# design 1

$ cat src/rtl/cook_time_controller_if.sv
// rtl/cook_time_controller_if.sv - front-panel and down-counter signal bundle for cook_time_controller
//
// Buttons are one-cycle pulses from the debouncers. door_open is a level.
// timer_end is a level from the 1 Hz counter domain. load_*, start and
// timer_rst drive the down counter. heating, done_beep and state are
// front-panel / debug outputs.
//   slave  : the controller side (buttons in, counter controls out)
//   master : the panel/counter side (buttons out, counter controls in)
interface cook_time_controller_if;
    logic       btn_min_inc;
    logic       btn_sec_inc;
    logic       btn_add30;
    logic       btn_start;
    logic       btn_stop;
    logic       door_open;
    logic       timer_end;
    logic [5:0] load_minutes;
    logic [5:0] load_seconds;
    logic       start;
    logic       timer_rst;
    logic       heating;
    logic       done_beep;
    logic [2:0] state;

    modport slave (
        input  btn_min_inc, btn_sec_inc, btn_add30, btn_start, btn_stop,
        input  door_open, timer_end,
        output load_minutes, load_seconds, start, timer_rst, heating,
        output done_beep, state
    );

    modport master (
        output btn_min_inc, btn_sec_inc, btn_add30, btn_start, btn_stop,
        output door_open, timer_end,
        input  load_minutes, load_seconds, start, timer_rst, heating,
        input  done_beep, state
    );
endinterface

$ cat src/rtl/cook_time_controller.sv
// rtl/cook_time_controller.sv - microwave front-panel cook time and run controller
//
// Ports:
//   clk   : system clock, rising edge
//   rst_n : asynchronous active-low reset
//   bus   : cook_time_controller_if.slave (buttons, door, timer_end in;
//           load_minutes/load_seconds, start, timer_rst, heating,
//           done_beep, state out)
// Parameters:
//   BEEP_CYCLES : done alert length in clk cycles
//   MAX_MIN     : highest settable minute value (<= 63)
module cook_time_controller #(
    parameter int BEEP_CYCLES = 100_000_000,
    parameter int MAX_MIN     = 59
) (
    input  logic                   clk,
    input  logic                   rst_n,
    cook_time_controller_if.slave  bus
);
    typedef enum logic [2:0] {
        IDLE   = 3'd0,
        SET    = 3'd1,
        COOK   = 3'd2,
        PAUSED = 3'd3,
        DONE   = 3'd4
    } state_t;

    localparam int            CW        = $clog2(BEEP_CYCLES + 1);
    localparam logic [5:0]    MAXM      = 6'(MAX_MIN);
    localparam logic [CW-1:0] BEEP_LAST = CW'(BEEP_CYCLES - 1);

    state_t        state_q, state_d;
    logic [5:0]    min_q, min_d;
    logic [5:0]    sec_q, sec_d;
    logic [CW-1:0] cnt_q, cnt_d;
    logic          sync1_q, sync2_q, prev_q, edge_q;
    logic          start_q, timer_rst_q, beep_q;

    // Candidate results of each edit, computed once and picked by the FSM.
    logic [6:0] sum30;
    logic [5:0] sec_inc_v, min_inc_v, add_min_v, add_sec_v;

    always_comb begin
        sum30     = {1'b0, sec_q} + 7'd30;
        sec_inc_v = (sec_q >= 6'd59) ? 6'd0 : sec_q + 6'd1;
        min_inc_v = (min_q >= MAXM) ? 6'd0 : min_q + 6'd1;
        if (sum30 < 7'd60) begin
            add_min_v = min_q;
            add_sec_v = sum30[5:0];
        end else if (min_q >= MAXM) begin
            // carry would overflow the minutes: pin at the maximum time
            add_min_v = MAXM;
            add_sec_v = 6'd59;
        end else begin
            add_min_v = min_q + 6'd1;
            add_sec_v = 6'(sum30 - 7'd60);
        end
    end

    always_comb begin
        state_d = state_q;
        min_d   = min_q;
        sec_d   = sec_q;
        cnt_d   = cnt_q;
        case (state_q)
            IDLE: begin
                if (bus.btn_add30) begin
                    min_d   = 6'd0;
                    sec_d   = 6'd30;
                    state_d = bus.door_open ? SET : COOK;
                end else if (bus.btn_min_inc) begin
                    min_d   = min_inc_v;
                    state_d = (min_inc_v == 6'd0) ? IDLE : SET;
                end else if (bus.btn_sec_inc) begin
                    sec_d   = sec_inc_v;
                    state_d = SET;
                end
            end
            SET: begin
                if (bus.btn_stop) begin
                    min_d   = 6'd0;
                    sec_d   = 6'd0;
                    state_d = IDLE;
                end else if (bus.btn_start && !bus.door_open) begin
                    state_d = COOK;
                end else if (bus.btn_add30) begin
                    min_d = add_min_v;
                    sec_d = add_sec_v;
                end else if (bus.btn_min_inc) begin
                    min_d   = min_inc_v;
                    state_d = (min_inc_v == 6'd0 && sec_q == 6'd0) ? IDLE : SET;
                end else if (bus.btn_sec_inc) begin
                    sec_d   = sec_inc_v;
                    state_d = (min_q == 6'd0 && sec_inc_v == 6'd0) ? IDLE : SET;
                end
            end
            COOK: begin
                if (bus.door_open || bus.btn_stop) begin
                    state_d = PAUSED;
                end else if (edge_q) begin
                    state_d = DONE;
                    cnt_d   = '0;
                end
            end
            PAUSED: begin
                if (bus.btn_stop) begin
                    min_d   = 6'd0;
                    sec_d   = 6'd0;
                    state_d = IDLE;
                end else if (bus.btn_start && !bus.door_open) begin
                    state_d = COOK;
                end
            end
            DONE: begin
                if (bus.btn_stop || cnt_q == BEEP_LAST) begin
                    min_d   = 6'd0;
                    sec_d   = 6'd0;
                    state_d = IDLE;
                end else begin
                    cnt_d = cnt_q + 1'b1;
                end
            end
            default: begin
                min_d   = 6'd0;
                sec_d   = 6'd0;
                state_d = IDLE;
            end
        endcase
    end

    always_ff @(posedge clk or negedge rst_n) begin
        if (!rst_n) begin
            state_q     <= IDLE;
            min_q       <= 6'd0;
            sec_q       <= 6'd0;
            cnt_q       <= '0;
            sync1_q     <= 1'b0;
            sync2_q     <= 1'b0;
            prev_q      <= 1'b0;
            edge_q      <= 1'b0;
            start_q     <= 1'b0;
            timer_rst_q <= 1'b1;
            beep_q      <= 1'b0;
        end else begin
            state_q     <= state_d;
            min_q       <= min_d;
            sec_q       <= sec_d;
            cnt_q       <= cnt_d;
            // two-flop synchronizer, then a registered rising-edge pulse
            sync1_q     <= bus.timer_end;
            sync2_q     <= sync1_q;
            prev_q      <= sync2_q;
            edge_q      <= sync2_q & ~prev_q;
            start_q     <= (state_d == COOK);
            timer_rst_q <= !(state_d == COOK || state_d == PAUSED);
            beep_q      <= (state_d == DONE);
        end
    end

    assign bus.load_minutes = min_q;
    assign bus.load_seconds = sec_q;
    assign bus.start        = start_q;
    assign bus.timer_rst    = timer_rst_q;
    // door interlock backup: cut heating in the same cycle the door opens
    assign bus.heating      = start_q & ~bus.door_open;
    assign bus.done_beep    = beep_q;
    assign bus.state        = state_q;
endmodule

$ cat src/flat_wrapper.sv
// flat-port wrapper written by rule: the top's interface ports become plain ports
module cook_time_controller_flat 
#(
    parameter int BEEP_CYCLES = 100_000_000,
    parameter int MAX_MIN     = 59
)
  (clk, rst_n, bus_btn_min_inc, bus_btn_sec_inc, bus_btn_add30, bus_btn_start, bus_btn_stop, bus_door_open, bus_timer_end, bus_load_minutes, bus_load_seconds, bus_start, bus_timer_rst, bus_heating, bus_done_beep, bus_state);
  cook_time_controller_if bus_i ();
  input  logic clk;
  input  logic rst_n;
  input wire logic [$bits(bus_i.btn_min_inc)-1:0] bus_btn_min_inc;
  input wire logic [$bits(bus_i.btn_sec_inc)-1:0] bus_btn_sec_inc;
  input wire logic [$bits(bus_i.btn_add30)-1:0] bus_btn_add30;
  input wire logic [$bits(bus_i.btn_start)-1:0] bus_btn_start;
  input wire logic [$bits(bus_i.btn_stop)-1:0] bus_btn_stop;
  input wire logic [$bits(bus_i.door_open)-1:0] bus_door_open;
  input wire logic [$bits(bus_i.timer_end)-1:0] bus_timer_end;
  output wire logic [$bits(bus_i.load_minutes)-1:0] bus_load_minutes;
  output wire logic [$bits(bus_i.load_seconds)-1:0] bus_load_seconds;
  output wire logic [$bits(bus_i.start)-1:0] bus_start;
  output wire logic [$bits(bus_i.timer_rst)-1:0] bus_timer_rst;
  output wire logic [$bits(bus_i.heating)-1:0] bus_heating;
  output wire logic [$bits(bus_i.done_beep)-1:0] bus_done_beep;
  output wire logic [$bits(bus_i.state)-1:0] bus_state;
  assign bus_i.btn_min_inc = bus_btn_min_inc;
  assign bus_i.btn_sec_inc = bus_btn_sec_inc;
  assign bus_i.btn_add30 = bus_btn_add30;
  assign bus_i.btn_start = bus_btn_start;
  assign bus_i.btn_stop = bus_btn_stop;
  assign bus_i.door_open = bus_door_open;
  assign bus_i.timer_end = bus_timer_end;
  assign bus_load_minutes = bus_i.load_minutes;
  assign bus_load_seconds = bus_i.load_seconds;
  assign bus_start = bus_i.start;
  assign bus_timer_rst = bus_i.timer_rst;
  assign bus_heating = bus_i.heating;
  assign bus_done_beep = bus_i.done_beep;
  assign bus_state = bus_i.state;
  cook_time_controller #(.BEEP_CYCLES(BEEP_CYCLES), .MAX_MIN(MAX_MIN)) u_core (.clk(clk), .rst_n(rst_n), .bus(bus_i));
endmodule
$ cat config.mk
export PLATFORM = sky130hd
export DESIGN_NAME = cook_time_controller_flat
export DESIGN_NICKNAME = d
export VERILOG_FILES = /design/src/rtl/cook_time_controller_if.sv /design/src/rtl/cook_time_controller.sv /design/src/flat_wrapper.sv
export SDC_FILE = /design/constraint.sdc
export NUM_CORES = 1
export LEC_CHECK = 0
export ABC_CLOCK_PERIOD_IN_PS = 2300
export CORE_MARGIN = 1.5
export CORE_UTILIZATION = 53
export CTS_CLUSTER_SIZE = 10
export DETAILED_ROUTE_END_ITERATION = 12
export GPL_ROUTABILITY_DRIVEN = 0
export PLACE_DENSITY = 0.77
export REMOVE_ABC_BUFFERS = 1
export SKIP_LAST_GASP = 1
export SLEW_MARGIN = 10
export SYNTH_ARGS = -nofsm -noshare
export SYNTH_HDL_FRONTEND = slang
export SYNTH_SLANG_ARGS = --single-unit
$ cat constraint.sdc
create_clock -name clk -period 2.3 [get_ports clk]
set_input_delay 0.345 -clock clk [delete_from_list [all_inputs] [get_ports clk]]
set_output_delay 0.345 -clock clk [all_outputs]
set_load 0.005 [all_outputs]
design_1/m1.png
Bar = 20 um. Supply wires on this layer in gray.
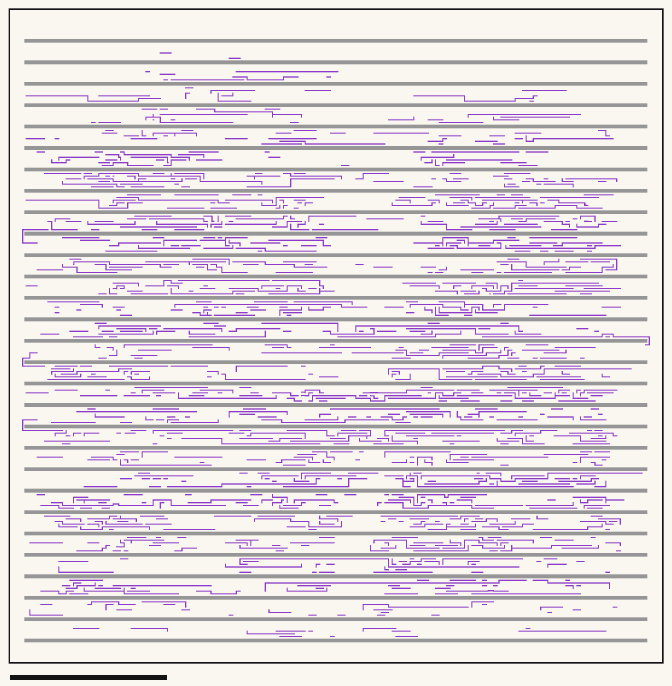
The wires run mostly horizontal. The longest straight run is 29.7 um.
total number of vias: 3,142
met1 GRT Util: 0.311
wirelength, routed: 8010 um

design_1/m2.png
Cells faint in the background.
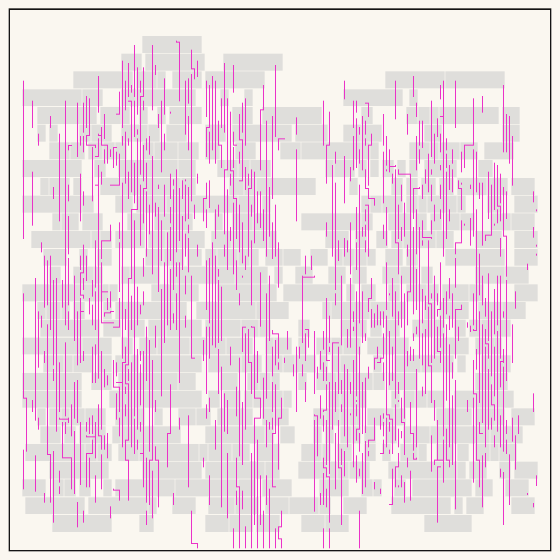
The layer holds 50% of the routed length. The wires run mostly vertical. The layer carries 4,020 um of wire.

==> ds_physical_params.txt <==
Implementation parameters

Parameter                              Value

Critical path
  Launching instance or port of the critical path .................. bus_door_open
  Buffering stage count on the worst path with inverters included .................. 2

Final layout
  Commonest cells after routing, fill and taps aside .................. dfrtp_1 (48), nor2_1 (45), nand2_1 (37), buf_4 (37), a21oi_1 (26)
  Final Net Count .................. 467
  Non-clock buffer share .................. 0.142
  Util after Layout .................. 0.679

Power and ir drop
  Power per unit of standard cell area .................. 823 nW/um2

GRT
  Vias in the first global route .................. between 2,000 and 3,000
  Pin count of the biggest net entering global routing .................. 30

Detailed routing
  Highest metal layer used by the detailed router .................. met4
  Routed length per placed instance .................. 15.3 um

Job
  Max cap viols .................. 0

Floorplan
  Area of the core region .................. between 6000 and 7000 um2
  DIE WIDTH .................. 82.8 um

Synth
  Share of synthesized cell area in and, or, nand and nor gates .................. 0.261

Worst hold path
  Min-delay worst type .................. primary input to asynchronous set/reset pin

Run status
  Status .................. complete, no violations

Place
  Dpl ws .................. -0.316 ns

# design 2

### src/rtl/cpu_defs_pkg.sv
// Shared CPU definitions: ext_op encodings, register-zero address and default datapath widths.
package cpu_defs_pkg;

  typedef enum logic [1:0] {
    EXT_ZERO = 2'b00,
    EXT_SIGN = 2'b01,
    EXT_LUI  = 2'b10,
    EXT_RSVD = 2'b11
  } extOpE;

  localparam int unsigned DEFAULT_WIDTH  = 32;
  localparam int unsigned DEFAULT_REG_AW = 5;
  localparam int unsigned REG_ZERO       = 0;

endpackage

### src/rtl/alu_b_operand_stage_if.sv
// ID/EX handshake bundle for the ALU operand-B stage: request from ID, registered operand to EX.
interface alu_b_operand_stage_if #(
    parameter int unsigned WIDTH   = 32,
    parameter int unsigned NUM_FWD = 2,
    parameter int unsigned REG_AW  = 5
);
    logic               in_valid;
    logic               in_ready;
    logic               sel_imm;
    logic [1:0]         ext_op;
    logic [15:0]        imm16;
    logic [REG_AW-1:0]  rt_addr;
    logic               out_valid;
    logic               out_ready;
    logic [WIDTH-1:0]   operand_b;
    logic [NUM_FWD-1:0] fwd_hit;

    modport master (
        output in_valid, sel_imm, ext_op, imm16, rt_addr, out_ready,
        input  in_ready, out_valid, operand_b, fwd_hit
    );

    modport slave (
        input  in_valid, sel_imm, ext_op, imm16, rt_addr, out_ready,
        output in_ready, out_valid, operand_b, fwd_hit
    );
endinterface

### src/rtl/alub_fwd_pick.sv
// Priority forwarding match for operand B: lowest-index matching channel wins, $0 never matches.
module alub_fwd_pick
    import cpu_defs_pkg::*;
#(
    parameter int unsigned WIDTH   = DEFAULT_WIDTH,
    parameter int unsigned NUM_FWD = 2,
    parameter int unsigned REG_AW  = DEFAULT_REG_AW
) (
    input  logic [REG_AW-1:0]         rt_addr,
    input  logic [WIDTH-1:0]          grf_rd2,
    input  logic [NUM_FWD-1:0]        fwd_en,
    input  logic [NUM_FWD-1:0]        fwd_pending,
    input  logic [NUM_FWD*REG_AW-1:0] fwd_addr,
    input  logic [NUM_FWD*WIDTH-1:0]  fwd_data,
    output logic [NUM_FWD-1:0]        winHot,
    output logic [WIDTH-1:0]          pickData,
    output logic                      hazard
);

    logic found;
    logic notZero;

    assign notZero = (rt_addr != REG_AW'(REG_ZERO));

    always_comb begin
        winHot   = '0;
        pickData = grf_rd2;
        hazard   = 1'b0;
        found    = 1'b0;
        for (int unsigned i = 0; i < NUM_FWD; i++) begin
            if (!found && notZero && fwd_en[i] &&
                (fwd_addr[i*REG_AW +: REG_AW] == rt_addr)) begin
                found     = 1'b1;
                winHot[i] = 1'b1;
                pickData  = fwd_data[i*WIDTH +: WIDTH];
                // Only the winner's readiness matters; pending lower-priority matches are shadowed.
                hazard    = fwd_pending[i];
            end
        end
    end

endmodule

### src/rtl/alu_b_operand_stage.sv
// Registered ALU operand-B selector between ID and EX with forwarding, load-use stall and flush.
// Optional ALUB_STALL_CNT_EN adds a saturating stall_cnt output.
module alu_b_operand_stage
    import cpu_defs_pkg::*;
#(
    parameter int unsigned WIDTH   = DEFAULT_WIDTH,
    parameter int unsigned NUM_FWD = 2,
    parameter int unsigned REG_AW  = DEFAULT_REG_AW
) (
    input  logic                      clk,
    input  logic                      reset_n,
    alu_b_operand_stage_if.slave      bus,
    input  logic [WIDTH-1:0]          grf_rd2,
    input  logic [NUM_FWD-1:0]        fwd_en,
    input  logic [NUM_FWD-1:0]        fwd_pending,
    input  logic [NUM_FWD*REG_AW-1:0] fwd_addr,
    input  logic [NUM_FWD*WIDTH-1:0]  fwd_data,
    input  logic                      flush
`ifdef ALUB_STALL_CNT_EN
    ,
    output logic [15:0]               stall_cnt
`endif
);

    logic [NUM_FWD-1:0] winHot;
    logic [WIDTH-1:0]   pickData;
    logic               pickHazard;
    logic               hazard;
    logic               accept;
    logic [WIDTH-1:0]   immExt;
    logic [WIDTH-1:0]   operandD;
    logic [NUM_FWD-1:0] fwdHitD;

    logic               outValidQ;
    logic [WIDTH-1:0]   operandQ;
    logic [NUM_FWD-1:0] fwdHitQ;

    alub_fwd_pick #(
        .WIDTH   (WIDTH),
        .NUM_FWD (NUM_FWD),
        .REG_AW  (REG_AW)
    ) uPick (
        .rt_addr     (bus.rt_addr),
        .grf_rd2     (grf_rd2),
        .fwd_en      (fwd_en),
        .fwd_pending (fwd_pending),
        .fwd_addr    (fwd_addr),
        .fwd_data    (fwd_data),
        .winHot      (winHot),
        .pickData    (pickData),
        .hazard      (pickHazard)
    );

    always_comb begin
        immExt = '0;
        case (extOpE'(bus.ext_op))
            EXT_SIGN: immExt = WIDTH'($signed(bus.imm16));
            EXT_LUI:  immExt[31:16] = bus.imm16;
            default:  immExt[15:0] = bus.imm16;
        endcase
    end

    assign hazard   = !bus.sel_imm && pickHazard;
    assign operandD = bus.sel_imm ? immExt : pickData;
    assign fwdHitD  = bus.sel_imm ? '0 : winHot;

    // Flush blocks capture so a squashed request never reaches EX.
    assign bus.in_ready = !flush && !hazard && (!outValidQ || bus.out_ready);
    assign accept       = bus.in_valid && bus.in_ready;

    always_ff @(posedge clk or negedge reset_n) begin
        if (!reset_n) begin
            outValidQ <= 1'b0;
            operandQ  <= '0;
            fwdHitQ   <= '0;
        end else if (flush) begin
            outValidQ <= 1'b0;
            fwdHitQ   <= '0;
        end else if (accept) begin
            outValidQ <= 1'b1;
            operandQ  <= operandD;
            fwdHitQ   <= fwdHitD;
        end else if (bus.out_ready) begin
            outValidQ <= 1'b0;
        end
    end

    assign bus.out_valid = outValidQ;
    assign bus.operand_b = operandQ;
    assign bus.fwd_hit   = fwdHitQ;

`ifdef ALUB_STALL_CNT_EN
    logic [15:0] stallCntQ;

    always_ff @(posedge clk or negedge reset_n) begin
        if (!reset_n) begin
            stallCntQ <= '0;
        end else if (bus.in_valid && hazard && (stallCntQ != 16'hFFFF)) begin
            stallCntQ <= stallCntQ + 16'd1;
        end
    end

    assign stall_cnt = stallCntQ;
`endif

endmodule

### src/flat_wrapper.sv
// flat-port wrapper written by rule: the top's interface ports become plain ports
module alu_b_operand_stage_flat import cpu_defs_pkg::*;
#(
    parameter int unsigned WIDTH   = DEFAULT_WIDTH,
    parameter int unsigned NUM_FWD = 2,
    parameter int unsigned REG_AW  = DEFAULT_REG_AW
)
  (clk, reset_n, grf_rd2, fwd_en, fwd_pending, fwd_addr, fwd_data, flush, bus_in_valid, bus_sel_imm, bus_ext_op, bus_imm16, bus_rt_addr, bus_out_ready, bus_in_ready, bus_out_valid, bus_operand_b, bus_fwd_hit);
  alu_b_operand_stage_if #(.WIDTH(WIDTH), .NUM_FWD(NUM_FWD), .REG_AW(REG_AW)) bus_i ();
  input  logic clk;
  input  logic reset_n;
  input  logic [WIDTH-1:0] grf_rd2;
  input  logic [NUM_FWD-1:0] fwd_en;
  input  logic [NUM_FWD-1:0] fwd_pending;
  input  logic [NUM_FWD*REG_AW-1:0] fwd_addr;
  input  logic [NUM_FWD*WIDTH-1:0] fwd_data;
  input  logic flush;
  input wire logic [$bits(bus_i.in_valid)-1:0] bus_in_valid;
  input wire logic [$bits(bus_i.sel_imm)-1:0] bus_sel_imm;
  input wire logic [$bits(bus_i.ext_op)-1:0] bus_ext_op;
  input wire logic [$bits(bus_i.imm16)-1:0] bus_imm16;
  input wire logic [$bits(bus_i.rt_addr)-1:0] bus_rt_addr;
  input wire logic [$bits(bus_i.out_ready)-1:0] bus_out_ready;
  output wire logic [$bits(bus_i.in_ready)-1:0] bus_in_ready;
  output wire logic [$bits(bus_i.out_valid)-1:0] bus_out_valid;
  output wire logic [$bits(bus_i.operand_b)-1:0] bus_operand_b;
  output wire logic [$bits(bus_i.fwd_hit)-1:0] bus_fwd_hit;
  assign bus_i.in_valid = bus_in_valid;
  assign bus_i.sel_imm = bus_sel_imm;
  assign bus_i.ext_op = bus_ext_op;
  assign bus_i.imm16 = bus_imm16;
  assign bus_i.rt_addr = bus_rt_addr;
  assign bus_i.out_ready = bus_out_ready;
  assign bus_in_ready = bus_i.in_ready;
  assign bus_out_valid = bus_i.out_valid;
  assign bus_operand_b = bus_i.operand_b;
  assign bus_fwd_hit = bus_i.fwd_hit;
  alu_b_operand_stage #(.WIDTH(WIDTH), .NUM_FWD(NUM_FWD), .REG_AW(REG_AW)) u_core (.clk(clk), .reset_n(reset_n), .bus(bus_i), .grf_rd2(grf_rd2), .fwd_en(fwd_en), .fwd_pending(fwd_pending), .fwd_addr(fwd_addr), .fwd_data(fwd_data), .flush(flush));
endmodule
### config.mk
export PLATFORM = sky130hd
export DESIGN_NAME = alu_b_operand_stage_flat
export DESIGN_NICKNAME = d
export VERILOG_FILES = /design/src/rtl/cpu_defs_pkg.sv /design/src/rtl/alu_b_operand_stage_if.sv /design/src/rtl/alub_fwd_pick.sv /design/src/rtl/alu_b_operand_stage.sv /design/src/flat_wrapper.sv
export SDC_FILE = /design/constraint.sdc
export NUM_CORES = 1
export LEC_CHECK = 0
export CAP_MARGIN = 30
export CORE_MARGIN = 1
export CORE_UTILIZATION = 55
export CTS_BUF_LIST = sky130_fd_sc_hd__clkbuf_8 sky130_fd_sc_hd__clkbuf_16
export DETAILED_ROUTE_END_ITERATION = 10
export DONT_BUFFER_PORTS = 1
export GPL_ROUTABILITY_DRIVEN = 0
export PLACE_DENSITY = 0.7
export SETUP_SLACK_MARGIN = 0.05
export SYNTH_ARGS = -nofsm -noshare
export SYNTH_HDL_FRONTEND = slang
export SYNTH_SLANG_ARGS = --single-unit
### constraint.sdc
create_clock -name clk -period 4.2 [get_ports clk]
set_clock_uncertainty 0.1 [all_clocks]
set_input_delay 0.63 -clock clk [delete_from_list [all_inputs] [get_ports clk]]
set_output_delay 0.63 -clock clk [all_outputs]
set_load 0.01 [all_outputs]
==> ds_physical_params.txt <==
Implementation parameters

Parameter                              Value

Final timing
  Cycle use final .................. 0.709
  Measured slew at the worst slew-check pin .................. around 0.91 ns
  Relative slew slack .................. 0.394

Detailed routing
  Routed length per placed instance .................. 19.5 um
  Highest metal layer used by the detailed router .................. met4
  Met2 Routed Length .................. slightly above 3000 um
  Initial detailed-routing violation count .................. 64
  Via density .................. 6.03

Power and ir drop
  Fraction of power consumed by the clock network .................. 0.254
  Combinational group power .................. about 200 uW

Final layout
  Count of fill cells added during filler insertion .................. roughly 440
  Util after Layout .................. 0.591
  Flops .................. 35

Floorplan
  Area of the die .................. between 5000 and 6000 um2

Critical path
  Cell type of the slowest stage on the worst timing path .................. or4_4
  Internal reg-to-reg setup slack .................. about 1.9 ns
  Maximum single-stage delay on the critical path .................. between 0.5 and 0.6 ns
  Kind of launch point of the worst setup path .................. primary input

Clocking
  Root buffer selected by CTS .................. clkbuf_8
  Sink Count .................. 35
  CTS Hold Buffers Added .................. 1

Job
  Total tool warning count .................. 27

Run status
  Status .................. complete, no violations

GRT
  Gr busiest metal .................. met2

Synth
  Cells in synth_stat.txt .................. 278
  Most used flip-flop cell .................. dfrtp_1
  Mux frac, synth .................. 0.358
design_2/m1.png
Bar = 20 um. Supply wires on this layer in gray.
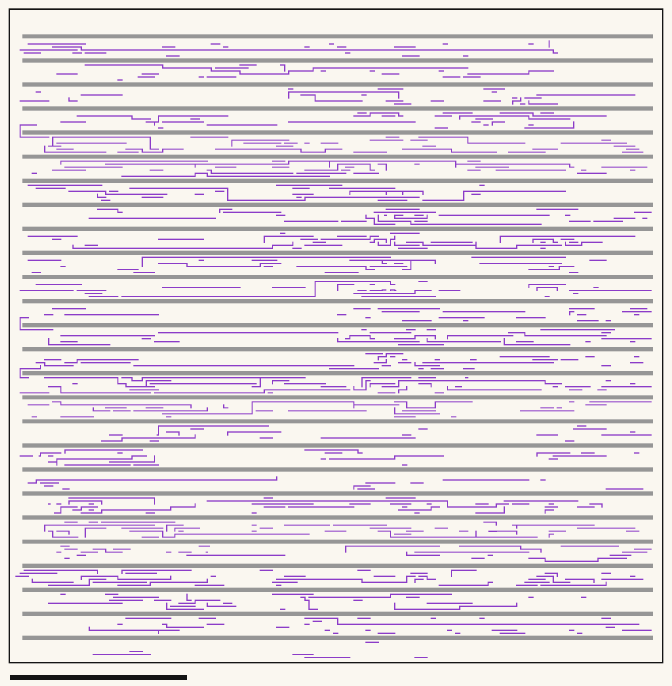
The layer carries 2,690 um of wire. The longest straight run is 53.4 um. The layer holds 41% of the routed length. The wires run mostly horizontal.
total number of vias: 2,021
met1 GRT Util: 0.289


# design 3

File: src/rtl/argmax_layer_if.sv
// Handshake and data bundle between an argmax requester and the argmax_layer scanner.
// The master side drives the start request and activations. The slave side returns the result.
interface argmax_layer_if #(
    parameter int NEURON_NB = 10,
    parameter int WIDTH     = 32,
    parameter int IDX_W     = (NEURON_NB > 1) ? $clog2(NEURON_NB) : 1
);
    logic                         argmax_go;
    logic [WIDTH*NEURON_NB-1:0]   data_in_array;
    logic                         argmax_done;
    logic [IDX_W-1:0]             max_index;
    logic [WIDTH-1:0]             max_value;

    modport master (
        output argmax_go,
        output data_in_array,
        input  argmax_done,
        input  max_index,
        input  max_value
    );

    modport slave (
        input  argmax_go,
        input  data_in_array,
        output argmax_done,
        output max_index,
        output max_value
    );
endinterface

File: src/rtl/argmax_layer.sv
// Sequential argmax: snapshots NEURON_NB unsigned activations on go, then compares one per cycle.
// The result (lowest index on ties) is presented with a level done flag NEURON_NB edges after go.
module argmax_layer #(
    parameter int NEURON_NB = 10,
    parameter int WIDTH     = 32,
    parameter int IDX_W     = (NEURON_NB > 1) ? $clog2(NEURON_NB) : 1
) (
    input  logic          clk,
    input  logic          reset,
    argmax_layer_if.slave bus
);

    typedef enum logic [1:0] {
        IDLE = 2'd0,
        SCAN = 2'd1,
        DONE = 2'd2
    } state_t;

    localparam logic [IDX_W-1:0] LAST_IDX  = IDX_W'(NEURON_NB - 1);
    localparam logic [IDX_W-1:0] FIRST_CMP = IDX_W'((NEURON_NB > 1) ? 1 : 0);
    localparam logic             SKIP_CMP  = (NEURON_NB == 1);

    state_t             state_reg;
    state_t             state_next;

    logic [WIDTH-1:0]   data_elem [NEURON_NB];
    logic [WIDTH-1:0]   snap_reg  [NEURON_NB];

    logic [IDX_W-1:0]   cnt_reg;
    logic               cmp_done_reg;
    logic [WIDTH-1:0]   cand_val_reg;
    logic [IDX_W-1:0]   cand_idx_reg;
    logic               done_reg;
    logic [IDX_W-1:0]   max_index_reg;
    logic [WIDTH-1:0]   max_value_reg;

    logic               accept;
    logic               compare_en;
    logic               finish;
    logic [WIDTH-1:0]   scan_elem;
    logic               elem_greater;

    // Unpack the flat activation bus and hold a private copy per element.
    generate
        for (genvar gi = 0; gi < NEURON_NB; gi++) begin : g_elem
            assign data_elem[gi] = bus.data_in_array[(gi+1)*WIDTH-1 -: WIDTH];

            always_ff @(posedge clk or negedge reset) begin
                if (!reset) begin
                    snap_reg[gi] <= '0;
                end else if (accept) begin
                    snap_reg[gi] <= data_elem[gi];
                end
            end
        end
    endgenerate

    always_ff @(posedge clk or negedge reset) begin
        if (!reset) begin
            state_reg <= IDLE;
        end else begin
            state_reg <= state_next;
        end
    end

    // SCAN spends one edge per compare, then one extra edge to publish the result,
    // which yields exactly NEURON_NB edges from go to done.
    always_comb begin
        state_next = state_reg;
        accept     = 1'b0;
        compare_en = 1'b0;
        finish     = 1'b0;
        case (state_reg)
            IDLE: begin
                if (bus.argmax_go) begin
                    accept     = 1'b1;
                    state_next = SCAN;
                end
            end
            SCAN: begin
                if (cmp_done_reg) begin
                    finish     = 1'b1;
                    state_next = DONE;
                end else begin
                    compare_en = 1'b1;
                end
            end
            DONE: begin
                if (bus.argmax_go) begin
                    accept     = 1'b1;
                    state_next = SCAN;
                end
            end
            default: begin
                state_next = IDLE;
            end
        endcase
    end

    always_comb begin
        scan_elem = '0;
        for (int i = 0; i < NEURON_NB; i++) begin
            if (cnt_reg == IDX_W'(i)) begin
                scan_elem = snap_reg[i];
            end
        end
    end

    // Strictly greater keeps the earliest index on ties.
    assign elem_greater = (scan_elem > cand_val_reg);

    always_ff @(posedge clk or negedge reset) begin
        if (!reset) begin
            cnt_reg       <= '0;
            cmp_done_reg  <= 1'b0;
            cand_val_reg  <= '0;
            cand_idx_reg  <= '0;
            done_reg      <= 1'b0;
            max_index_reg <= '0;
            max_value_reg <= '0;
        end else begin
            if (accept) begin
                cand_val_reg <= data_elem[0];
                cand_idx_reg <= '0;
                cnt_reg      <= FIRST_CMP;
                cmp_done_reg <= SKIP_CMP;
                done_reg     <= 1'b0;
            end
            if (compare_en) begin
                if (elem_greater) begin
                    cand_val_reg <= scan_elem;
                    cand_idx_reg <= cnt_reg;
                end
                // Counter parks on the last index; the flag ends the scan instead of a wrap.
                if (cnt_reg == LAST_IDX) begin
                    cmp_done_reg <= 1'b1;
                end else begin
                    cnt_reg <= cnt_reg + IDX_W'(1);
                end
            end
            if (finish) begin
                max_index_reg <= cand_idx_reg;
                max_value_reg <= cand_val_reg;
                done_reg      <= 1'b1;
            end
        end
    end

    assign bus.argmax_done = done_reg;
    assign bus.max_index   = max_index_reg;
    assign bus.max_value   = max_value_reg;

endmodule

File: src/flat_wrapper.sv
// flat-port wrapper written by rule: the top's interface ports become plain ports
module argmax_layer_flat 
#(
    parameter int NEURON_NB = 10,
    parameter int WIDTH     = 32,
    parameter int IDX_W     = (NEURON_NB > 1) ? $clog2(NEURON_NB) : 1
)
  (clk, reset, bus_argmax_go, bus_data_in_array, bus_argmax_done, bus_max_index, bus_max_value);
  argmax_layer_if #(.NEURON_NB(NEURON_NB), .WIDTH(WIDTH), .IDX_W(IDX_W)) bus_i ();
  input  logic clk;
  input  logic reset;
  input wire logic [$bits(bus_i.argmax_go)-1:0] bus_argmax_go;
  input wire logic [$bits(bus_i.data_in_array)-1:0] bus_data_in_array;
  output wire logic [$bits(bus_i.argmax_done)-1:0] bus_argmax_done;
  output wire logic [$bits(bus_i.max_index)-1:0] bus_max_index;
  output wire logic [$bits(bus_i.max_value)-1:0] bus_max_value;
  assign bus_i.argmax_go = bus_argmax_go;
  assign bus_i.data_in_array = bus_data_in_array;
  assign bus_argmax_done = bus_i.argmax_done;
  assign bus_max_index = bus_i.max_index;
  assign bus_max_value = bus_i.max_value;
  argmax_layer #(.NEURON_NB(NEURON_NB), .WIDTH(WIDTH), .IDX_W(IDX_W)) u_core (.clk(clk), .reset(reset), .bus(bus_i));
endmodule
File: config.mk
export PLATFORM = sky130hd
export DESIGN_NAME = argmax_layer_flat
export DESIGN_NICKNAME = d
export VERILOG_FILES = /design/src/rtl/argmax_layer_if.sv /design/src/rtl/argmax_layer.sv /design/src/flat_wrapper.sv
export SDC_FILE = /design/constraint.sdc
export NUM_CORES = 1
export LEC_CHECK = 0
export CORE_ASPECT_RATIO = 0.9
export CORE_MARGIN = 3
export CORE_UTILIZATION = 53
export CTS_BUF_LIST = sky130_fd_sc_hd__clkbuf_16
export DETAILED_ROUTE_END_ITERATION = 8
export PLACE_DENSITY = 0.81
export SLEW_MARGIN = 20
export SYNTH_ARGS = -nofsm -noshare
export SYNTH_HDL_FRONTEND = slang
export SYNTH_SLANG_ARGS = --single-unit
File: constraint.sdc
create_clock -name clk -period 5.35 [get_ports clk]
set_input_delay 1.07 -clock clk [delete_from_list [all_inputs] [get_ports clk]]
set_output_delay 1.07 -clock clk [all_outputs]
set_load 0.005 [all_outputs]
design_3/m1.png
Bar = 50 um. Supply wires on this layer in gray.
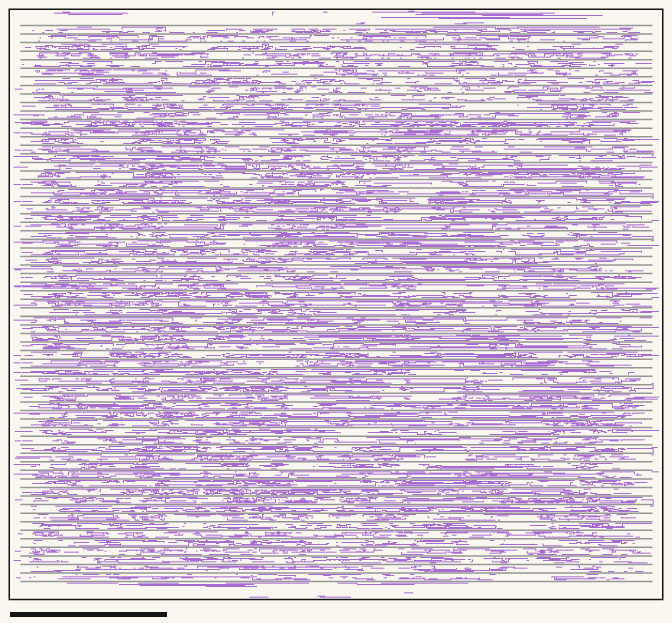
The wires run mostly horizontal. The longest straight run is 90.2 um. The layer holds 43% of the routed length. The layer carries 31.0 mm of wire.

design_3/m2.png
Cells faint in the background.
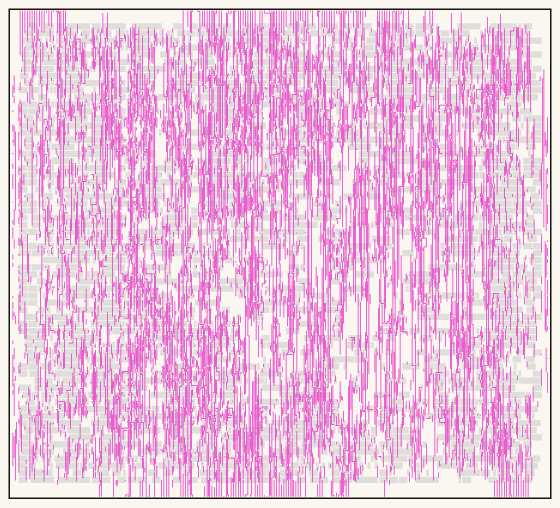
The longest straight run is 95.7 um. The layer carries 31.2 mm of wire.
fraction of met2 tracks used by global routing: 0.533
wirelength, routed: 71,400 um
total number of vias: 18,392

==> ds_physical_params.txt <==
Implementation parameters

Parameter                              Value

Synth
  Xor/xnor share .................. 0
  Yosys Chip Area .................. 19,300 um2
  Area share of the largest cell type after synthesis .................. 0.518
  Yosys aoi share .................. 0.155
  Mapped cell area .................. 19,300 um2

Critical path
  Critical register-to-register path startpoint .................. u_core.cnt_reg[0]
  Critical-path cell list .................. ha_2 > inv_2 > buf_4 > o22ai_1 > nor2_1 > a31oi_1 > o32ai_1 > ha_1 > a21oi_1 > o21ai_0 > o31a_1 > nor3_1 > o22a_2 > buf_12 > mux2_2
  Maximum single-stage delay on the critical path .................. 0.52 ns
  Kind of end point of the critical path .................. flop
  Arr. time, crit path .................. 5.18 ns
  R2r endpoint .................. u_core.cand_val_reg[2]
  Critical path fanouts, max .................. 30
  Cell type of the slowest stage on the worst timing path .................. o32ai_1

Final layout
  Final instance area .................. 24,800 um2
  Layout cell share with drive strength beyond 1 .................. 0.0596

Worst hold path
  Hold Path Stages .................. 2

Clocking
  Bufs on Longest Clock Path .................. 3
  Number of levels the H-tree was split into .................. 2
  Buffers inserted by post-CTS timing repair .................. 0

Place
  Instance count after placement with tap cells included .................. between 3,000 and 4,000
  Placed instance area .................. 23,400 um2

Power and ir drop
  Largest vdd supply drop .................. around 0.45 mV
  P_clk .................. approximately 3 mW

Detailed routing
  Met2 Routed Length .................. approximately 31,000 um
  Routed length per placed instance .................. between 20 and 25 um

Run status
  Status .................. complete, no violations

GRT
  GR Util All Layers .................. 0.358
  Pin count of the biggest net entering global routing .................. between 150 and 200
  Initial antenna violation count .................. 1

# design 4

File: src/rtl/grf_wport_arbiter_if.sv
// Purpose: bundle of W-stage writeback, secondary writer and register-file write-port signals.
// Latency: wires only; timing is defined by the arbiter that takes the slave side.
// Backpressure: b_valid/b_ready on the secondary; the primary writer is never back-pressured.
interface grf_wport_arbiter_if;
  logic        w_we;
  logic [4:0]  w_addr;
  logic [31:0] w_data;
  logic        b_valid;
  logic [4:0]  b_addr;
  logic [31:0] b_data;
  logic        b_ready;
  logic        grf_we;
  logic [4:0]  grf_waddr;
  logic [31:0] grf_wdata;
  logic [31:0] pending;
  logic        stall_req;

  // Writers and register file view: drive requests, observe port and status.
  modport master (
    output w_we, w_addr, w_data, b_valid, b_addr, b_data,
    input  b_ready, grf_we, grf_waddr, grf_wdata, pending, stall_req
  );

  // Arbiter view.
  modport slave (
    input  w_we, w_addr, w_data, b_valid, b_addr, b_data,
    output b_ready, grf_we, grf_waddr, grf_wdata, pending, stall_req
  );
endinterface

File: src/rtl/grf_wport_arbiter.sv
// Purpose: share the single GRF write port between the W-stage writeback and a queued secondary writer.
// Latency: primary 0 cycles; secondary at least 1 cycle from acceptance to grf_we.
// Backpressure: b_ready from registered FIFO occupancy only; stall_req after STARVE_LIMIT blocked cycles.
module grf_wport_arbiter #(
  parameter int DEPTH        = 2,
  parameter int STARVE_LIMIT = 4
) (
  input logic              clk,
  input logic              reset,
  grf_wport_arbiter_if.slave bus
);

  localparam int PW = (DEPTH > 1) ? $clog2(DEPTH) : 1;
  localparam int CW = PW + 1;
  localparam logic [CW-1:0] DEPTH_C = CW'(DEPTH);
  localparam logic [3:0]    LIMIT_C = 4'(STARVE_LIMIT);

  // FIFO storage; a killed entry still occupies its slot until it reaches the head.
  logic [4:0]       q_addr [DEPTH];
  logic [31:0]      q_data [DEPTH];
  logic [DEPTH-1:0] q_vld;
  logic [DEPTH-1:0] q_kill;
  logic [PW-1:0]    rd_ptr;
  logic [PW-1:0]    wr_ptr;
  logic [CW-1:0]    count;
  logic [3:0]       starve;
  logic [3:0]       starve_nxt;
  logic             stall;

  logic        prim;
  logic        head_vld;
  logic        head_kill;
  logic        head_live;
  logic        pop;
  logic        rdy;
  logic        acc;
  logic        enq;
  logic [31:0] pend;

  // Request decode: register 0 writes are dropped, killed heads drain even under a primary write.
  always_comb begin
    prim      = bus.w_we && (bus.w_addr != 5'd0);
    head_vld  = q_vld[rd_ptr];
    head_kill = q_kill[rd_ptr];
    head_live = head_vld && !head_kill;
    pop       = head_vld && (head_kill || !prim);
    rdy       = reset && (count < DEPTH_C);
    acc       = bus.b_valid && rdy;
    enq       = acc && (bus.b_addr != 5'd0);
  end

  // Write-port mux: primary first, then a live FIFO head, else idle zeros.
  always_comb begin
    bus.grf_we    = 1'b0;
    bus.grf_waddr = 5'd0;
    bus.grf_wdata = 32'd0;
    if (reset) begin
      if (prim) begin
        bus.grf_we    = 1'b1;
        bus.grf_waddr = bus.w_addr;
        bus.grf_wdata = bus.w_data;
      end else if (head_live) begin
        bus.grf_we    = 1'b1;
        bus.grf_waddr = q_addr[rd_ptr];
        bus.grf_wdata = q_data[rd_ptr];
      end
    end
  end

  // Pending mask from registered entry state, so it follows enqueue/pop/kill by one cycle.
  always_comb begin
    pend = 32'd0;
    for (int i = 0; i < DEPTH; i++) begin
      if (q_vld[i] && !q_kill[i]) begin
        pend = pend | (32'd1 << q_addr[i]);
      end
    end
    pend[0] = 1'b0;
  end

  // Starvation count: reset by any head pop or an empty FIFO, saturating otherwise.
  always_comb begin
    starve_nxt = starve;
    if ((count == '0) || pop) begin
      starve_nxt = 4'd0;
    end else if (head_live && prim && (starve != 4'hF)) begin
      starve_nxt = starve + 4'd1;
    end
  end

  // Entry control: kills from a matching primary write, then pop, then the newer enqueue overrides.
  always_ff @(posedge clk or negedge reset) begin
    if (!reset) begin
      q_vld  <= '0;
      q_kill <= '0;
      rd_ptr <= '0;
      wr_ptr <= '0;
      count  <= '0;
    end else begin
      for (int i = 0; i < DEPTH; i++) begin
        if (prim && q_vld[i] && (q_addr[i] == bus.w_addr)) begin
          q_kill[i] <= 1'b1;
        end
        if (pop && (PW'(i) == rd_ptr)) begin
          q_vld[i]  <= 1'b0;
          q_kill[i] <= 1'b0;
        end
        if (enq && (PW'(i) == wr_ptr)) begin
          q_vld[i]  <= 1'b1;
          q_kill[i] <= 1'b0;
        end
      end
      if (pop) begin
        rd_ptr <= rd_ptr + PW'(1);
      end
      if (enq) begin
        wr_ptr <= wr_ptr + PW'(1);
      end
      count <= count + CW'(enq) - CW'(pop);
    end
  end

  // Payload storage needs no reset; validity is tracked by q_vld.
  always_ff @(posedge clk) begin
    if (enq) begin
      q_addr[wr_ptr] <= bus.b_addr;
      q_data[wr_ptr] <= bus.b_data;
    end
  end

  // Starvation counter and stall request; stall holds until the FIFO has drained.
  always_ff @(posedge clk or negedge reset) begin
    if (!reset) begin
      starve <= 4'd0;
      stall  <= 1'b0;
    end else begin
      starve <= starve_nxt;
      if (count == '0) begin
        stall <= 1'b0;
      end else if (starve_nxt == LIMIT_C) begin
        stall <= 1'b1;
      end
    end
  end

  assign bus.b_ready   = rdy;
  assign bus.pending   = pend;
  assign bus.stall_req = stall;

endmodule

File: src/flat_wrapper.sv
// flat-port wrapper written by rule: the top's interface ports become plain ports
module grf_wport_arbiter_flat 
#(
  parameter int DEPTH        = 2,
  parameter int STARVE_LIMIT = 4
)
  (clk, reset, bus_w_we, bus_w_addr, bus_w_data, bus_b_valid, bus_b_addr, bus_b_data, bus_b_ready, bus_grf_we, bus_grf_waddr, bus_grf_wdata, bus_pending, bus_stall_req);
  grf_wport_arbiter_if bus_i ();
  input logic clk;
  input logic reset;
  input wire logic [$bits(bus_i.w_we)-1:0] bus_w_we;
  input wire logic [$bits(bus_i.w_addr)-1:0] bus_w_addr;
  input wire logic [$bits(bus_i.w_data)-1:0] bus_w_data;
  input wire logic [$bits(bus_i.b_valid)-1:0] bus_b_valid;
  input wire logic [$bits(bus_i.b_addr)-1:0] bus_b_addr;
  input wire logic [$bits(bus_i.b_data)-1:0] bus_b_data;
  output wire logic [$bits(bus_i.b_ready)-1:0] bus_b_ready;
  output wire logic [$bits(bus_i.grf_we)-1:0] bus_grf_we;
  output wire logic [$bits(bus_i.grf_waddr)-1:0] bus_grf_waddr;
  output wire logic [$bits(bus_i.grf_wdata)-1:0] bus_grf_wdata;
  output wire logic [$bits(bus_i.pending)-1:0] bus_pending;
  output wire logic [$bits(bus_i.stall_req)-1:0] bus_stall_req;
  assign bus_i.w_we = bus_w_we;
  assign bus_i.w_addr = bus_w_addr;
  assign bus_i.w_data = bus_w_data;
  assign bus_i.b_valid = bus_b_valid;
  assign bus_i.b_addr = bus_b_addr;
  assign bus_i.b_data = bus_b_data;
  assign bus_b_ready = bus_i.b_ready;
  assign bus_grf_we = bus_i.grf_we;
  assign bus_grf_waddr = bus_i.grf_waddr;
  assign bus_grf_wdata = bus_i.grf_wdata;
  assign bus_pending = bus_i.pending;
  assign bus_stall_req = bus_i.stall_req;
  grf_wport_arbiter #(.DEPTH(DEPTH), .STARVE_LIMIT(STARVE_LIMIT)) u_core (.clk(clk), .reset(reset), .bus(bus_i));
endmodule
File: config.mk
export PLATFORM = sky130hd
export DESIGN_NAME = grf_wport_arbiter_flat
export DESIGN_NICKNAME = d
export VERILOG_FILES = /design/src/rtl/grf_wport_arbiter_if.sv /design/src/rtl/grf_wport_arbiter.sv /design/src/flat_wrapper.sv
export SDC_FILE = /design/constraint.sdc
export NUM_CORES = 1
export LEC_CHECK = 0
export CAP_MARGIN = 20
export CORE_ASPECT_RATIO = 1.25
export CORE_MARGIN = 1
export CORE_UTILIZATION = 49
export DETAILED_ROUTE_END_ITERATION = 12
export PLACE_DENSITY = 0.85
export SYNTH_ARGS = -nofsm -noshare
export SYNTH_HDL_FRONTEND = slang
export SYNTH_SLANG_ARGS = --single-unit
File: constraint.sdc
create_clock -name clk -period 5.1 [get_ports clk]
set_input_delay 0.51 -clock clk [delete_from_list [all_inputs] [get_ports clk]]
set_output_delay 0.51 -clock clk [all_outputs]
set_load 0.1 [all_outputs]
design_4/m1.png
Bar = 20 um. Supply wires on this layer in gray.
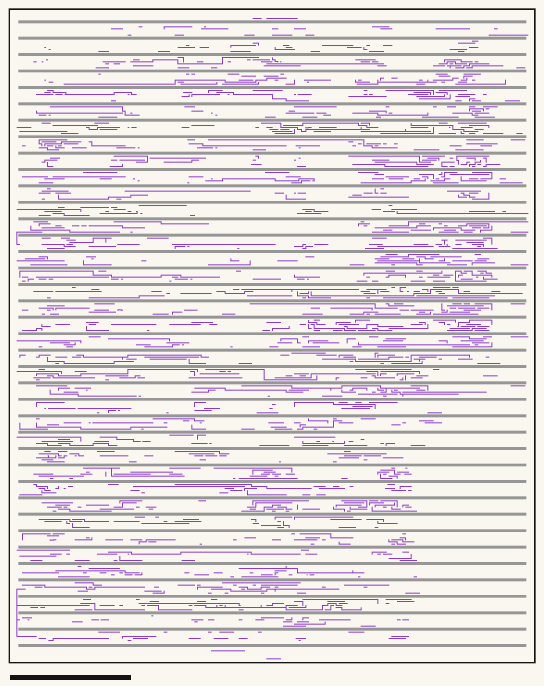
The longest straight run is 25.8 um. The layer holds 38% of the routed length. 503 nets have wire on it. The wires run mostly horizontal. The layer carries 3,930 um of wire.

design_4/m2.png
Cells faint in the background.
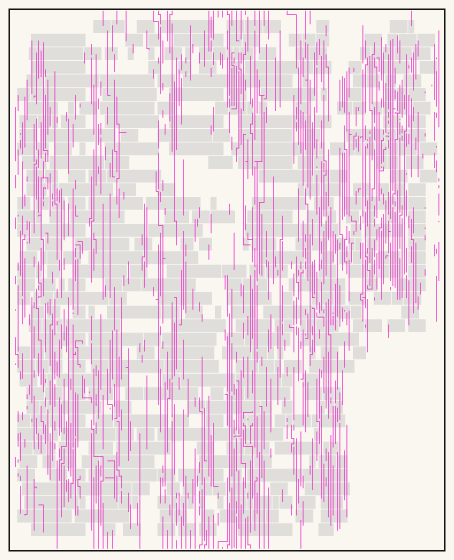
518 nets have wire on it. The longest straight run is 35.5 um. The layer carries 5,630 um of wire. The layer holds 54% of the routed length. The wires run mostly vertical.

design_4/m3.png
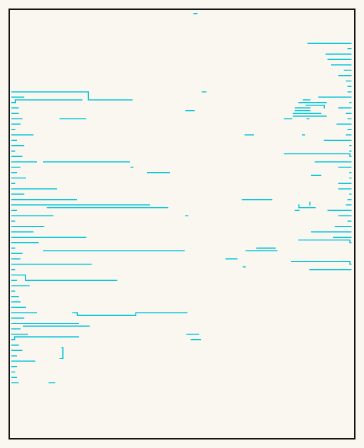
The wires run mostly horizontal. The layer holds 7.1% of the routed length. 121 nets have wire on it. The layer carries 736 um of wire.

==> ds_physical_params.txt <==
Implementation parameters

Parameter                              Value

Power and ir drop
  P_clk .................. 378 uW
  Combinational power share .................. 0.479

Detailed routing
  Via density .................. roughly 5.6

Run status
  Status .................. complete, no violations

GRT
  Fraction of met2 tracks used by global routing .................. 0.420
  Vias in the first global route .................. approximately 3,500
  Wire length of the first global-routing pass .................. 16,600 um

Synth
  Register area share after synthesis .................. 0.578
  Library cell with the highest instance count after synthesis .................. edfxtp_1
  Mapped cell area .................. 4410 um2
  Number of synthesized register bits .................. 87
  Cells in synth_stat.txt .................. 368

Critical path
  Destination of the critical timing path .................. bus_grf_wdata[30]
  Cell depth of the worst flop-to-flop path .................. 9

Final layout
  Area growth, synth to finish .................. 36.3%
  Final instance area .................. 6000 um2

Floorplan
  DIE WIDTH .................. approximately 87 um

Final timing
  Endpoints failing hold .................. 0

# design 5

design_5/m1.png
Bar = 20 um. Supply wires on this layer in gray.
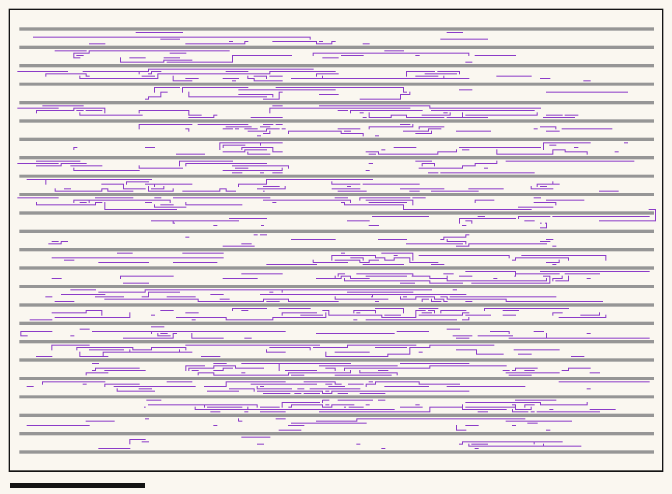
design_5/m2.png
Cells faint in the background.
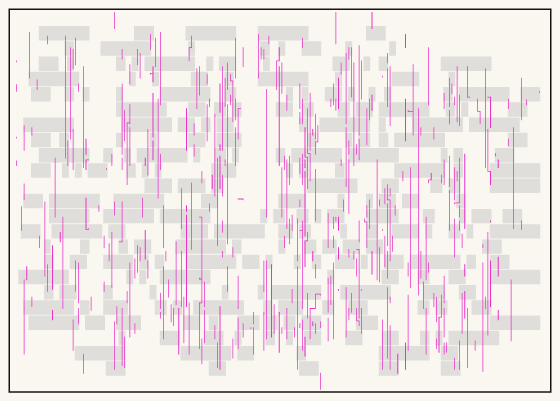
design_5/m3.png
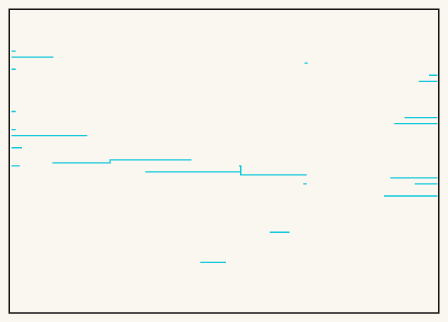
File: src/rtl/q_ringdown_meter_pkg.sv
// q_meter_pkg: shared FSM encoding and constants for the Q ring-down meter.
package q_meter_pkg;
    typedef enum logic [2:0] {IDLE, EXCITE, WAIT_HI, COUNT, DONE, SETTLE} state_t;
    localparam int Q_SAT     = 1023;
    localparam int AVG_DEPTH = 4;
    localparam int AVG_SHIFT = 2;
endpackage

File: src/rtl/q_ringdown_meter_if.sv
// q_ringdown_meter_if: resonator-side and result-side signals of the Q meter.
interface q_ringdown_meter_if #(parameter int BUS_WIDTH = 10);
    logic                 enable;
    logic                 osc_in;
    logic                 env_hi;
    logic                 env_lo;
    logic                 excite;
    logic [BUS_WIDTH-1:0] q_measured;
    logic                 ready;
    logic                 timeout;
    modport master (output enable, osc_in, env_hi, env_lo, input excite, q_measured, ready, timeout);
    modport slave  (input enable, osc_in, env_hi, env_lo, output excite, q_measured, ready, timeout);
endinterface

File: src/rtl/q_ringdown_meter_sync_2ff.sv
// sync_2ff: 1-bit two-flop synchronizer, async active-high reset to 0.
module sync_2ff (
    input  logic clk,
    input  logic rst,
    input  logic d_i,
    output logic q_o
);
    logic meta_q;
    always_ff @(posedge clk or posedge rst)
        if (rst) {q_o, meta_q} <= 2'b00;
        else     {q_o, meta_q} <= {meta_q, d_i};
endmodule

File: src/rtl/q_ringdown_meter.sv
// q_ringdown_meter: excites the resonator and counts ring-down cycles between thresholds.
// Define Q_AVG_EN to publish the mean of four back-to-back measurements.
module q_ringdown_meter
    import q_meter_pkg::*;
#(
    parameter int BUS_WIDTH      = 10,
    parameter int EXCITE_CYCLES  = 64,
    parameter int SETTLE_CYCLES  = 256,
    parameter int TIMER_WIDTH    = 16,
    parameter int TIMEOUT_CYCLES = 65535
) (
    input  logic clk,
    input  logic rst,
    q_ringdown_meter_if.slave bus_io
);
    localparam logic [TIMER_WIDTH-1:0] EXC_END = TIMER_WIDTH'(EXCITE_CYCLES - 1);
    localparam logic [TIMER_WIDTH-1:0] SET_END = TIMER_WIDTH'(SETTLE_CYCLES - 1);
    localparam logic [TIMER_WIDTH-1:0] TO_END  = TIMER_WIDTH'(TIMEOUT_CYCLES - 1);
    state_t               state_q, state_d;
    logic [TIMER_WIDTH-1:0] tmr_q, tmr_d;
    logic [BUS_WIDTH-1:0] cnt_q, cnt_d, q_q, q_d, res;
    logic                 hit_q, hit_d, tout_q, tout_d, pub_q, pub_d, osc_q;
    logic                 osc_s, hi_s, lo_s, rise, to_hit, normal, fin, last;
`ifdef Q_AVG_EN
    logic [BUS_WIDTH+1:0] acc_q, acc_d, sum;
    logic [$clog2(AVG_DEPTH)-1:0] idx_q, idx_d;
    logic                 tor_q, tor_d;
`endif
    sync_2ff u_sync_osc (.clk(clk), .rst(rst), .d_i(bus_io.osc_in), .q_o(osc_s));
    sync_2ff u_sync_hi  (.clk(clk), .rst(rst), .d_i(bus_io.env_hi), .q_o(hi_s));
    sync_2ff u_sync_lo  (.clk(clk), .rst(rst), .d_i(bus_io.env_lo), .q_o(lo_s));
    always_ff @(posedge clk or posedge rst) begin
        if (rst) begin
            state_q <= IDLE;
            tmr_q   <= '0;
            cnt_q   <= '0;
            q_q     <= '0;
            {hit_q, tout_q, pub_q, osc_q} <= 4'b0000;
`ifdef Q_AVG_EN
            acc_q   <= '0;
            idx_q   <= '0;
            tor_q   <= 1'b0;
`endif
        end else begin
            state_q <= state_d;
            tmr_q   <= tmr_d;
            cnt_q   <= cnt_d;
            q_q     <= q_d;
            {hit_q, tout_q, pub_q, osc_q} <= {hit_d, tout_d, pub_d, osc_s};
`ifdef Q_AVG_EN
            acc_q   <= acc_d;
            idx_q   <= idx_d;
            tor_q   <= tor_d;
`endif
        end
    end
    always_comb begin
        state_d = state_q;
        to_hit  = tmr_q == TO_END;
        case (state_q)
            IDLE:    state_d = EXCITE;
            EXCITE:  state_d = tmr_q == EXC_END ? WAIT_HI : EXCITE;
            WAIT_HI: state_d = (!hit_q || to_hit) ? DONE : !hi_s ? COUNT : WAIT_HI;
            COUNT:   state_d = (!lo_s || to_hit) ? DONE : COUNT;
            DONE:    state_d = pub_q ? SETTLE : EXCITE;
            SETTLE:  state_d = tmr_q == SET_END ? EXCITE : SETTLE;
            default: state_d = IDLE;
        endcase
        if (!bus_io.enable) state_d = IDLE;
    end
    // Timer is shared by all phases; WAIT_HI and COUNT form one timeout window.
    always_comb begin
        rise   = osc_s & ~osc_q;
        normal = (state_q == WAIT_HI && !hit_q) || (state_q == COUNT && !lo_s);
        cnt_d  = state_q == COUNT ? cnt_q + BUS_WIDTH'(rise && cnt_q != '1) : '0;
        res    = !normal ? '1 : state_q == COUNT ? cnt_d : '0;
        fin    = state_d == DONE;
        tmr_d  = (state_d != state_q && !(state_q == WAIT_HI && state_d == COUNT)) ? '0 : tmr_q + 1'b1;
        hit_d  = state_q == EXCITE ? hit_q | hi_s : state_q == WAIT_HI && hit_q;
`ifdef Q_AVG_EN
        sum    = acc_q + (BUS_WIDTH + 2)'(res);
        last   = idx_q == ($clog2(AVG_DEPTH))'(AVG_DEPTH - 1);
        acc_d  = !bus_io.enable ? '0 : fin ? (last ? '0 : sum) : acc_q;
        idx_d  = !bus_io.enable ? '0 : fin ? idx_q + 1'b1 : idx_q;
        tor_d  = !bus_io.enable ? 1'b0 : fin ? !last && (tor_q | !normal) : tor_q;
        q_d    = fin && last ? BUS_WIDTH'(sum >> AVG_SHIFT) : q_q;
        tout_d = fin && last ? tor_q | !normal : tout_q;
`else
        last   = 1'b1;
        q_d    = fin ? res : q_q;
        tout_d = fin ? !normal : tout_q;
`endif
        pub_d  = fin ? last : pub_q;
    end
    always_comb begin
        bus_io.excite     = state_q == EXCITE;
        bus_io.ready      = state_q == DONE && pub_q;
        bus_io.timeout    = state_q == DONE && pub_q && tout_q;
        bus_io.q_measured = q_q;
    end
endmodule
File: src/flat_wrapper.sv
// flat-port wrapper written by rule: the top's interface ports become plain ports
module q_ringdown_meter_flat import q_meter_pkg::*;
#(
    parameter int BUS_WIDTH      = 10,
    parameter int EXCITE_CYCLES  = 64,
    parameter int SETTLE_CYCLES  = 256,
    parameter int TIMER_WIDTH    = 16,
    parameter int TIMEOUT_CYCLES = 65535
)
  (clk, rst, bus_io_enable, bus_io_osc_in, bus_io_env_hi, bus_io_env_lo, bus_io_excite, bus_io_q_measured, bus_io_ready, bus_io_timeout);
  q_ringdown_meter_if #(.BUS_WIDTH(BUS_WIDTH)) bus_io_i ();
  input  logic clk;
  input  logic rst;
  input wire logic [$bits(bus_io_i.enable)-1:0] bus_io_enable;
  input wire logic [$bits(bus_io_i.osc_in)-1:0] bus_io_osc_in;
  input wire logic [$bits(bus_io_i.env_hi)-1:0] bus_io_env_hi;
  input wire logic [$bits(bus_io_i.env_lo)-1:0] bus_io_env_lo;
  output wire logic [$bits(bus_io_i.excite)-1:0] bus_io_excite;
  output wire logic [$bits(bus_io_i.q_measured)-1:0] bus_io_q_measured;
  output wire logic [$bits(bus_io_i.ready)-1:0] bus_io_ready;
  output wire logic [$bits(bus_io_i.timeout)-1:0] bus_io_timeout;
  assign bus_io_i.enable = bus_io_enable;
  assign bus_io_i.osc_in = bus_io_osc_in;
  assign bus_io_i.env_hi = bus_io_env_hi;
  assign bus_io_i.env_lo = bus_io_env_lo;
  assign bus_io_excite = bus_io_i.excite;
  assign bus_io_q_measured = bus_io_i.q_measured;
  assign bus_io_ready = bus_io_i.ready;
  assign bus_io_timeout = bus_io_i.timeout;
  q_ringdown_meter #(.BUS_WIDTH(BUS_WIDTH), .EXCITE_CYCLES(EXCITE_CYCLES), .SETTLE_CYCLES(SETTLE_CYCLES), .TIMER_WIDTH(TIMER_WIDTH), .TIMEOUT_CYCLES(TIMEOUT_CYCLES)) u_core (.clk(clk), .rst(rst), .bus_io(bus_io_i));
endmodule
File: config.mk
export PLATFORM = sky130hd
export DESIGN_NAME = q_ringdown_meter_flat
export DESIGN_NICKNAME = d
export VERILOG_FILES = /design/src/rtl/q_ringdown_meter_pkg.sv /design/src/rtl/q_ringdown_meter_if.sv /design/src/rtl/q_ringdown_meter_sync_2ff.sv /design/src/rtl/q_ringdown_meter.sv /design/src/flat_wrapper.sv
export SDC_FILE = /design/constraint.sdc
export NUM_CORES = 1
export LEC_CHECK = 0
export CAP_MARGIN = 25
export CELL_PAD_IN_SITES_DETAIL_PLACEMENT = 1
export CELL_PAD_IN_SITES_GLOBAL_PLACEMENT = 2
export CORE_ASPECT_RATIO = 0.7
export CORE_MARGIN = 1
export CORE_UTILIZATION = 37
export DETAILED_ROUTE_END_ITERATION = 8
export GPL_ROUTABILITY_DRIVEN = 1
export GPL_TIMING_DRIVEN = 0
export PLACE_DENSITY_LB_ADDON = 0.1
export SYNTH_ARGS = -nofsm -noshare
export SYNTH_HDL_FRONTEND = slang
export SYNTH_SLANG_ARGS = --single-unit
File: constraint.sdc
create_clock -name clk -period 2.9 [get_ports clk]
set_clock_uncertainty 0.2 [all_clocks]
set_input_delay 0.58 -clock clk [delete_from_list [all_inputs] [get_ports clk]]
set_output_delay 0.58 -clock clk [all_outputs]
set_load 0.005 [all_outputs]
==> ds_physical_params.txt <==
Implementation parameters

Parameter                              Value

Final layout
  Count of fill cells added during filler insertion .................. 665
  Fin cells .................. 324
  Final Net Count .................. 258
  Area used by sequential logic in the layout .................. around 1200 um2

Final timing
  Unrepaired setup endpoints after global routing .................. false
  Endpoints failing hold .................. 0
  Setup violations, final .................. 0

Power and ir drop
  Fraction of power consumed by the clock network .................. 0.355

Run status
  Status .................. complete, no violations

GRT
  Pin count of the biggest net entering global routing .................. 42
  Wire length of the first global-routing pass .................. slightly below 9000 um

Detailed routing
  Met2 Routed Length .................. approximately 2000 um
  Highest metal layer used by the detailed router .................. met4
  Initial detailed-routing violation count .................. 55

Synth
  Top cell types by occurrence after synthesis .................. dfrtp_1 (49), nor2_1 (26), nand2_1 (24), o21ai_0 (14), xor2_1 (14)
  Xor/xnor share .................. 0.0797
  Largest cells by area .................. dfrtp_1 (53%), xor2_1 (5.3%), nor3_2 (4.3%)

Place
  Placed instance area .................. 2600 um2

Critical path
  Depth of the critical timing path with buffers and inverters included .................. 5
  Internal reg-to-reg setup slack .................. approximately 0.32 ns
  Kind of launch point of the worst setup path .................. flop
  Cell depth of the worst flop-to-flop path .................. 10

Job
  Max cap viols .................. 0
Notes on design_5/m1.png above:
231 nets have wire on it. The layer holds 58% of the routed length.
total number of vias: 1,661
met1 GRT Util: 0.285
wirelength, routed: 5200 um

Notes on design_5/m2.png above:
The layer holds 38% of the routed length. The layer carries 1,970 um of wire.
fraction of met2 tracks used by global routing: 0.247

Notes on design_5/m3.png above:
The layer holds 3.1% of the routed length. The wires run mostly horizontal. 18 nets have wire on it.
met3 usage: 0.0389


# design 6

### src/rtl/midi_msg_parser.sv
// midi_msg_parser: MIDI byte stream to registered note-event strobes and fields.
// clk32/rst: 32 MHz clock, synchronous active-high reset.
// rx_data/rx_valid: received byte and its one-cycle strobe.
// note_pressed/note_released/note_keypress/note_channelpress/read_back: one-cycle event strobes.
// note_interface/velocity/channel: fields of the last event; err_count: saturating orphan data byte count.
module midi_msg_parser #(
  parameter logic [6:0] RB_CONTROLLER = 7'h7F
) (
  input  logic       clk32,
  input  logic       rst,
  input  logic [7:0] rx_data,
  input  logic       rx_valid,
  output logic       note_pressed,
  output logic       note_released,
  output logic       note_keypress,
  output logic       note_channelpress,
  output logic       read_back,
  output logic [6:0] note_interface,
  output logic [6:0] velocity,
  output logic [3:0] channel,
  output logic [7:0] err_count
);
  typedef enum logic [1:0] {S_IDLE, S_D1, S_D2, S_SYSEX} state_t;
  state_t state, state_n;
  logic [7:0] status, status_n;
  logic [6:0] d1, d1_n;
  logic done, orphan, press, rel, key, chp, rb;
  logic [3:0] hi;
  assign hi = status[7:4];
  always_comb begin
    state_n = state;
    status_n = status;
    d1_n = d1;
    done = 1'b0;
    orphan = 1'b0;
    if (rx_valid && rx_data[7:3] != 5'h1F) begin
      if (rx_data[7] && rx_data[7:4] != 4'hF) begin
        status_n = rx_data;
        state_n = S_D1;
      end else if (rx_data[7]) begin
        status_n = 8'h00;
        state_n = (rx_data == 8'hF0 && state != S_SYSEX) ? S_SYSEX : S_IDLE;
      end else begin
        orphan = state == S_IDLE;
        done = state == S_D2 || (state == S_D1 && (hi == 4'hC || hi == 4'hD));
        d1_n = (state == S_D1) ? rx_data[6:0] : d1;
        state_n = (state == S_D1 && !done) ? S_D2 : (state == S_D2) ? S_D1 : state;
      end
    end
  end
  assign press = done && hi == 4'h9 && rx_data[6:0] != 7'h00;
  assign rel = done && (hi == 4'h8 || (hi == 4'h9 && rx_data[6:0] == 7'h00));
  assign key = done && hi == 4'hA;
  assign chp = done && hi == 4'hD;
  assign rb = done && hi == 4'hB && d1 == RB_CONTROLLER;
  always_ff @(posedge clk32) begin
    if (rst) begin
      state <= S_IDLE;
      status <= 8'h00;
      d1 <= 7'h00;
      {note_pressed, note_released, note_keypress, note_channelpress, read_back} <= 5'b0;
      note_interface <= 7'h00;
      velocity <= 7'h00;
      channel <= 4'h0;
      err_count <= 8'h00;
    end else begin
      state <= state_n;
      status <= status_n;
      d1 <= d1_n;
      {note_pressed, note_released, note_keypress, note_channelpress, read_back} <= {press, rel, key, chp, rb};
      if (press || key || (rel && hi == 4'h8)) note_interface <= d1;
      if (press || rel || key || chp || rb) begin
        velocity <= rx_data[6:0];
        channel <= status[3:0];
      end
      if (orphan && err_count != 8'hFF) err_count <= err_count + 8'h01;
    end
  end
endmodule

### config.mk
export PLATFORM = sky130hd
export DESIGN_NAME = midi_msg_parser
export DESIGN_NICKNAME = d
export VERILOG_FILES = /design/src/rtl/midi_msg_parser.sv
export SDC_FILE = /design/constraint.sdc
export NUM_CORES = 1
export LEC_CHECK = 0
export CORE_UTILIZATION = 60
export CTS_BUF_LIST = sky130_fd_sc_hd__clkbuf_4 sky130_fd_sc_hd__clkbuf_8
export DETAILED_ROUTE_END_ITERATION = 16
export DONT_BUFFER_PORTS = 1
export PLACE_DENSITY_LB_ADDON = 0.1
export SETUP_SLACK_MARGIN = 0.1
export SLEW_MARGIN = 40
export SYNTH_ARGS = -nofsm -noshare
export SYNTH_HDL_FRONTEND = slang
export SYNTH_SLANG_ARGS = --single-unit
export TNS_END_PERCENT = 100
### constraint.sdc
create_clock -name clk32 -period 3.7 [get_ports clk32]
set_clock_uncertainty 0.2 [all_clocks]
set_input_delay 0.37 -clock clk32 [delete_from_list [all_inputs] [get_ports clk32]]
set_output_delay 0.37 -clock clk32 [all_outputs]
set_load 0.02 [all_outputs]
design_6/m2.png
Cells faint in the background.
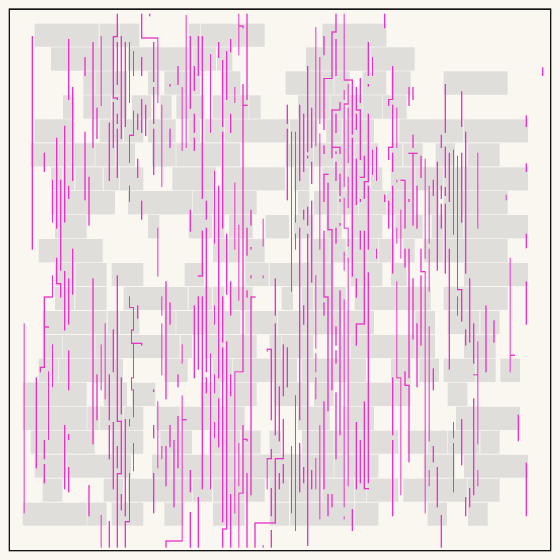
The layer carries 2,140 um of wire. The layer holds 49% of the routed length. The wires run mostly vertical.

design_6/m3.png
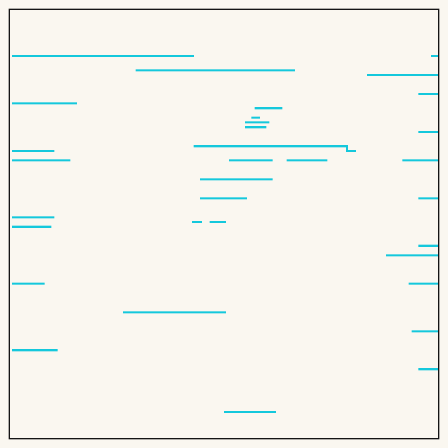
The layer carries 222 um of wire. The wires run mostly horizontal.

==> ds_physical_params.txt <==
Implementation parameters

Parameter                              Value

Final timing
  Endpoints failing hold .................. 0
  Peak clock frequency supported by timing .................. 460 MHz

Detailed routing
  Met3 wire len .................. 222 um
  Met1 layer wirelength in the final routing .................. 1900 um
  Total number of vias .................. 1,598

Synth
  EDFF count, synth .................. 0
  Mux frac, synth .................. 0.138
  Mapped cell area .................. roughly 2100 um2

Final layout
  Combinational gates .................. 163
  Diode insertion count for antenna repair .................. 0
  Clock-cell share of area .................. 0.0282
  Layout cell share with drive strength beyond 1 .................. 0.0522

Run status
  Status .................. complete, no violations

Floorplan
  IO Pins .................. 42

Critical path
  Maximum single-stage delay on the critical path .................. 0.55 ns
  Worst path top cell family by delay .................. simple AND/OR/NAND/NOR gates
  Critical register-to-register path startpoint .................. state[0]

Power and ir drop
  Switching Share .................. 0.230

GRT
  Pin count of the biggest net entering global routing .................. 63

# design 7

design_7/m1.png
Bar = 20 um. Supply wires on this layer in gray.
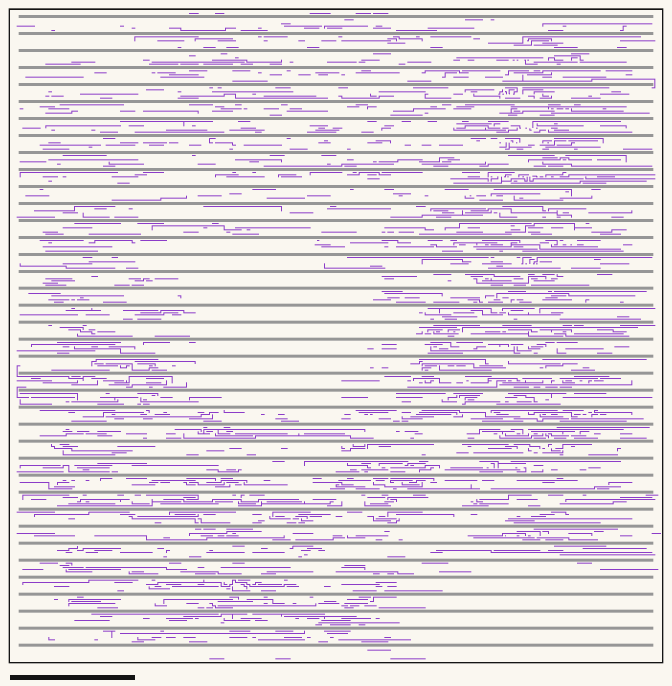
design_7/m3.png
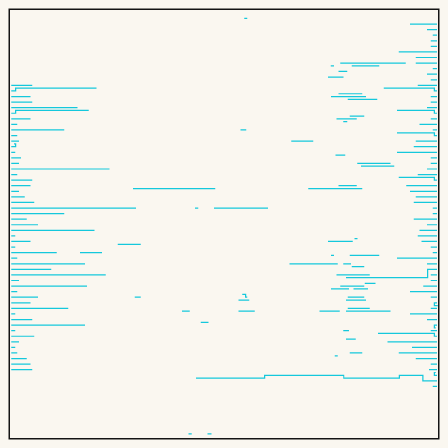
--- src/rtl/mem_access_pkg.sv ---
// rtl/mem_access_pkg.sv - shared types and helpers for the load/store unit
// Purpose: FSM state enum, RV32I load/store width codes, and the pure helper
//          functions for legality, alignment, byte-lane mask and lane data.
// Ports:   none (package).
package mem_access_pkg;

    typedef enum logic [1:0] {
        ST_IDLE    = 2'd0,
        ST_ACCESS  = 2'd1,
        ST_CAPTURE = 2'd2,
        ST_RESP    = 2'd3
    } state_e;

    localparam logic [2:0] F3_B  = 3'b000;
    localparam logic [2:0] F3_H  = 3'b001;
    localparam logic [2:0] F3_W  = 3'b010;
    localparam logic [2:0] F3_BU = 3'b100;
    localparam logic [2:0] F3_HU = 3'b101;

    // Access size is encoded in funct3[1:0] for every legal code.
    localparam logic [1:0] SZ_B = 2'b00;
    localparam logic [1:0] SZ_H = 2'b01;

    // Unsigned widths only exist for loads.
    function automatic logic width_legal(input logic write, input logic [2:0] funct3);
        case (funct3)
            F3_B, F3_H, F3_W: return 1'b1;
            F3_BU, F3_HU:     return !write;
            default:          return 1'b0;
        endcase
    endfunction

    function automatic logic is_misaligned(input logic [1:0] size, input logic [1:0] addr_lo);
        case (size)
            SZ_B:    return 1'b0;
            SZ_H:    return addr_lo[0];
            default: return addr_lo != 2'b00;
        endcase
    endfunction

    // Halfwords look at addr[1] only, so a stray addr[0] cannot split lanes.
    function automatic logic [3:0] lane_mask(input logic [1:0] size, input logic [1:0] addr_lo);
        case (size)
            SZ_B:    return 4'b0001 << addr_lo;
            SZ_H:    return 4'b0011 << {addr_lo[1], 1'b0};
            default: return 4'b1111;
        endcase
    endfunction

    function automatic logic [31:0] lane_data(input logic [1:0] size, input logic [31:0] wdata);
        case (size)
            SZ_B:    return {4{wdata[7:0]}};
            SZ_H:    return {2{wdata[15:0]}};
            default: return wdata;
        endcase
    endfunction

endpackage

--- src/rtl/load_formatter.sv ---
// rtl/load_formatter.sv - combinational extraction and extension of load data
// Purpose: select the addressed byte/halfword of the read word and zero- or
//          sign-extend it; words pass through.
// Ports:   rdata_i (raw memory word), addr_lo_i (byte offset), funct3_i (width
//          code), result_o (formatted 32-bit load value).
module load_formatter
    import mem_access_pkg::*;
(
    input  logic [31:0] rdata_i,
    input  logic [1:0]  addr_lo_i,
    input  logic [2:0]  funct3_i,
    output logic [31:0] result_o
);

    logic [7:0]  byte_sel;
    logic [15:0] half_sel;

    assign byte_sel = rdata_i[{addr_lo_i, 3'b000} +: 8];
    assign half_sel = rdata_i[{addr_lo_i[1], 4'b0000} +: 16];

    always_comb begin
        result_o = rdata_i;
        case (funct3_i)
            F3_B:    result_o = {{24{byte_sel[7]}}, byte_sel};
            F3_BU:   result_o = {24'd0, byte_sel};
            F3_H:    result_o = {{16{half_sel[15]}}, half_sel};
            F3_HU:   result_o = {16'd0, half_sel};
            default: result_o = rdata_i;
        endcase
    end

endmodule

--- src/rtl/mem_access_unit.sv ---
// rtl/mem_access_unit.sv - load/store unit between core datapath and BRAM port
// Purpose: one request at a time; drives word address, lane mask and
//          replicated store data, absorbs the one-cycle BRAM read latency and
//          returns a single-cycle response with a fault flag.
// Ports:   clk, rst_n (async active-low); req_* request handshake and fields;
//          rsp_valid/rsp_rdata/rsp_fault response pulse; memAddress,
//          memWriteData, memWrite, byteMask to memory; memReadData from memory.
// Config:  MEM_ACCESS_MISALIGN_TRAP_EN - misaligned H/W requests fault instead
//          of ignoring the low address bits.
module mem_access_unit
    import mem_access_pkg::*;
(
    input  logic        clk,
    input  logic        rst_n,
    input  logic        req_valid,
    output logic        req_ready,
    input  logic        req_write,
    input  logic [2:0]  req_funct3,
    input  logic [31:0] req_addr,
    input  logic [31:0] req_wdata,
    output logic        rsp_valid,
    output logic [31:0] rsp_rdata,
    output logic        rsp_fault,
    output logic [31:0] memAddress,
    output logic [31:0] memWriteData,
    output logic        memWrite,
    output logic [3:0]  byteMask,
    input  logic [31:0] memReadData
);

    state_e      state_q, state_d;
    logic [1:0]  addr_lo_q, addr_lo_d;
    logic [2:0]  f3_q, f3_d;
    logic        write_q, write_d;
    logic [31:0] mem_addr_q, mem_addr_d;
    logic [31:0] mem_wdata_q, mem_wdata_d;
    logic [31:0] rdata_q, rdata_d;
    logic        fault_q, fault_d;
    logic [31:0] fmt_result;
    logic        misalign;

`ifdef MEM_ACCESS_MISALIGN_TRAP_EN
    assign misalign = is_misaligned(req_funct3[1:0], req_addr[1:0]);
`else
    assign misalign = 1'b0;
`endif

    load_formatter u_fmt (
        .rdata_i   (memReadData),
        .addr_lo_i (addr_lo_q),
        .funct3_i  (f3_q),
        .result_o  (fmt_result)
    );

    always_comb begin
        state_d     = state_q;
        addr_lo_d   = addr_lo_q;
        f3_d        = f3_q;
        write_d     = write_q;
        mem_addr_d  = mem_addr_q;
        mem_wdata_d = mem_wdata_q;
        rdata_d     = rdata_q;
        fault_d     = fault_q;
        case (state_q)
            ST_IDLE: begin
                if (req_valid) begin
                    addr_lo_d = req_addr[1:0];
                    f3_d      = req_funct3;
                    write_d   = req_write;
                    rdata_d   = 32'd0;
                    if (!width_legal(req_write, req_funct3) || misalign) begin
                        // Faulting requests never touch the memory port.
                        fault_d = 1'b1;
                        state_d = ST_RESP;
                    end else begin
                        fault_d     = 1'b0;
                        mem_addr_d  = {req_addr[31:2], 2'b00};
                        mem_wdata_d = lane_data(req_funct3[1:0], req_wdata);
                        state_d     = ST_ACCESS;
                    end
                end
            end
            ST_ACCESS:  state_d = write_q ? ST_RESP : ST_CAPTURE;
            ST_CAPTURE: begin
                rdata_d = fmt_result;
                state_d = ST_RESP;
            end
            default:    state_d = ST_IDLE;
        endcase
    end

    always_ff @(posedge clk or negedge rst_n) begin
        if (!rst_n) begin
            state_q     <= ST_IDLE;
            addr_lo_q   <= 2'b00;
            f3_q        <= 3'b000;
            write_q     <= 1'b0;
            mem_addr_q  <= 32'd0;
            mem_wdata_q <= 32'd0;
            rdata_q     <= 32'd0;
            fault_q     <= 1'b0;
        end else begin
            state_q     <= state_d;
            addr_lo_q   <= addr_lo_d;
            f3_q        <= f3_d;
            write_q     <= write_d;
            mem_addr_q  <= mem_addr_d;
            mem_wdata_q <= mem_wdata_d;
            rdata_q     <= rdata_d;
            fault_q     <= fault_d;
        end
    end

    // Strobe and mask decode straight from state so reset kills them at once.
    assign req_ready    = (state_q == ST_IDLE);
    assign rsp_valid    = (state_q == ST_RESP);
    assign rsp_rdata    = rdata_q;
    assign rsp_fault    = fault_q;
    assign memAddress   = mem_addr_q;
    assign memWriteData = mem_wdata_q;
    assign memWrite     = (state_q == ST_ACCESS) && write_q;
    assign byteMask     = (state_q == ST_ACCESS) ? lane_mask(f3_q[1:0], addr_lo_q) : 4'b0000;

endmodule
--- config.mk ---
export PLATFORM = sky130hd
export DESIGN_NAME = mem_access_unit
export DESIGN_NICKNAME = d
export VERILOG_FILES = /design/src/rtl/mem_access_pkg.sv /design/src/rtl/load_formatter.sv /design/src/rtl/mem_access_unit.sv
export SDC_FILE = /design/constraint.sdc
export NUM_CORES = 1
export LEC_CHECK = 0
export CAP_MARGIN = 20
export CORE_UTILIZATION = 46
export DETAILED_ROUTE_END_ITERATION = 10
export PLACE_DENSITY = 0.95
export SLEW_MARGIN = 20
export SYNTH_ARGS = -nofsm -noshare
export SYNTH_HDL_FRONTEND = slang
export SYNTH_SLANG_ARGS = --single-unit
--- constraint.sdc ---
create_clock -name clk -period 5.36 [get_ports clk]
set_input_delay 1.072 -clock clk [delete_from_list [all_inputs] [get_ports clk]]
set_output_delay 1.072 -clock clk [all_outputs]
set_load 0.05 [all_outputs]
==> ds_physical_params.txt <==
Implementation parameters

Parameter                              Value

Synth
  Mapped cell area .................. 4820 um2
  Library cell with the highest instance count after synthesis .................. dfrtp_1
  Xor/xnor share .................. 0
  Avg Inst Size Synth .................. 11.9 um2
  Yosys aoi share .................. 0.155
  EDFF count, synth .................. 0

Final layout
  Commonest cells after routing, fill and taps aside .................. clkdlybuf4s50_1 (203), dfrtp_1 (103), mux2_2 (54)
  Flops .................. approximately 100
  Top logic cell by instance count in the layout .................. clkdlybuf4s50_1
  Final instance area .................. 7140 um2
  CLK BUF .................. 10

Place
  Instance count after placement with tap cells included .................. 723

Job
  Total tool warning count .................. 29

Power and ir drop
  Sequential cell fraction of total power .................. 0.283
  Combinational group power .................. 3.00 mW

Final timing
  Unrepaired setup endpoints after global routing .................. false
  Pins over their slew limit .................. 0
  Worst-case hold slack .................. 0.486 ns
  Setup ws final .................. 1.44 ns

Detailed routing
  Routed length per placed instance .................. roughly 18 um

Run status
  Status .................. complete, no violations

Critical path
  Critical-path cell list .................. nor2b_1 > o21bai_1 > and2_1 > clkdlybuf4s50_1
  Cell depth of the worst flop-to-flop path .................. 6
  Arr. time, crit path .................. 2.84 ns
  Kind of end point of the critical path .................. output port

Worst hold path
  Hold Path Stages .................. 2

Clocking
  Bufs on Longest Clock Path .................. 2
## Picture notes: design_7/m1.png
595 nets have wire on it. The longest straight run is 29.4 um. The wires run mostly horizontal. The layer carries 5,400 um of wire. The layer holds 40% of the routed length.
met1 GRT Util: 0.299
total number of vias: 4,087

## Picture notes: design_7/m3.png
154 nets have wire on it. The layer holds 7.1% of the routed length. The longest straight run is 30.1 um. The wires run mostly horizontal.
wirelength, routed: 13,500 um
met3 usage: 0.0595


# design 8

design_8/m1.png
Bar = 100 um. Supply wires on this layer in gray.
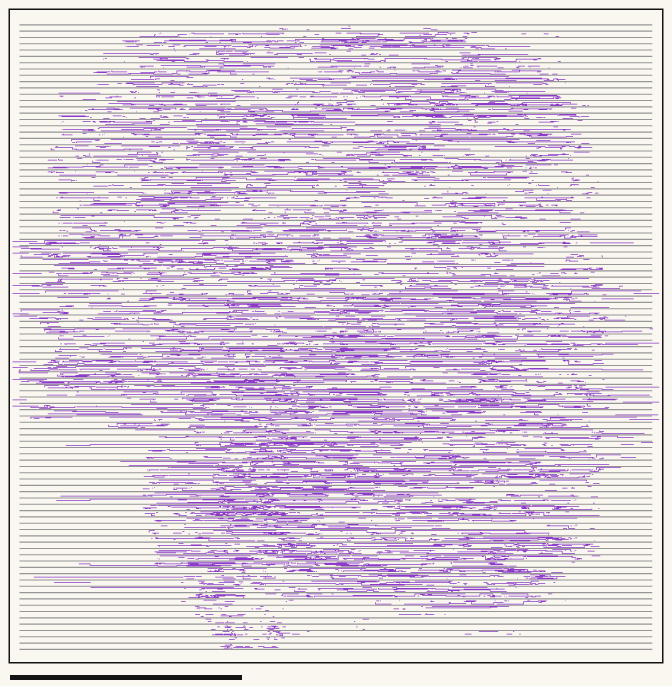
<file path="src/rtl/memoria_dados_param_if.sv">
// Request/response bundle for memoria_dados_param: one valid/ready request
// channel (address, write data, byte enables) and one valid/ready response channel.
interface memoria_dados_param_if #(
    parameter int DATA_WIDTH = 32,
    parameter int ADDR_WIDTH = 32
);
    logic                    req_valid;
    logic                    req_ready;
    logic [ADDR_WIDTH-1:0]   req_addr;
    logic                    req_write;
    logic [DATA_WIDTH-1:0]   req_wdata;
    logic [DATA_WIDTH/8-1:0] req_be;
    logic                    resp_valid;
    logic                    resp_ready;
    logic [DATA_WIDTH-1:0]   resp_rdata;
    logic                    resp_err;

    modport master (
        output req_valid, req_addr, req_write, req_wdata, req_be, resp_ready,
        input  req_ready, resp_valid, resp_rdata, resp_err
    );

    modport slave (
        input  req_valid, req_addr, req_write, req_wdata, req_be, resp_ready,
        output req_ready, resp_valid, resp_rdata, resp_err
    );
endinterface

</file>
<file path="src/rtl/memoria_dados_param.sv">
// Word-addressed data memory with byte enables, range check and optional MEM_STATS_EN counters.
// Latency: resp_valid rises LATENCY clocks after the accepted request; one access outstanding.
// Backpressure: req_ready low outside IDLE; response held until resp_ready, re-accept one clock later.
module memoria_dados_param #(
    parameter int DATA_WIDTH = 32,
    parameter int DEPTH      = 20,
    parameter int ADDR_WIDTH = 32,
    parameter int LATENCY    = 1
) (
    input  logic                 clock,
    input  logic                 reset,
    memoria_dados_param_if.slave bus
`ifdef MEM_STATS_EN
    ,
    output logic [31:0]          stat_reads,
    output logic [31:0]          stat_writes,
    output logic [31:0]          stat_errors
`endif
);
    localparam int IW   = $clog2(DEPTH);
    localparam int NB   = DATA_WIDTH / 8;
    localparam int CW   = $clog2(LATENCY) + 1;
    localparam int LOAD = (LATENCY > 1) ? LATENCY - 2 : 0;
    localparam logic [ADDR_WIDTH:0] DEPTH_EXT = (ADDR_WIDTH + 1)'(DEPTH);

    typedef enum logic [1:0] {IDLE, WAIT, RESP} state_t;

    state_t                  state, state_nxt;
    logic [CW-1:0]           cnt;
    logic [ADDR_WIDTH-1:0]   addr_q;
    logic [DATA_WIDTH-1:0]   mem [DEPTH];
    logic [DATA_WIDTH-1:0]   merged;
    logic [DATA_WIDTH-1:0]   rdata_q;
    logic                    err_q;
    logic                    accept;
    logic                    req_ok;
    logic                    addr_ok_q;
    logic                    enter_resp;

    assign bus.req_ready  = (state == IDLE) && !reset;
    assign bus.resp_valid = (state == RESP);
    assign bus.resp_rdata = rdata_q;
    assign bus.resp_err   = err_q;

    assign accept     = bus.req_valid && bus.req_ready;
    // Full-width compare so high address bits can never alias into the array.
    assign req_ok     = {1'b0, bus.req_addr} < DEPTH_EXT;
    assign addr_ok_q  = {1'b0, addr_q} < DEPTH_EXT;
    assign enter_resp = (state != RESP) && (state_nxt == RESP);

    // Post-write word: feeds both the array write and the write-first bypass.
    always_comb begin
        merged = mem[bus.req_addr[IW-1:0]];
        for (int i = 0; i < NB; i++) begin
            if (bus.req_write && bus.req_be[i]) begin
                merged[8*i +: 8] = bus.req_wdata[8*i +: 8];
            end
        end
    end

    always_ff @(posedge clock) begin
        if (accept && bus.req_write && req_ok) begin
            mem[bus.req_addr[IW-1:0]] <= merged;
        end
    end

    always_ff @(posedge clock or posedge reset) begin
        if (reset) begin
            state <= IDLE;
        end else begin
            state <= state_nxt;
        end
    end

    always_comb begin
        state_nxt = state;
        case (state)
            IDLE: if (accept) state_nxt = (LATENCY == 1) ? RESP : WAIT;
            WAIT: if (cnt == '0) state_nxt = RESP;
            RESP: if (bus.resp_ready) state_nxt = IDLE;
            default: state_nxt = IDLE;
        endcase
    end

    always_ff @(posedge clock or posedge reset) begin
        if (reset) begin
            cnt    <= '0;
            addr_q <= '0;
        end else if (accept) begin
            cnt    <= CW'(LOAD);
            addr_q <= bus.req_addr;
        end else if (state == WAIT && cnt != '0) begin
            cnt <= cnt - 1'b1;
        end
    end

    // With LATENCY=1 the RESP entry edge is the write edge itself, so the
    // merged word is forwarded; otherwise the array already holds it.
    always_ff @(posedge clock or posedge reset) begin
        if (reset) begin
            rdata_q <= '0;
            err_q   <= 1'b0;
        end else if (enter_resp) begin
            if (LATENCY == 1) begin
                rdata_q <= req_ok ? merged : '0;
                err_q   <= !req_ok;
            end else begin
                rdata_q <= addr_ok_q ? mem[addr_q[IW-1:0]] : '0;
                err_q   <= !addr_ok_q;
            end
        end
    end

`ifdef MEM_STATS_EN
    always_ff @(posedge clock or posedge reset) begin
        if (reset) begin
            stat_reads  <= '0;
            stat_writes <= '0;
            stat_errors <= '0;
        end else if (accept) begin
            if (!req_ok) begin
                stat_errors <= stat_errors + 32'd1;
            end else if (bus.req_write) begin
                stat_writes <= stat_writes + 32'd1;
            end else begin
                stat_reads  <= stat_reads + 32'd1;
            end
        end
    end
`endif

endmodule

</file>
<file path="src/flat_wrapper.sv">
// flat-port wrapper written by rule: the top's interface ports become plain ports
module memoria_dados_param_flat 
#(
    parameter int DATA_WIDTH = 32,
    parameter int DEPTH      = 20,
    parameter int ADDR_WIDTH = 32,
    parameter int LATENCY    = 1
)
  (clock, reset, bus_req_valid, bus_req_addr, bus_req_write, bus_req_wdata, bus_req_be, bus_resp_ready, bus_req_ready, bus_resp_valid, bus_resp_rdata, bus_resp_err);
  memoria_dados_param_if #(.DATA_WIDTH(DATA_WIDTH), .ADDR_WIDTH(ADDR_WIDTH)) bus_i ();
  input  logic clock;
  input  logic reset;
  input wire logic [$bits(bus_i.req_valid)-1:0] bus_req_valid;
  input wire logic [$bits(bus_i.req_addr)-1:0] bus_req_addr;
  input wire logic [$bits(bus_i.req_write)-1:0] bus_req_write;
  input wire logic [$bits(bus_i.req_wdata)-1:0] bus_req_wdata;
  input wire logic [$bits(bus_i.req_be)-1:0] bus_req_be;
  input wire logic [$bits(bus_i.resp_ready)-1:0] bus_resp_ready;
  output wire logic [$bits(bus_i.req_ready)-1:0] bus_req_ready;
  output wire logic [$bits(bus_i.resp_valid)-1:0] bus_resp_valid;
  output wire logic [$bits(bus_i.resp_rdata)-1:0] bus_resp_rdata;
  output wire logic [$bits(bus_i.resp_err)-1:0] bus_resp_err;
  assign bus_i.req_valid = bus_req_valid;
  assign bus_i.req_addr = bus_req_addr;
  assign bus_i.req_write = bus_req_write;
  assign bus_i.req_wdata = bus_req_wdata;
  assign bus_i.req_be = bus_req_be;
  assign bus_i.resp_ready = bus_resp_ready;
  assign bus_req_ready = bus_i.req_ready;
  assign bus_resp_valid = bus_i.resp_valid;
  assign bus_resp_rdata = bus_i.resp_rdata;
  assign bus_resp_err = bus_i.resp_err;
  memoria_dados_param #(.DATA_WIDTH(DATA_WIDTH), .DEPTH(DEPTH), .ADDR_WIDTH(ADDR_WIDTH), .LATENCY(LATENCY)) u_core (.clock(clock), .reset(reset), .bus(bus_i));
endmodule
</file>
<file path="config.mk">
export PLATFORM = sky130hd
export DESIGN_NAME = memoria_dados_param_flat
export DESIGN_NICKNAME = d
export VERILOG_FILES = /design/src/rtl/memoria_dados_param_if.sv /design/src/rtl/memoria_dados_param.sv /design/src/flat_wrapper.sv
export SDC_FILE = /design/constraint.sdc
export NUM_CORES = 1
export LEC_CHECK = 0
export CAP_MARGIN = 10
export CORE_MARGIN = 4
export CORE_UTILIZATION = 35
export DETAILED_ROUTE_END_ITERATION = 10
export GPL_TIMING_DRIVEN = 0
export PLACE_DENSITY = 0.5
export SYNTH_ARGS = -nofsm -noshare
export SYNTH_HDL_FRONTEND = slang
export SYNTH_SLANG_ARGS = --single-unit
</file>
<file path="constraint.sdc">
create_clock -name clock -period 5.99 [get_ports clock]
set_input_delay 0.8985 -clock clock [delete_from_list [all_inputs] [get_ports clock]]
set_output_delay 0.8985 -clock clock [all_outputs]
set_load 0.02 [all_outputs]
</file>
==> ds_physical_params.txt <==
Implementation parameters

Parameter                              Value

Final timing
  Total Neg Setup Slack .................. 0 ns
  Cycle use final .................. 0.684

Synth
  Avg Inst Size Synth .................. approximately 20 um2
  Largest cells by area .................. edfxtp_1 (74%), mux4_2 (7.1%), mux2i_1 (6.0%)

Critical path
  Kind of launch point of the worst setup path .................. primary input

Detailed routing
  Initial detailed-routing violation count .................. 1,507
  Routed length per placed instance .................. around 30 um

Final layout
  Commonest cells after routing, fill and taps aside .................. edfxtp_1 (640), mux2i_1 (156), clkdlybuf4s50_1 (104)
  Count of fill cells added during filler insertion .................. 6,344
  Layout cell share with drive strength beyond 1 .................. 0.207
  Buffers outside the clock class .................. 219
  Final instance area .................. between 30,000 and 40,000 um2

Run status
  Status .................. complete, no violations

GRT
  Initial antenna violation count .................. 1

Clocking
  Clock buffer count from CTS .................. 72

Worst hold path
  Hold Startpoint .................. u_core.bus.resp_rdata[16]
Notes on design_8/m1.png above:
The layer carries 33.9 mm of wire. The layer holds 44% of the routed length.


# design 9

design_9/m1.png
Bar = 20 um. Supply wires on this layer in gray.
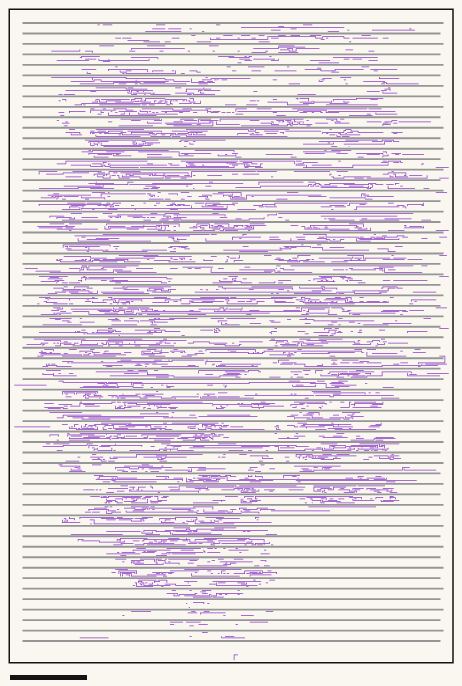
design_9/m2.png
Cells faint in the background.
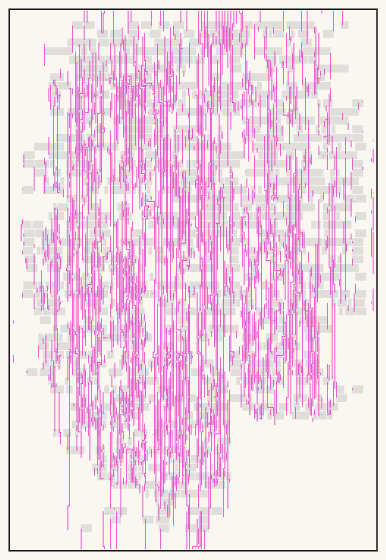
design_9/m3.png
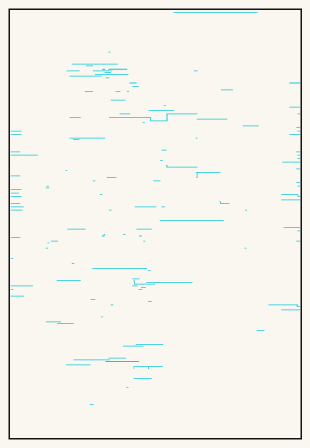
## src/rtl/cnu_min_stream.sv

```systemverilog
// ---------------------------------------------------------------------------
// cnu_min_stream
//
// Streaming min-sum check-node front end. Sign-magnitude messages arrive P
// lanes per beat. A frame has a variable number of beats and ends on in_last,
// or when it reaches DMAX entries. For each frame the block reports:
//   - the smallest magnitude (min) and the global index of that entry (min_idx)
//   - the second-smallest magnitude (min2)
//   - the XOR of the signs (sgn)
//   - the number of enabled lanes (cnt)
//   - whether the frame was closed at DMAX without in_last (err)
//
// Ports
//   clk, rst     rising-edge clock, asynchronous active-low reset
//   in_valid     input beat valid
//   in_ready     input beat accepted when in_valid && in_ready
//   in_data      P lanes of (data_w+1) bits; lane k at [(data_w+1)*k +: data_w+1]
//   in_mask      per-lane enable; a masked lane is ignored entirely
//   in_last      final beat of the frame
//   out_valid    result valid
//   out_ready    result consumed when out_valid && out_ready
//   min, min2, min_idx, sgn, cnt, err   registered per-frame result
// ---------------------------------------------------------------------------
module cnu_min_stream #(
    parameter int data_w = 8,
    parameter int idx_w  = 8,
    parameter int P      = 4,
    parameter int DMAX   = 32
) (
    input  logic                    clk,
    input  logic                    rst,
    input  logic                    in_valid,
    output logic                    in_ready,
    input  logic [(data_w+1)*P-1:0] in_data,
    input  logic [P-1:0]            in_mask,
    input  logic                    in_last,
    output logic                    out_valid,
    input  logic                    out_ready,
    output logic [data_w-1:0]       min,
    output logic [data_w-1:0]       min2,
    output logic [idx_w-1:0]        min_idx,
    output logic                    sgn,
    output logic [idx_w:0]          cnt,
    output logic                    err
);

    localparam int BEATS = DMAX / P;
    localparam int BW    = (BEATS > 1) ? $clog2(BEATS) : 1;

    localparam logic [BW-1:0]     LAST_BEAT = BW'(BEATS - 1);
    localparam logic [BW-1:0]     BEAT_ONE  = BW'(1);
    localparam logic [idx_w:0]    CNT_ONE   = (idx_w+1)'(1);
    localparam logic [data_w-1:0] MAG_MAX   = '1;

    // Accumulator for the frame in progress
    logic [data_w-1:0] acc_min_q, acc_min_d;
    logic [data_w-1:0] acc_min2_q, acc_min2_d;
    logic [idx_w-1:0]  acc_idx_q, acc_idx_d;
    logic              acc_sgn_q, acc_sgn_d;
    logic [idx_w:0]    acc_cnt_q, acc_cnt_d;
    logic [BW-1:0]     beat_q, beat_d;

    // Output registers
    logic              out_valid_q, out_valid_d;
    logic [data_w-1:0] min_q, min_d;
    logic [data_w-1:0] min2_q, min2_d;
    logic [idx_w-1:0]  min_idx_q, min_idx_d;
    logic              sgn_q, sgn_d;
    logic [idx_w:0]    cnt_q, cnt_d;
    logic              err_q, err_d;

    // Merge results for the current beat combined with the accumulator
    logic [data_w-1:0] mrg_min, mrg_min2, lane_mag;
    logic [idx_w-1:0]  mrg_idx, lane_idx;
    logic              mrg_sgn;
    logic [idx_w:0]    mrg_cnt;
    logic              accept, close_frame, forced_close;

    // Only out_valid/out_ready feed in_ready, so there is no path from in_valid.
    assign in_ready = !out_valid_q || out_ready;
    assign accept   = in_valid && in_ready;

    // Lanes are folded in ascending global index order, so a strict compare
    // keeps the earlier entry as min on a tie and the equal value drops into
    // min2. The first enabled entry of a frame always becomes min, which keeps
    // min_idx correct even when that entry is the all-ones magnitude.
    always_comb begin
        mrg_min  = acc_min_q;
        mrg_min2 = acc_min2_q;
        mrg_idx  = acc_idx_q;
        mrg_sgn  = acc_sgn_q;
        mrg_cnt  = acc_cnt_q;
        lane_mag = '0;
        lane_idx = '0;
        for (int k = 0; k < P; k++) begin
            if (in_mask[k]) begin
                lane_mag = in_data[(data_w+1)*k +: data_w];
                lane_idx = idx_w'(int'(beat_q) * P + k);
                if (mrg_cnt == '0 || lane_mag < mrg_min) begin
                    mrg_min2 = mrg_min;
                    mrg_min  = lane_mag;
                    mrg_idx  = lane_idx;
                end else if (lane_mag < mrg_min2) begin
                    mrg_min2 = lane_mag;
                end
                mrg_sgn = mrg_sgn ^ in_data[(data_w+1)*k + data_w];
                mrg_cnt = mrg_cnt + CNT_ONE;
            end
        end
    end

    // A frame closes on in_last, or is force-closed on its final permitted beat.
    always_comb begin
        forced_close = !in_last && (beat_q == LAST_BEAT);
        close_frame  = in_last || (beat_q == LAST_BEAT);
    end

    // Next-state for accumulator and output registers. Closing a frame loads
    // the outputs and re-arms the accumulator on the same edge, so the next
    // frame can start without a bubble.
    always_comb begin
        acc_min_d   = acc_min_q;
        acc_min2_d  = acc_min2_q;
        acc_idx_d   = acc_idx_q;
        acc_sgn_d   = acc_sgn_q;
        acc_cnt_d   = acc_cnt_q;
        beat_d      = beat_q;
        out_valid_d = out_valid_q;
        min_d       = min_q;
        min2_d      = min2_q;
        min_idx_d   = min_idx_q;
        sgn_d       = sgn_q;
        cnt_d       = cnt_q;
        err_d       = err_q;

        if (out_valid_q && out_ready) begin
            out_valid_d = 1'b0;
        end

        if (accept) begin
            if (close_frame) begin
                out_valid_d = 1'b1;
                min_d       = mrg_min;
                min2_d      = mrg_min2;
                min_idx_d   = mrg_idx;
                sgn_d       = mrg_sgn;
                cnt_d       = mrg_cnt;
                err_d       = forced_close;
                acc_min_d   = MAG_MAX;
                acc_min2_d  = MAG_MAX;
                acc_idx_d   = '0;
                acc_sgn_d   = 1'b0;
                acc_cnt_d   = '0;
                beat_d      = '0;
            end else begin
                acc_min_d  = mrg_min;
                acc_min2_d = mrg_min2;
                acc_idx_d  = mrg_idx;
                acc_sgn_d  = mrg_sgn;
                acc_cnt_d  = mrg_cnt;
                beat_d     = beat_q + BEAT_ONE;
            end
        end
    end

    // State registers; reset discards any partial frame.
    always_ff @(posedge clk or negedge rst) begin
        if (!rst) begin
            acc_min_q   <= MAG_MAX;
            acc_min2_q  <= MAG_MAX;
            acc_idx_q   <= '0;
            acc_sgn_q   <= 1'b0;
            acc_cnt_q   <= '0;
            beat_q      <= '0;
            out_valid_q <= 1'b0;
            min_q       <= '0;
            min2_q      <= '0;
            min_idx_q   <= '0;
            sgn_q       <= 1'b0;
            cnt_q       <= '0;
            err_q       <= 1'b0;
        end else begin
            acc_min_q   <= acc_min_d;
            acc_min2_q  <= acc_min2_d;
            acc_idx_q   <= acc_idx_d;
            acc_sgn_q   <= acc_sgn_d;
            acc_cnt_q   <= acc_cnt_d;
            beat_q      <= beat_d;
            out_valid_q <= out_valid_d;
            min_q       <= min_d;
            min2_q      <= min2_d;
            min_idx_q   <= min_idx_d;
            sgn_q       <= sgn_d;
            cnt_q       <= cnt_d;
            err_q       <= err_d;
        end
    end

    assign out_valid = out_valid_q;
    assign min       = min_q;
    assign min2      = min2_q;
    assign min_idx   = min_idx_q;
    assign sgn       = sgn_q;
    assign cnt       = cnt_q;
    assign err       = err_q;

endmodule

```

## config.mk

```make
export PLATFORM = sky130hd
export DESIGN_NAME = cnu_min_stream
export DESIGN_NICKNAME = d
export VERILOG_FILES = /design/src/rtl/cnu_min_stream.sv
export SDC_FILE = /design/constraint.sdc
export NUM_CORES = 1
export LEC_CHECK = 0
export CORE_ASPECT_RATIO = 1.5
export CORE_MARGIN = 3
export CORE_UTILIZATION = 39
export DETAILED_ROUTE_END_ITERATION = 8
export PLACE_DENSITY = 0.61
export SYNTH_ARGS = -nofsm -noshare
export SYNTH_HDL_FRONTEND = slang
export SYNTH_SLANG_ARGS = --single-unit
```

## constraint.sdc

```tcl
create_clock -name clk -period 10.8 [get_ports clk]
set_input_delay 2.16 -clock clk [delete_from_list [all_inputs] [get_ports clk]]
set_output_delay 2.16 -clock clk [all_outputs]
set_load 0.01 [all_outputs]
```

==> ds_physical_params.txt <==
Implementation parameters

Parameter                              Value

Power and ir drop
  Largest vdd supply drop .................. 0.114 mV
  Combinational group power .................. 1.31 mW

Final timing
  Relative slew slack .................. 0.285
  Worst-case hold slack .................. 0.474 ns

Final layout
  Commonest cells after routing, fill and taps aside .................. nand2_1 (89), clkdlybuf4s50_1 (80), inv_1 (64)
  Layout cell share with drive strength beyond 1 .................. 0.118
  Combinational cell area excluding buffers and inverters .................. 4670 um2
  Layout inverter count without the clock tree .................. 65

Detailed routing
  Antenna violation net count after detailed routing .................. 0
  Met2 Routed Length .................. 11,200 um

GRT
  GR Util All Layers .................. 0.228

Synth
  Synthesized-area fraction occupied by adder cells .................. 0.112

Floorplan
  Area of the core region .................. between 15,000 and 20,000 um2

Critical path
  Critical path fanouts, max .................. 28

Run status
  Status .................. complete, no violations

Clocking
  Clock buffer count from CTS .................. 9
Notes on design_9/m1.png above:
The longest straight run is 37.7 um. The layer carries 9,020 um of wire.
total number of vias: 6,477
met1 GRT Util: 0.274
wirelength, routed: 22,000 um

Notes on design_9/m2.png above:
836 nets have wire on it. The wires run mostly vertical. The longest straight run is 71.1 um. The layer holds 51% of the routed length. The layer carries 11,200 um of wire.

Notes on design_9/m3.png above:
The wires run mostly horizontal. 86 nets have wire on it. The layer holds 2.8% of the routed length. The longest straight run is 32.9 um.
met3 usage: 0.0278


# design 10

design_10/m1.png
Bar = 50 um. Supply wires on this layer in gray.
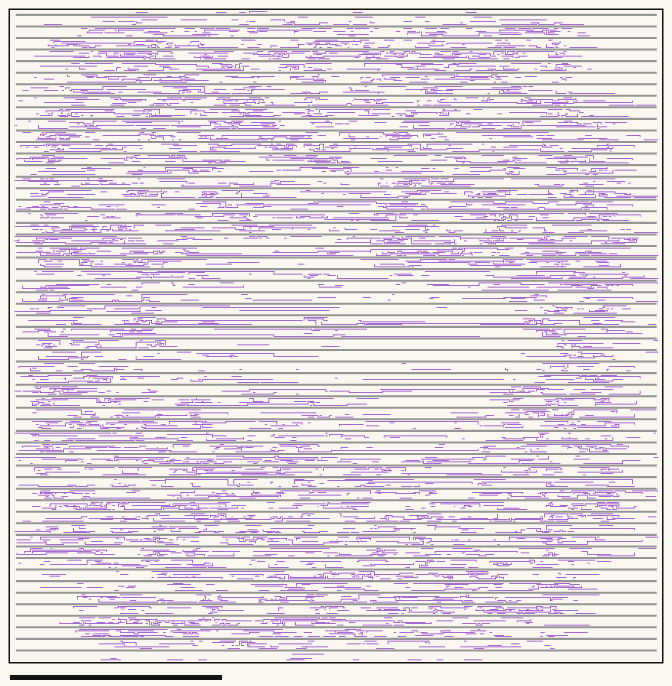
design_10/m2.png
Cells faint in the background.
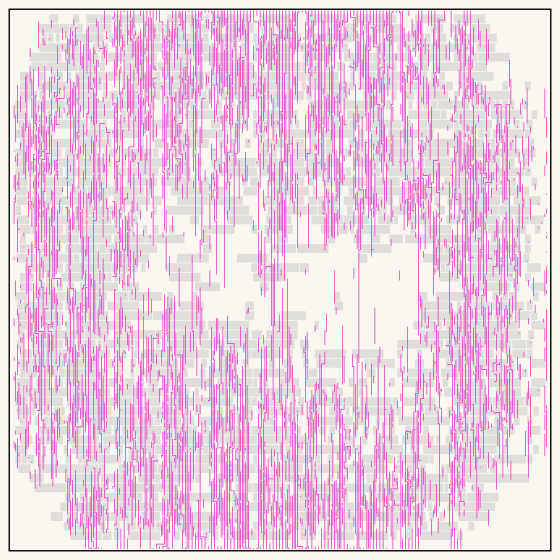
[src/rtl/block_loader_288.sv]
// Packs nine word-serial 32-bit words MSW-first into a 288-bit block and strobes it into the block memory.
// Optional BLOCK_LOADER_BSWAP_EN byte-reverses each accepted word before packing.
`timescale 1ns/1ps
module block_loader_288 #(
  parameter int WORD_W    = 32,
  parameter int NUM_WORDS = 9
) (
  input  logic                        CLK,
  input  logic                        RST,
  input  logic                        clr,
  input  logic [WORD_W-1:0]           word_in,
  input  logic                        word_valid,
  output logic                        word_ready,
  input  logic                        mem_free,
  output logic                        write_en,
  output logic [WORD_W*NUM_WORDS-1:0] block_out,
  output logic [3:0]                  word_count
);

  localparam int BLK_W = WORD_W * NUM_WORDS;
  localparam logic [3:0] LAST_IDX = 4'(NUM_WORDS - 1);

  typedef enum logic [1:0] {FILL, PEND, WRITE} state_t;

  state_t             state;
  state_t             state_nxt;
  logic               accept;
  logic [WORD_W-1:0]  word_ins;

  assign word_ready = (state == FILL);
  // clr wins over a same-cycle handshake, so the word is simply dropped
  assign accept     = word_valid && word_ready && !clr;

  always_comb begin
    word_ins = word_in;
`ifdef BLOCK_LOADER_BSWAP_EN
    for (int b = 0; b < WORD_W/8; b++) begin
      word_ins[8*b +: 8] = word_in[WORD_W-8-8*b +: 8];
    end
`endif
  end

  always_comb begin
    state_nxt = state;
    if (clr) begin
      state_nxt = FILL;
    end else begin
      case (state)
        FILL:    if (accept && word_count == LAST_IDX) state_nxt = PEND;
        PEND:    if (mem_free) state_nxt = WRITE;
        WRITE:   state_nxt = FILL;
        default: state_nxt = FILL;
      endcase
    end
  end

  always_ff @(posedge CLK or negedge RST) begin
    if (!RST) begin
      state    <= FILL;
      write_en <= 1'b0;
    end else begin
      state    <= state_nxt;
      write_en <= (state_nxt == WRITE);
    end
  end

  // block_out is left intact after WRITE; the next accept shifts it out
  always_ff @(posedge CLK or negedge RST) begin
    if (!RST) begin
      block_out  <= '0;
      word_count <= '0;
    end else if (clr) begin
      block_out  <= '0;
      word_count <= '0;
    end else if (accept) begin
      block_out  <= {block_out[BLK_W-WORD_W-1:0], word_ins};
      word_count <= word_count + 4'd1;
    end else if (state == WRITE) begin
      word_count <= '0;
    end
  end

endmodule
[config.mk]
export PLATFORM = sky130hd
export DESIGN_NAME = block_loader_288
export DESIGN_NICKNAME = d
export VERILOG_FILES = /design/src/rtl/block_loader_288.sv
export SDC_FILE = /design/constraint.sdc
export NUM_CORES = 1
export LEC_CHECK = 0
export ABC_AREA = 1
export CORE_UTILIZATION = 49
export CTS_BUF_LIST = sky130_fd_sc_hd__clkbuf_4
export CTS_CLUSTER_DIAMETER = 60
export DETAILED_ROUTE_END_ITERATION = 10
export MAX_ROUTING_LAYER = met4
export PLACE_DENSITY = 0.82
export SYNTH_ARGS = -nofsm -noshare
export SYNTH_HDL_FRONTEND = slang
export SYNTH_SLANG_ARGS = --single-unit
[constraint.sdc]
create_clock -name CLK -period 1.5 [get_ports CLK]
set_input_delay 0.15 -clock CLK [delete_from_list [all_inputs] [get_ports CLK]]
set_output_delay 0.15 -clock CLK [all_outputs]
set_load 0.02 [all_outputs]
==> ds_physical_params.txt <==
Implementation parameters

Parameter                              Value

Run status
  Status .................. complete, but fails checks
  Failing checks .................. setup timing

Power and ir drop
  Fraction of power consumed by the clock network .................. 0.419
  P_clk .................. roughly 6.9 mW
  Combinational group power .................. around 1.4 mW

Clocking
  Cts repair resizes .................. between 1,000 and 1,500
  Clock slew at the register clock pins of the worst setup and hold paths .................. 0.06 ns
  Bufs on Longest Clock Path .................. 3

Synth
  Largest cells by area .................. dfrtp_1 (66%), o21ai_0 (11%), nand3_1 (7.4%)
  Number of synthesized register bits .................. 295

GRT
  Initial antenna violation count .................. 1
  GR Util All Layers .................. 0.294

Job
  Max cap viols .................. 0

Final layout
  Diode insertion count for antenna repair .................. 1
  Flops .................. just under 300

Critical path
  Category of the critical setup timing path .................. flop to flop
  Kind of end point of the critical path .................. flop

Final timing
  Setup violations, final .................. between 100 and 150
  Setup ws final .................. -0.0938 ns
  Worst Clk Skew .................. 0.0435 ns
  Unrepaired setup endpoints after global routing .................. true

Place
  Instance count after placement with tap cells included .................. 1,736

Floorplan
  Height of the chip .................. 153 um

Detailed routing
  Met1 layer wirelength in the final routing .................. 13,800 um
  Met2 Routed Length .................. 17,300 um
## Picture notes: design_10/m1.png
The wires run mostly horizontal. The layer holds 39% of the routed length.
total number of vias: 10,196
wirelength, routed: 35,100 um
met1 GRT Util: 0.367

## Picture notes: design_10/m2.png
The longest straight run is 51.7 um. The layer carries 17,300 um of wire. The layer holds 49% of the routed length. The wires run mostly vertical.


# design 11

design_11/m1.png
Bar = 20 um. Supply wires on this layer in gray.
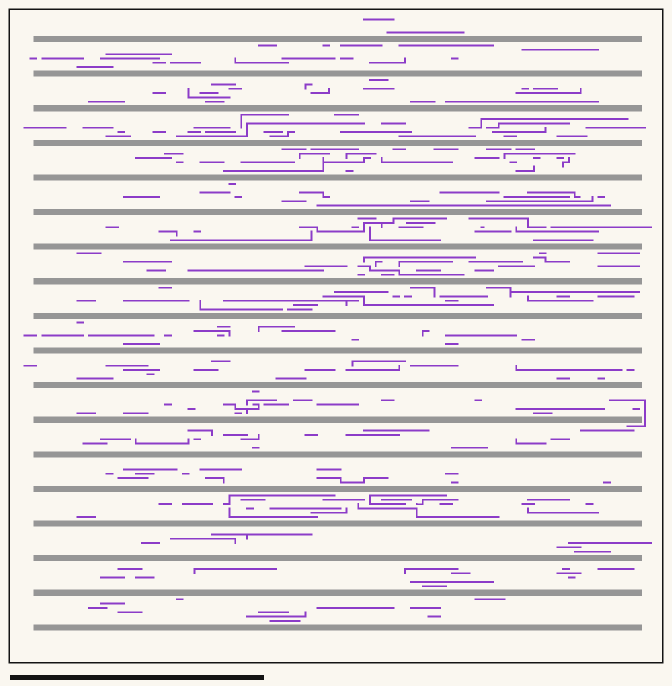
design_11/m2.png
Cells faint in the background.
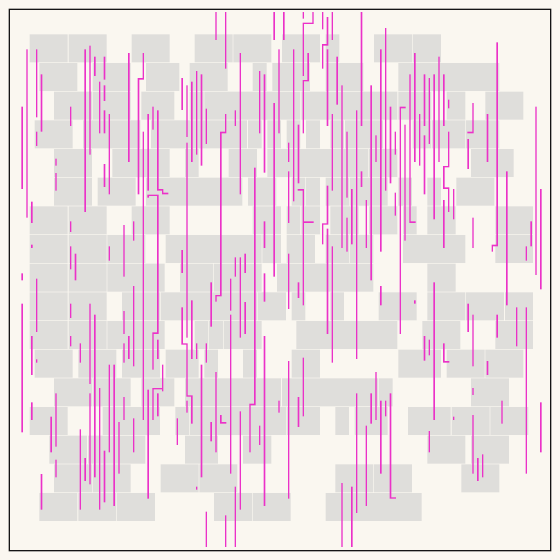
[src/rtl/fifo_wr_arbiter.sv]
// fifo_wr_arbiter: round-robin arbiter sharing one FIFO write port among NUM_REQ valid/ready requesters
// Ports:
//   clk, rst_n        clock (rising edge), asynchronous active-low reset
//   req_valid_i       per-requester word valid
//   req_data_i        packed payloads, requester i at [i*WIDTH +: WIDTH]
//   req_ready_o       one-hot grant, word i accepted when valid & ready
//   fifo_full_i       FIFO full flag
//   fifo_wr_en_o      FIFO write strobe
//   fifo_wr_data_o    {source id, payload} from the output register
//   busy_o            output stage holds a word
// Optional FIFO_ARB_GRANT_CNT_EN adds cnt_clr_i and grant_cnt_o (saturating per-requester handshake counts).
module fifo_wr_arbiter #(
  parameter int NUM_REQ = 4,
  parameter int WIDTH = 8,
  parameter int ID_WIDTH = $clog2(NUM_REQ)
`ifdef FIFO_ARB_GRANT_CNT_EN
  ,
  parameter int CNT_WIDTH = 16
`endif
) (
  input  logic                        clk,
  input  logic                        rst_n,
  input  logic [NUM_REQ-1:0]          req_valid_i,
  input  logic [NUM_REQ*WIDTH-1:0]    req_data_i,
  output logic [NUM_REQ-1:0]          req_ready_o,
  input  logic                        fifo_full_i,
  output logic                        fifo_wr_en_o,
  output logic [WIDTH+ID_WIDTH-1:0]   fifo_wr_data_o,
  output logic                        busy_o
`ifdef FIFO_ARB_GRANT_CNT_EN
  ,
  input  logic                        cnt_clr_i,
  output logic [NUM_REQ*CNT_WIDTH-1:0] grant_cnt_o
`endif
);
  logic                      out_valid_q, out_valid_d;
  logic [WIDTH+ID_WIDTH-1:0] out_data_q, out_data_d;
  logic [ID_WIDTH-1:0]       last_grant_q, last_grant_d;
  logic [ID_WIDTH-1:0]       winner, idx;
  logic                      found, hs;
  assign fifo_wr_en_o   = out_valid_q & ~fifo_full_i;
  assign fifo_wr_data_o = out_data_q;
  assign busy_o         = out_valid_q;
  always_comb begin
    found  = 1'b0;
    winner = '0;
    idx    = '0;
    for (int k = 1; k <= NUM_REQ; k++) begin
      idx = ID_WIDTH'((int'(last_grant_q) + k) % NUM_REQ);
      if (!found && req_valid_i[idx]) begin
        found  = 1'b1;
        winner = idx;
      end
    end
  end
  // A full FIFO freezes arbitration even when the stage is empty; rst_n gates grants so they read 0 in reset.
  assign req_ready_o = (found & ~fifo_full_i & rst_n) ? NUM_REQ'(1) << winner : '0;
  assign hs          = |req_ready_o;
  always_comb begin
    out_valid_d  = hs ? 1'b1 : (fifo_wr_en_o ? 1'b0 : out_valid_q);
    out_data_d   = hs ? {winner, req_data_i[int'(winner)*WIDTH +: WIDTH]} : out_data_q;
    last_grant_d = hs ? winner : last_grant_q;
  end
  always_ff @(posedge clk or negedge rst_n) begin
    if (!rst_n) begin
      out_valid_q  <= 1'b0;
      out_data_q   <= '0;
      last_grant_q <= ID_WIDTH'(NUM_REQ - 1);
    end else begin
      out_valid_q  <= out_valid_d;
      out_data_q   <= out_data_d;
      last_grant_q <= last_grant_d;
    end
  end
`ifdef FIFO_ARB_GRANT_CNT_EN
  for (genvar g = 0; g < NUM_REQ; g++) begin : g_cnt
    logic [CNT_WIDTH-1:0] cnt_q, cnt_d;
    always_comb cnt_d = cnt_clr_i ? '0 : ((req_ready_o[g] & req_valid_i[g] & ~&cnt_q) ? cnt_q + 1'b1 : cnt_q);
    always_ff @(posedge clk or negedge rst_n) begin
      if (!rst_n) cnt_q <= '0;
      else cnt_q <= cnt_d;
    end
    assign grant_cnt_o[g*CNT_WIDTH +: CNT_WIDTH] = cnt_q;
  end
`endif
endmodule

[config.mk]
export PLATFORM = sky130hd
export DESIGN_NAME = fifo_wr_arbiter
export DESIGN_NICKNAME = d
export VERILOG_FILES = /design/src/rtl/fifo_wr_arbiter.sv
export SDC_FILE = /design/constraint.sdc
export NUM_CORES = 1
export LEC_CHECK = 0
export CAP_MARGIN = 10
export CORE_MARGIN = 1.5
export CORE_UTILIZATION = 40
export DETAILED_ROUTE_END_ITERATION = 12
export PLACE_DENSITY = 0.85
export SLEW_MARGIN = 20
export SYNTH_ARGS = -nofsm -noshare
export SYNTH_HDL_FRONTEND = slang
export SYNTH_SLANG_ARGS = --single-unit
export TNS_END_PERCENT = 20
[constraint.sdc]
create_clock -name clk -period 3.5 [get_ports clk]
set_input_delay 0.7 -clock clk [delete_from_list [all_inputs] [get_ports clk]]
set_output_delay 0.7 -clock clk [all_outputs]
set_load 0.02 [all_outputs]
==> ds_physical_params.txt <==
Implementation parameters

Parameter                              Value

Synth
  Syn Inst Count .................. 90

Clocking
  Buffers inserted by post-CTS timing repair .................. 0
  Clock buffer count from CTS .................. 3

Detailed routing
  Highest metal layer used by the detailed router .................. met4

Floorplan
  Tapcells .................. 28
  Height of the chip .................. 51.2 um
  Starting Density .................. 0.421

Power and ir drop
  Power attributed to sequential cells .................. 213 uW

Final timing
  Cycle use final .................. 0.950
  Setup ws final .................. 0.174 ns

GRT
  GR Util All Layers .................. 0.196
  Wire length of the first global-routing pass .................. 3770 um

Final layout
  Util after Layout .................. 0.706

Run status
  Status .................. complete, no violations

Critical path
  Depth of the critical timing path with buffers and inverters included .................. 6
About design_11/m1.png:
The longest straight run is 23.0 um. The layer carries 842 um of wire. The layer holds 36% of the routed length.
total number of vias: 893
met1 GRT Util: 0.194

About design_11/m2.png:
164 nets have wire on it. The layer carries 1,240 um of wire.



==> screenshots <==
Track usage over the die.
image #1
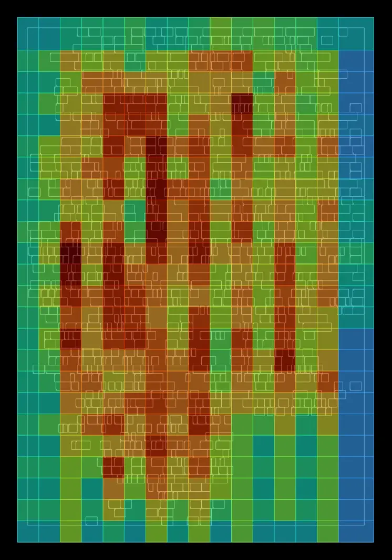
image #2
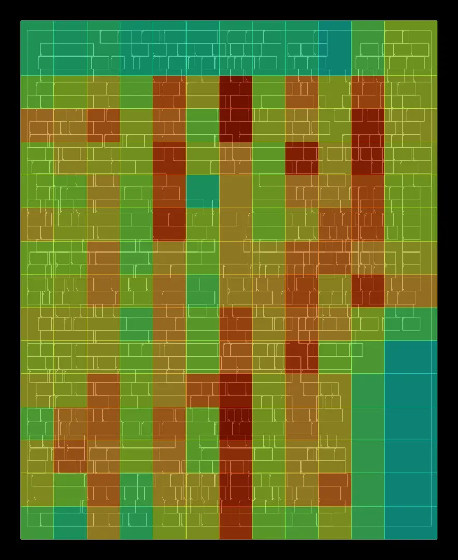
image #3
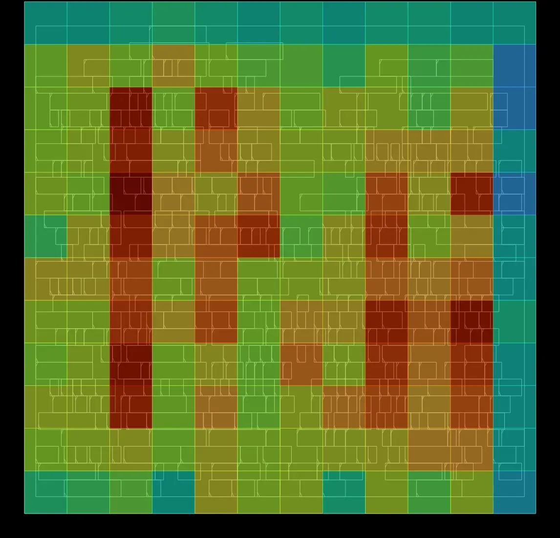
image #4
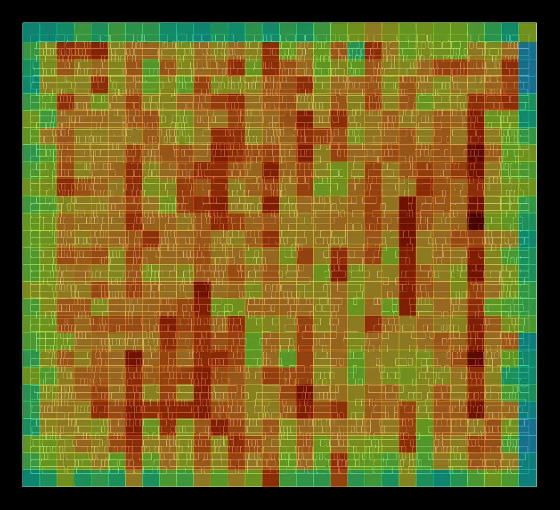
image #5
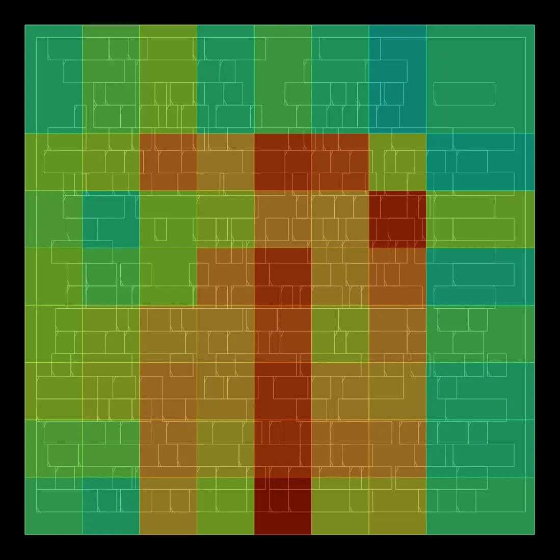
image #6
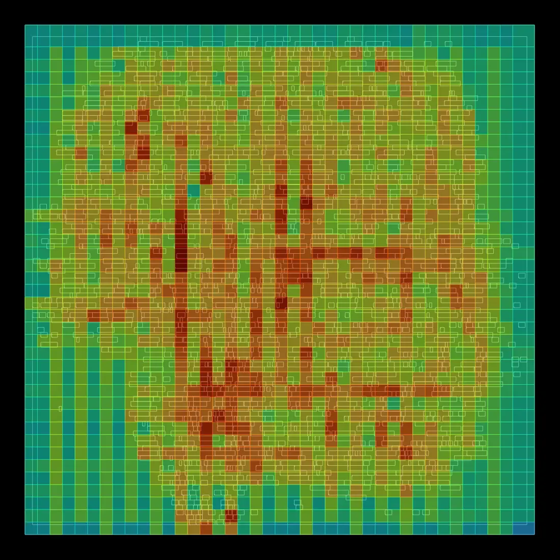
- design 6 = image #5
- design 4 = image #2
- design 9 = image #1
- design 1 = image #3
- design 3 = image #4
- design 8 = image #6
The one with the most wire per cell is image #6.
The one with the lowest track usage is image #6.


==> screenshots <==
Track usage over the die.
picture 1
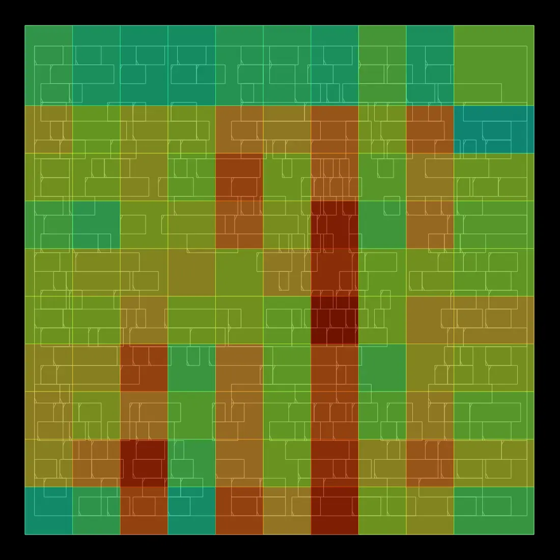
picture 2
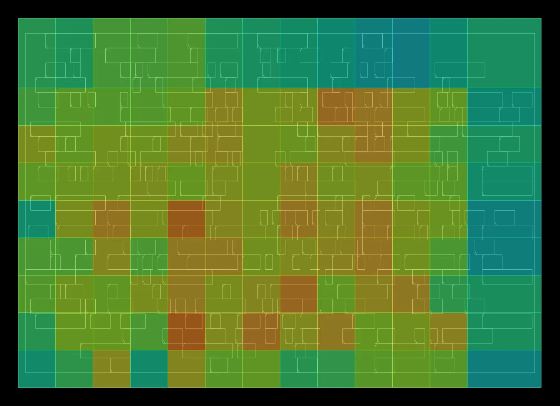
picture 3
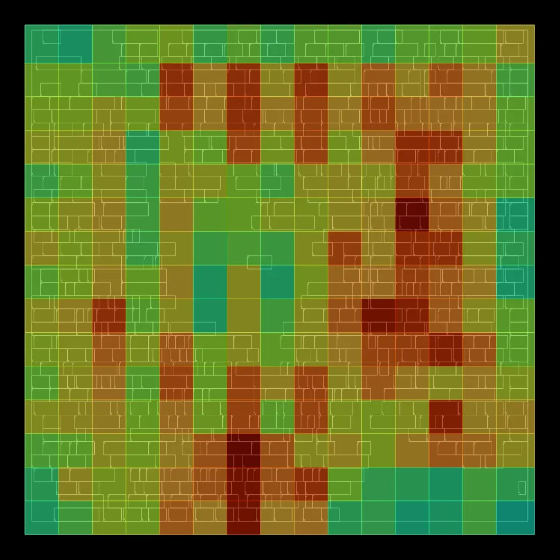
picture 4
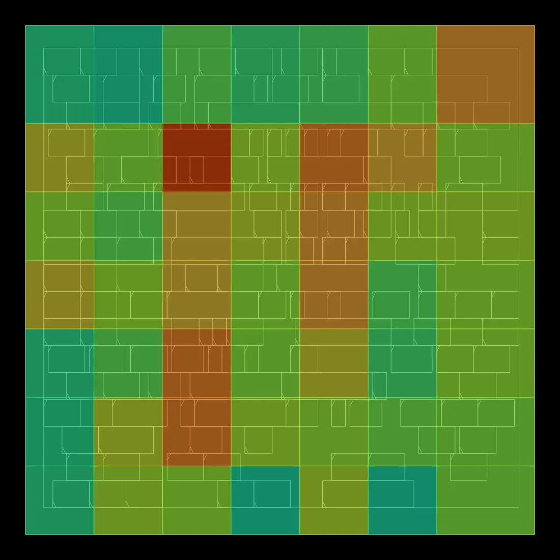
picture 5
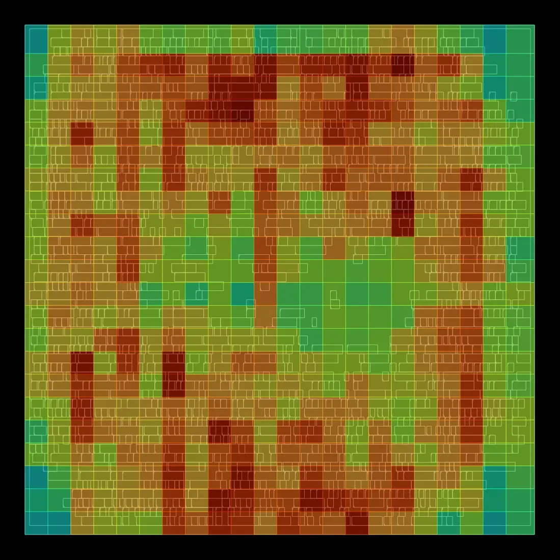
| picture | from |
|---|---|
| picture 3 | design 7 |
| picture 5 | design 10 |
| picture 1 | design 2 |
| picture 4 | design 11 |
| picture 2 | design 5 |
The one with the lowest utilization is picture 2.
The one with the least wire per cell is picture 4.

No activity file was given, so power comes from the tool's default toggle rates.
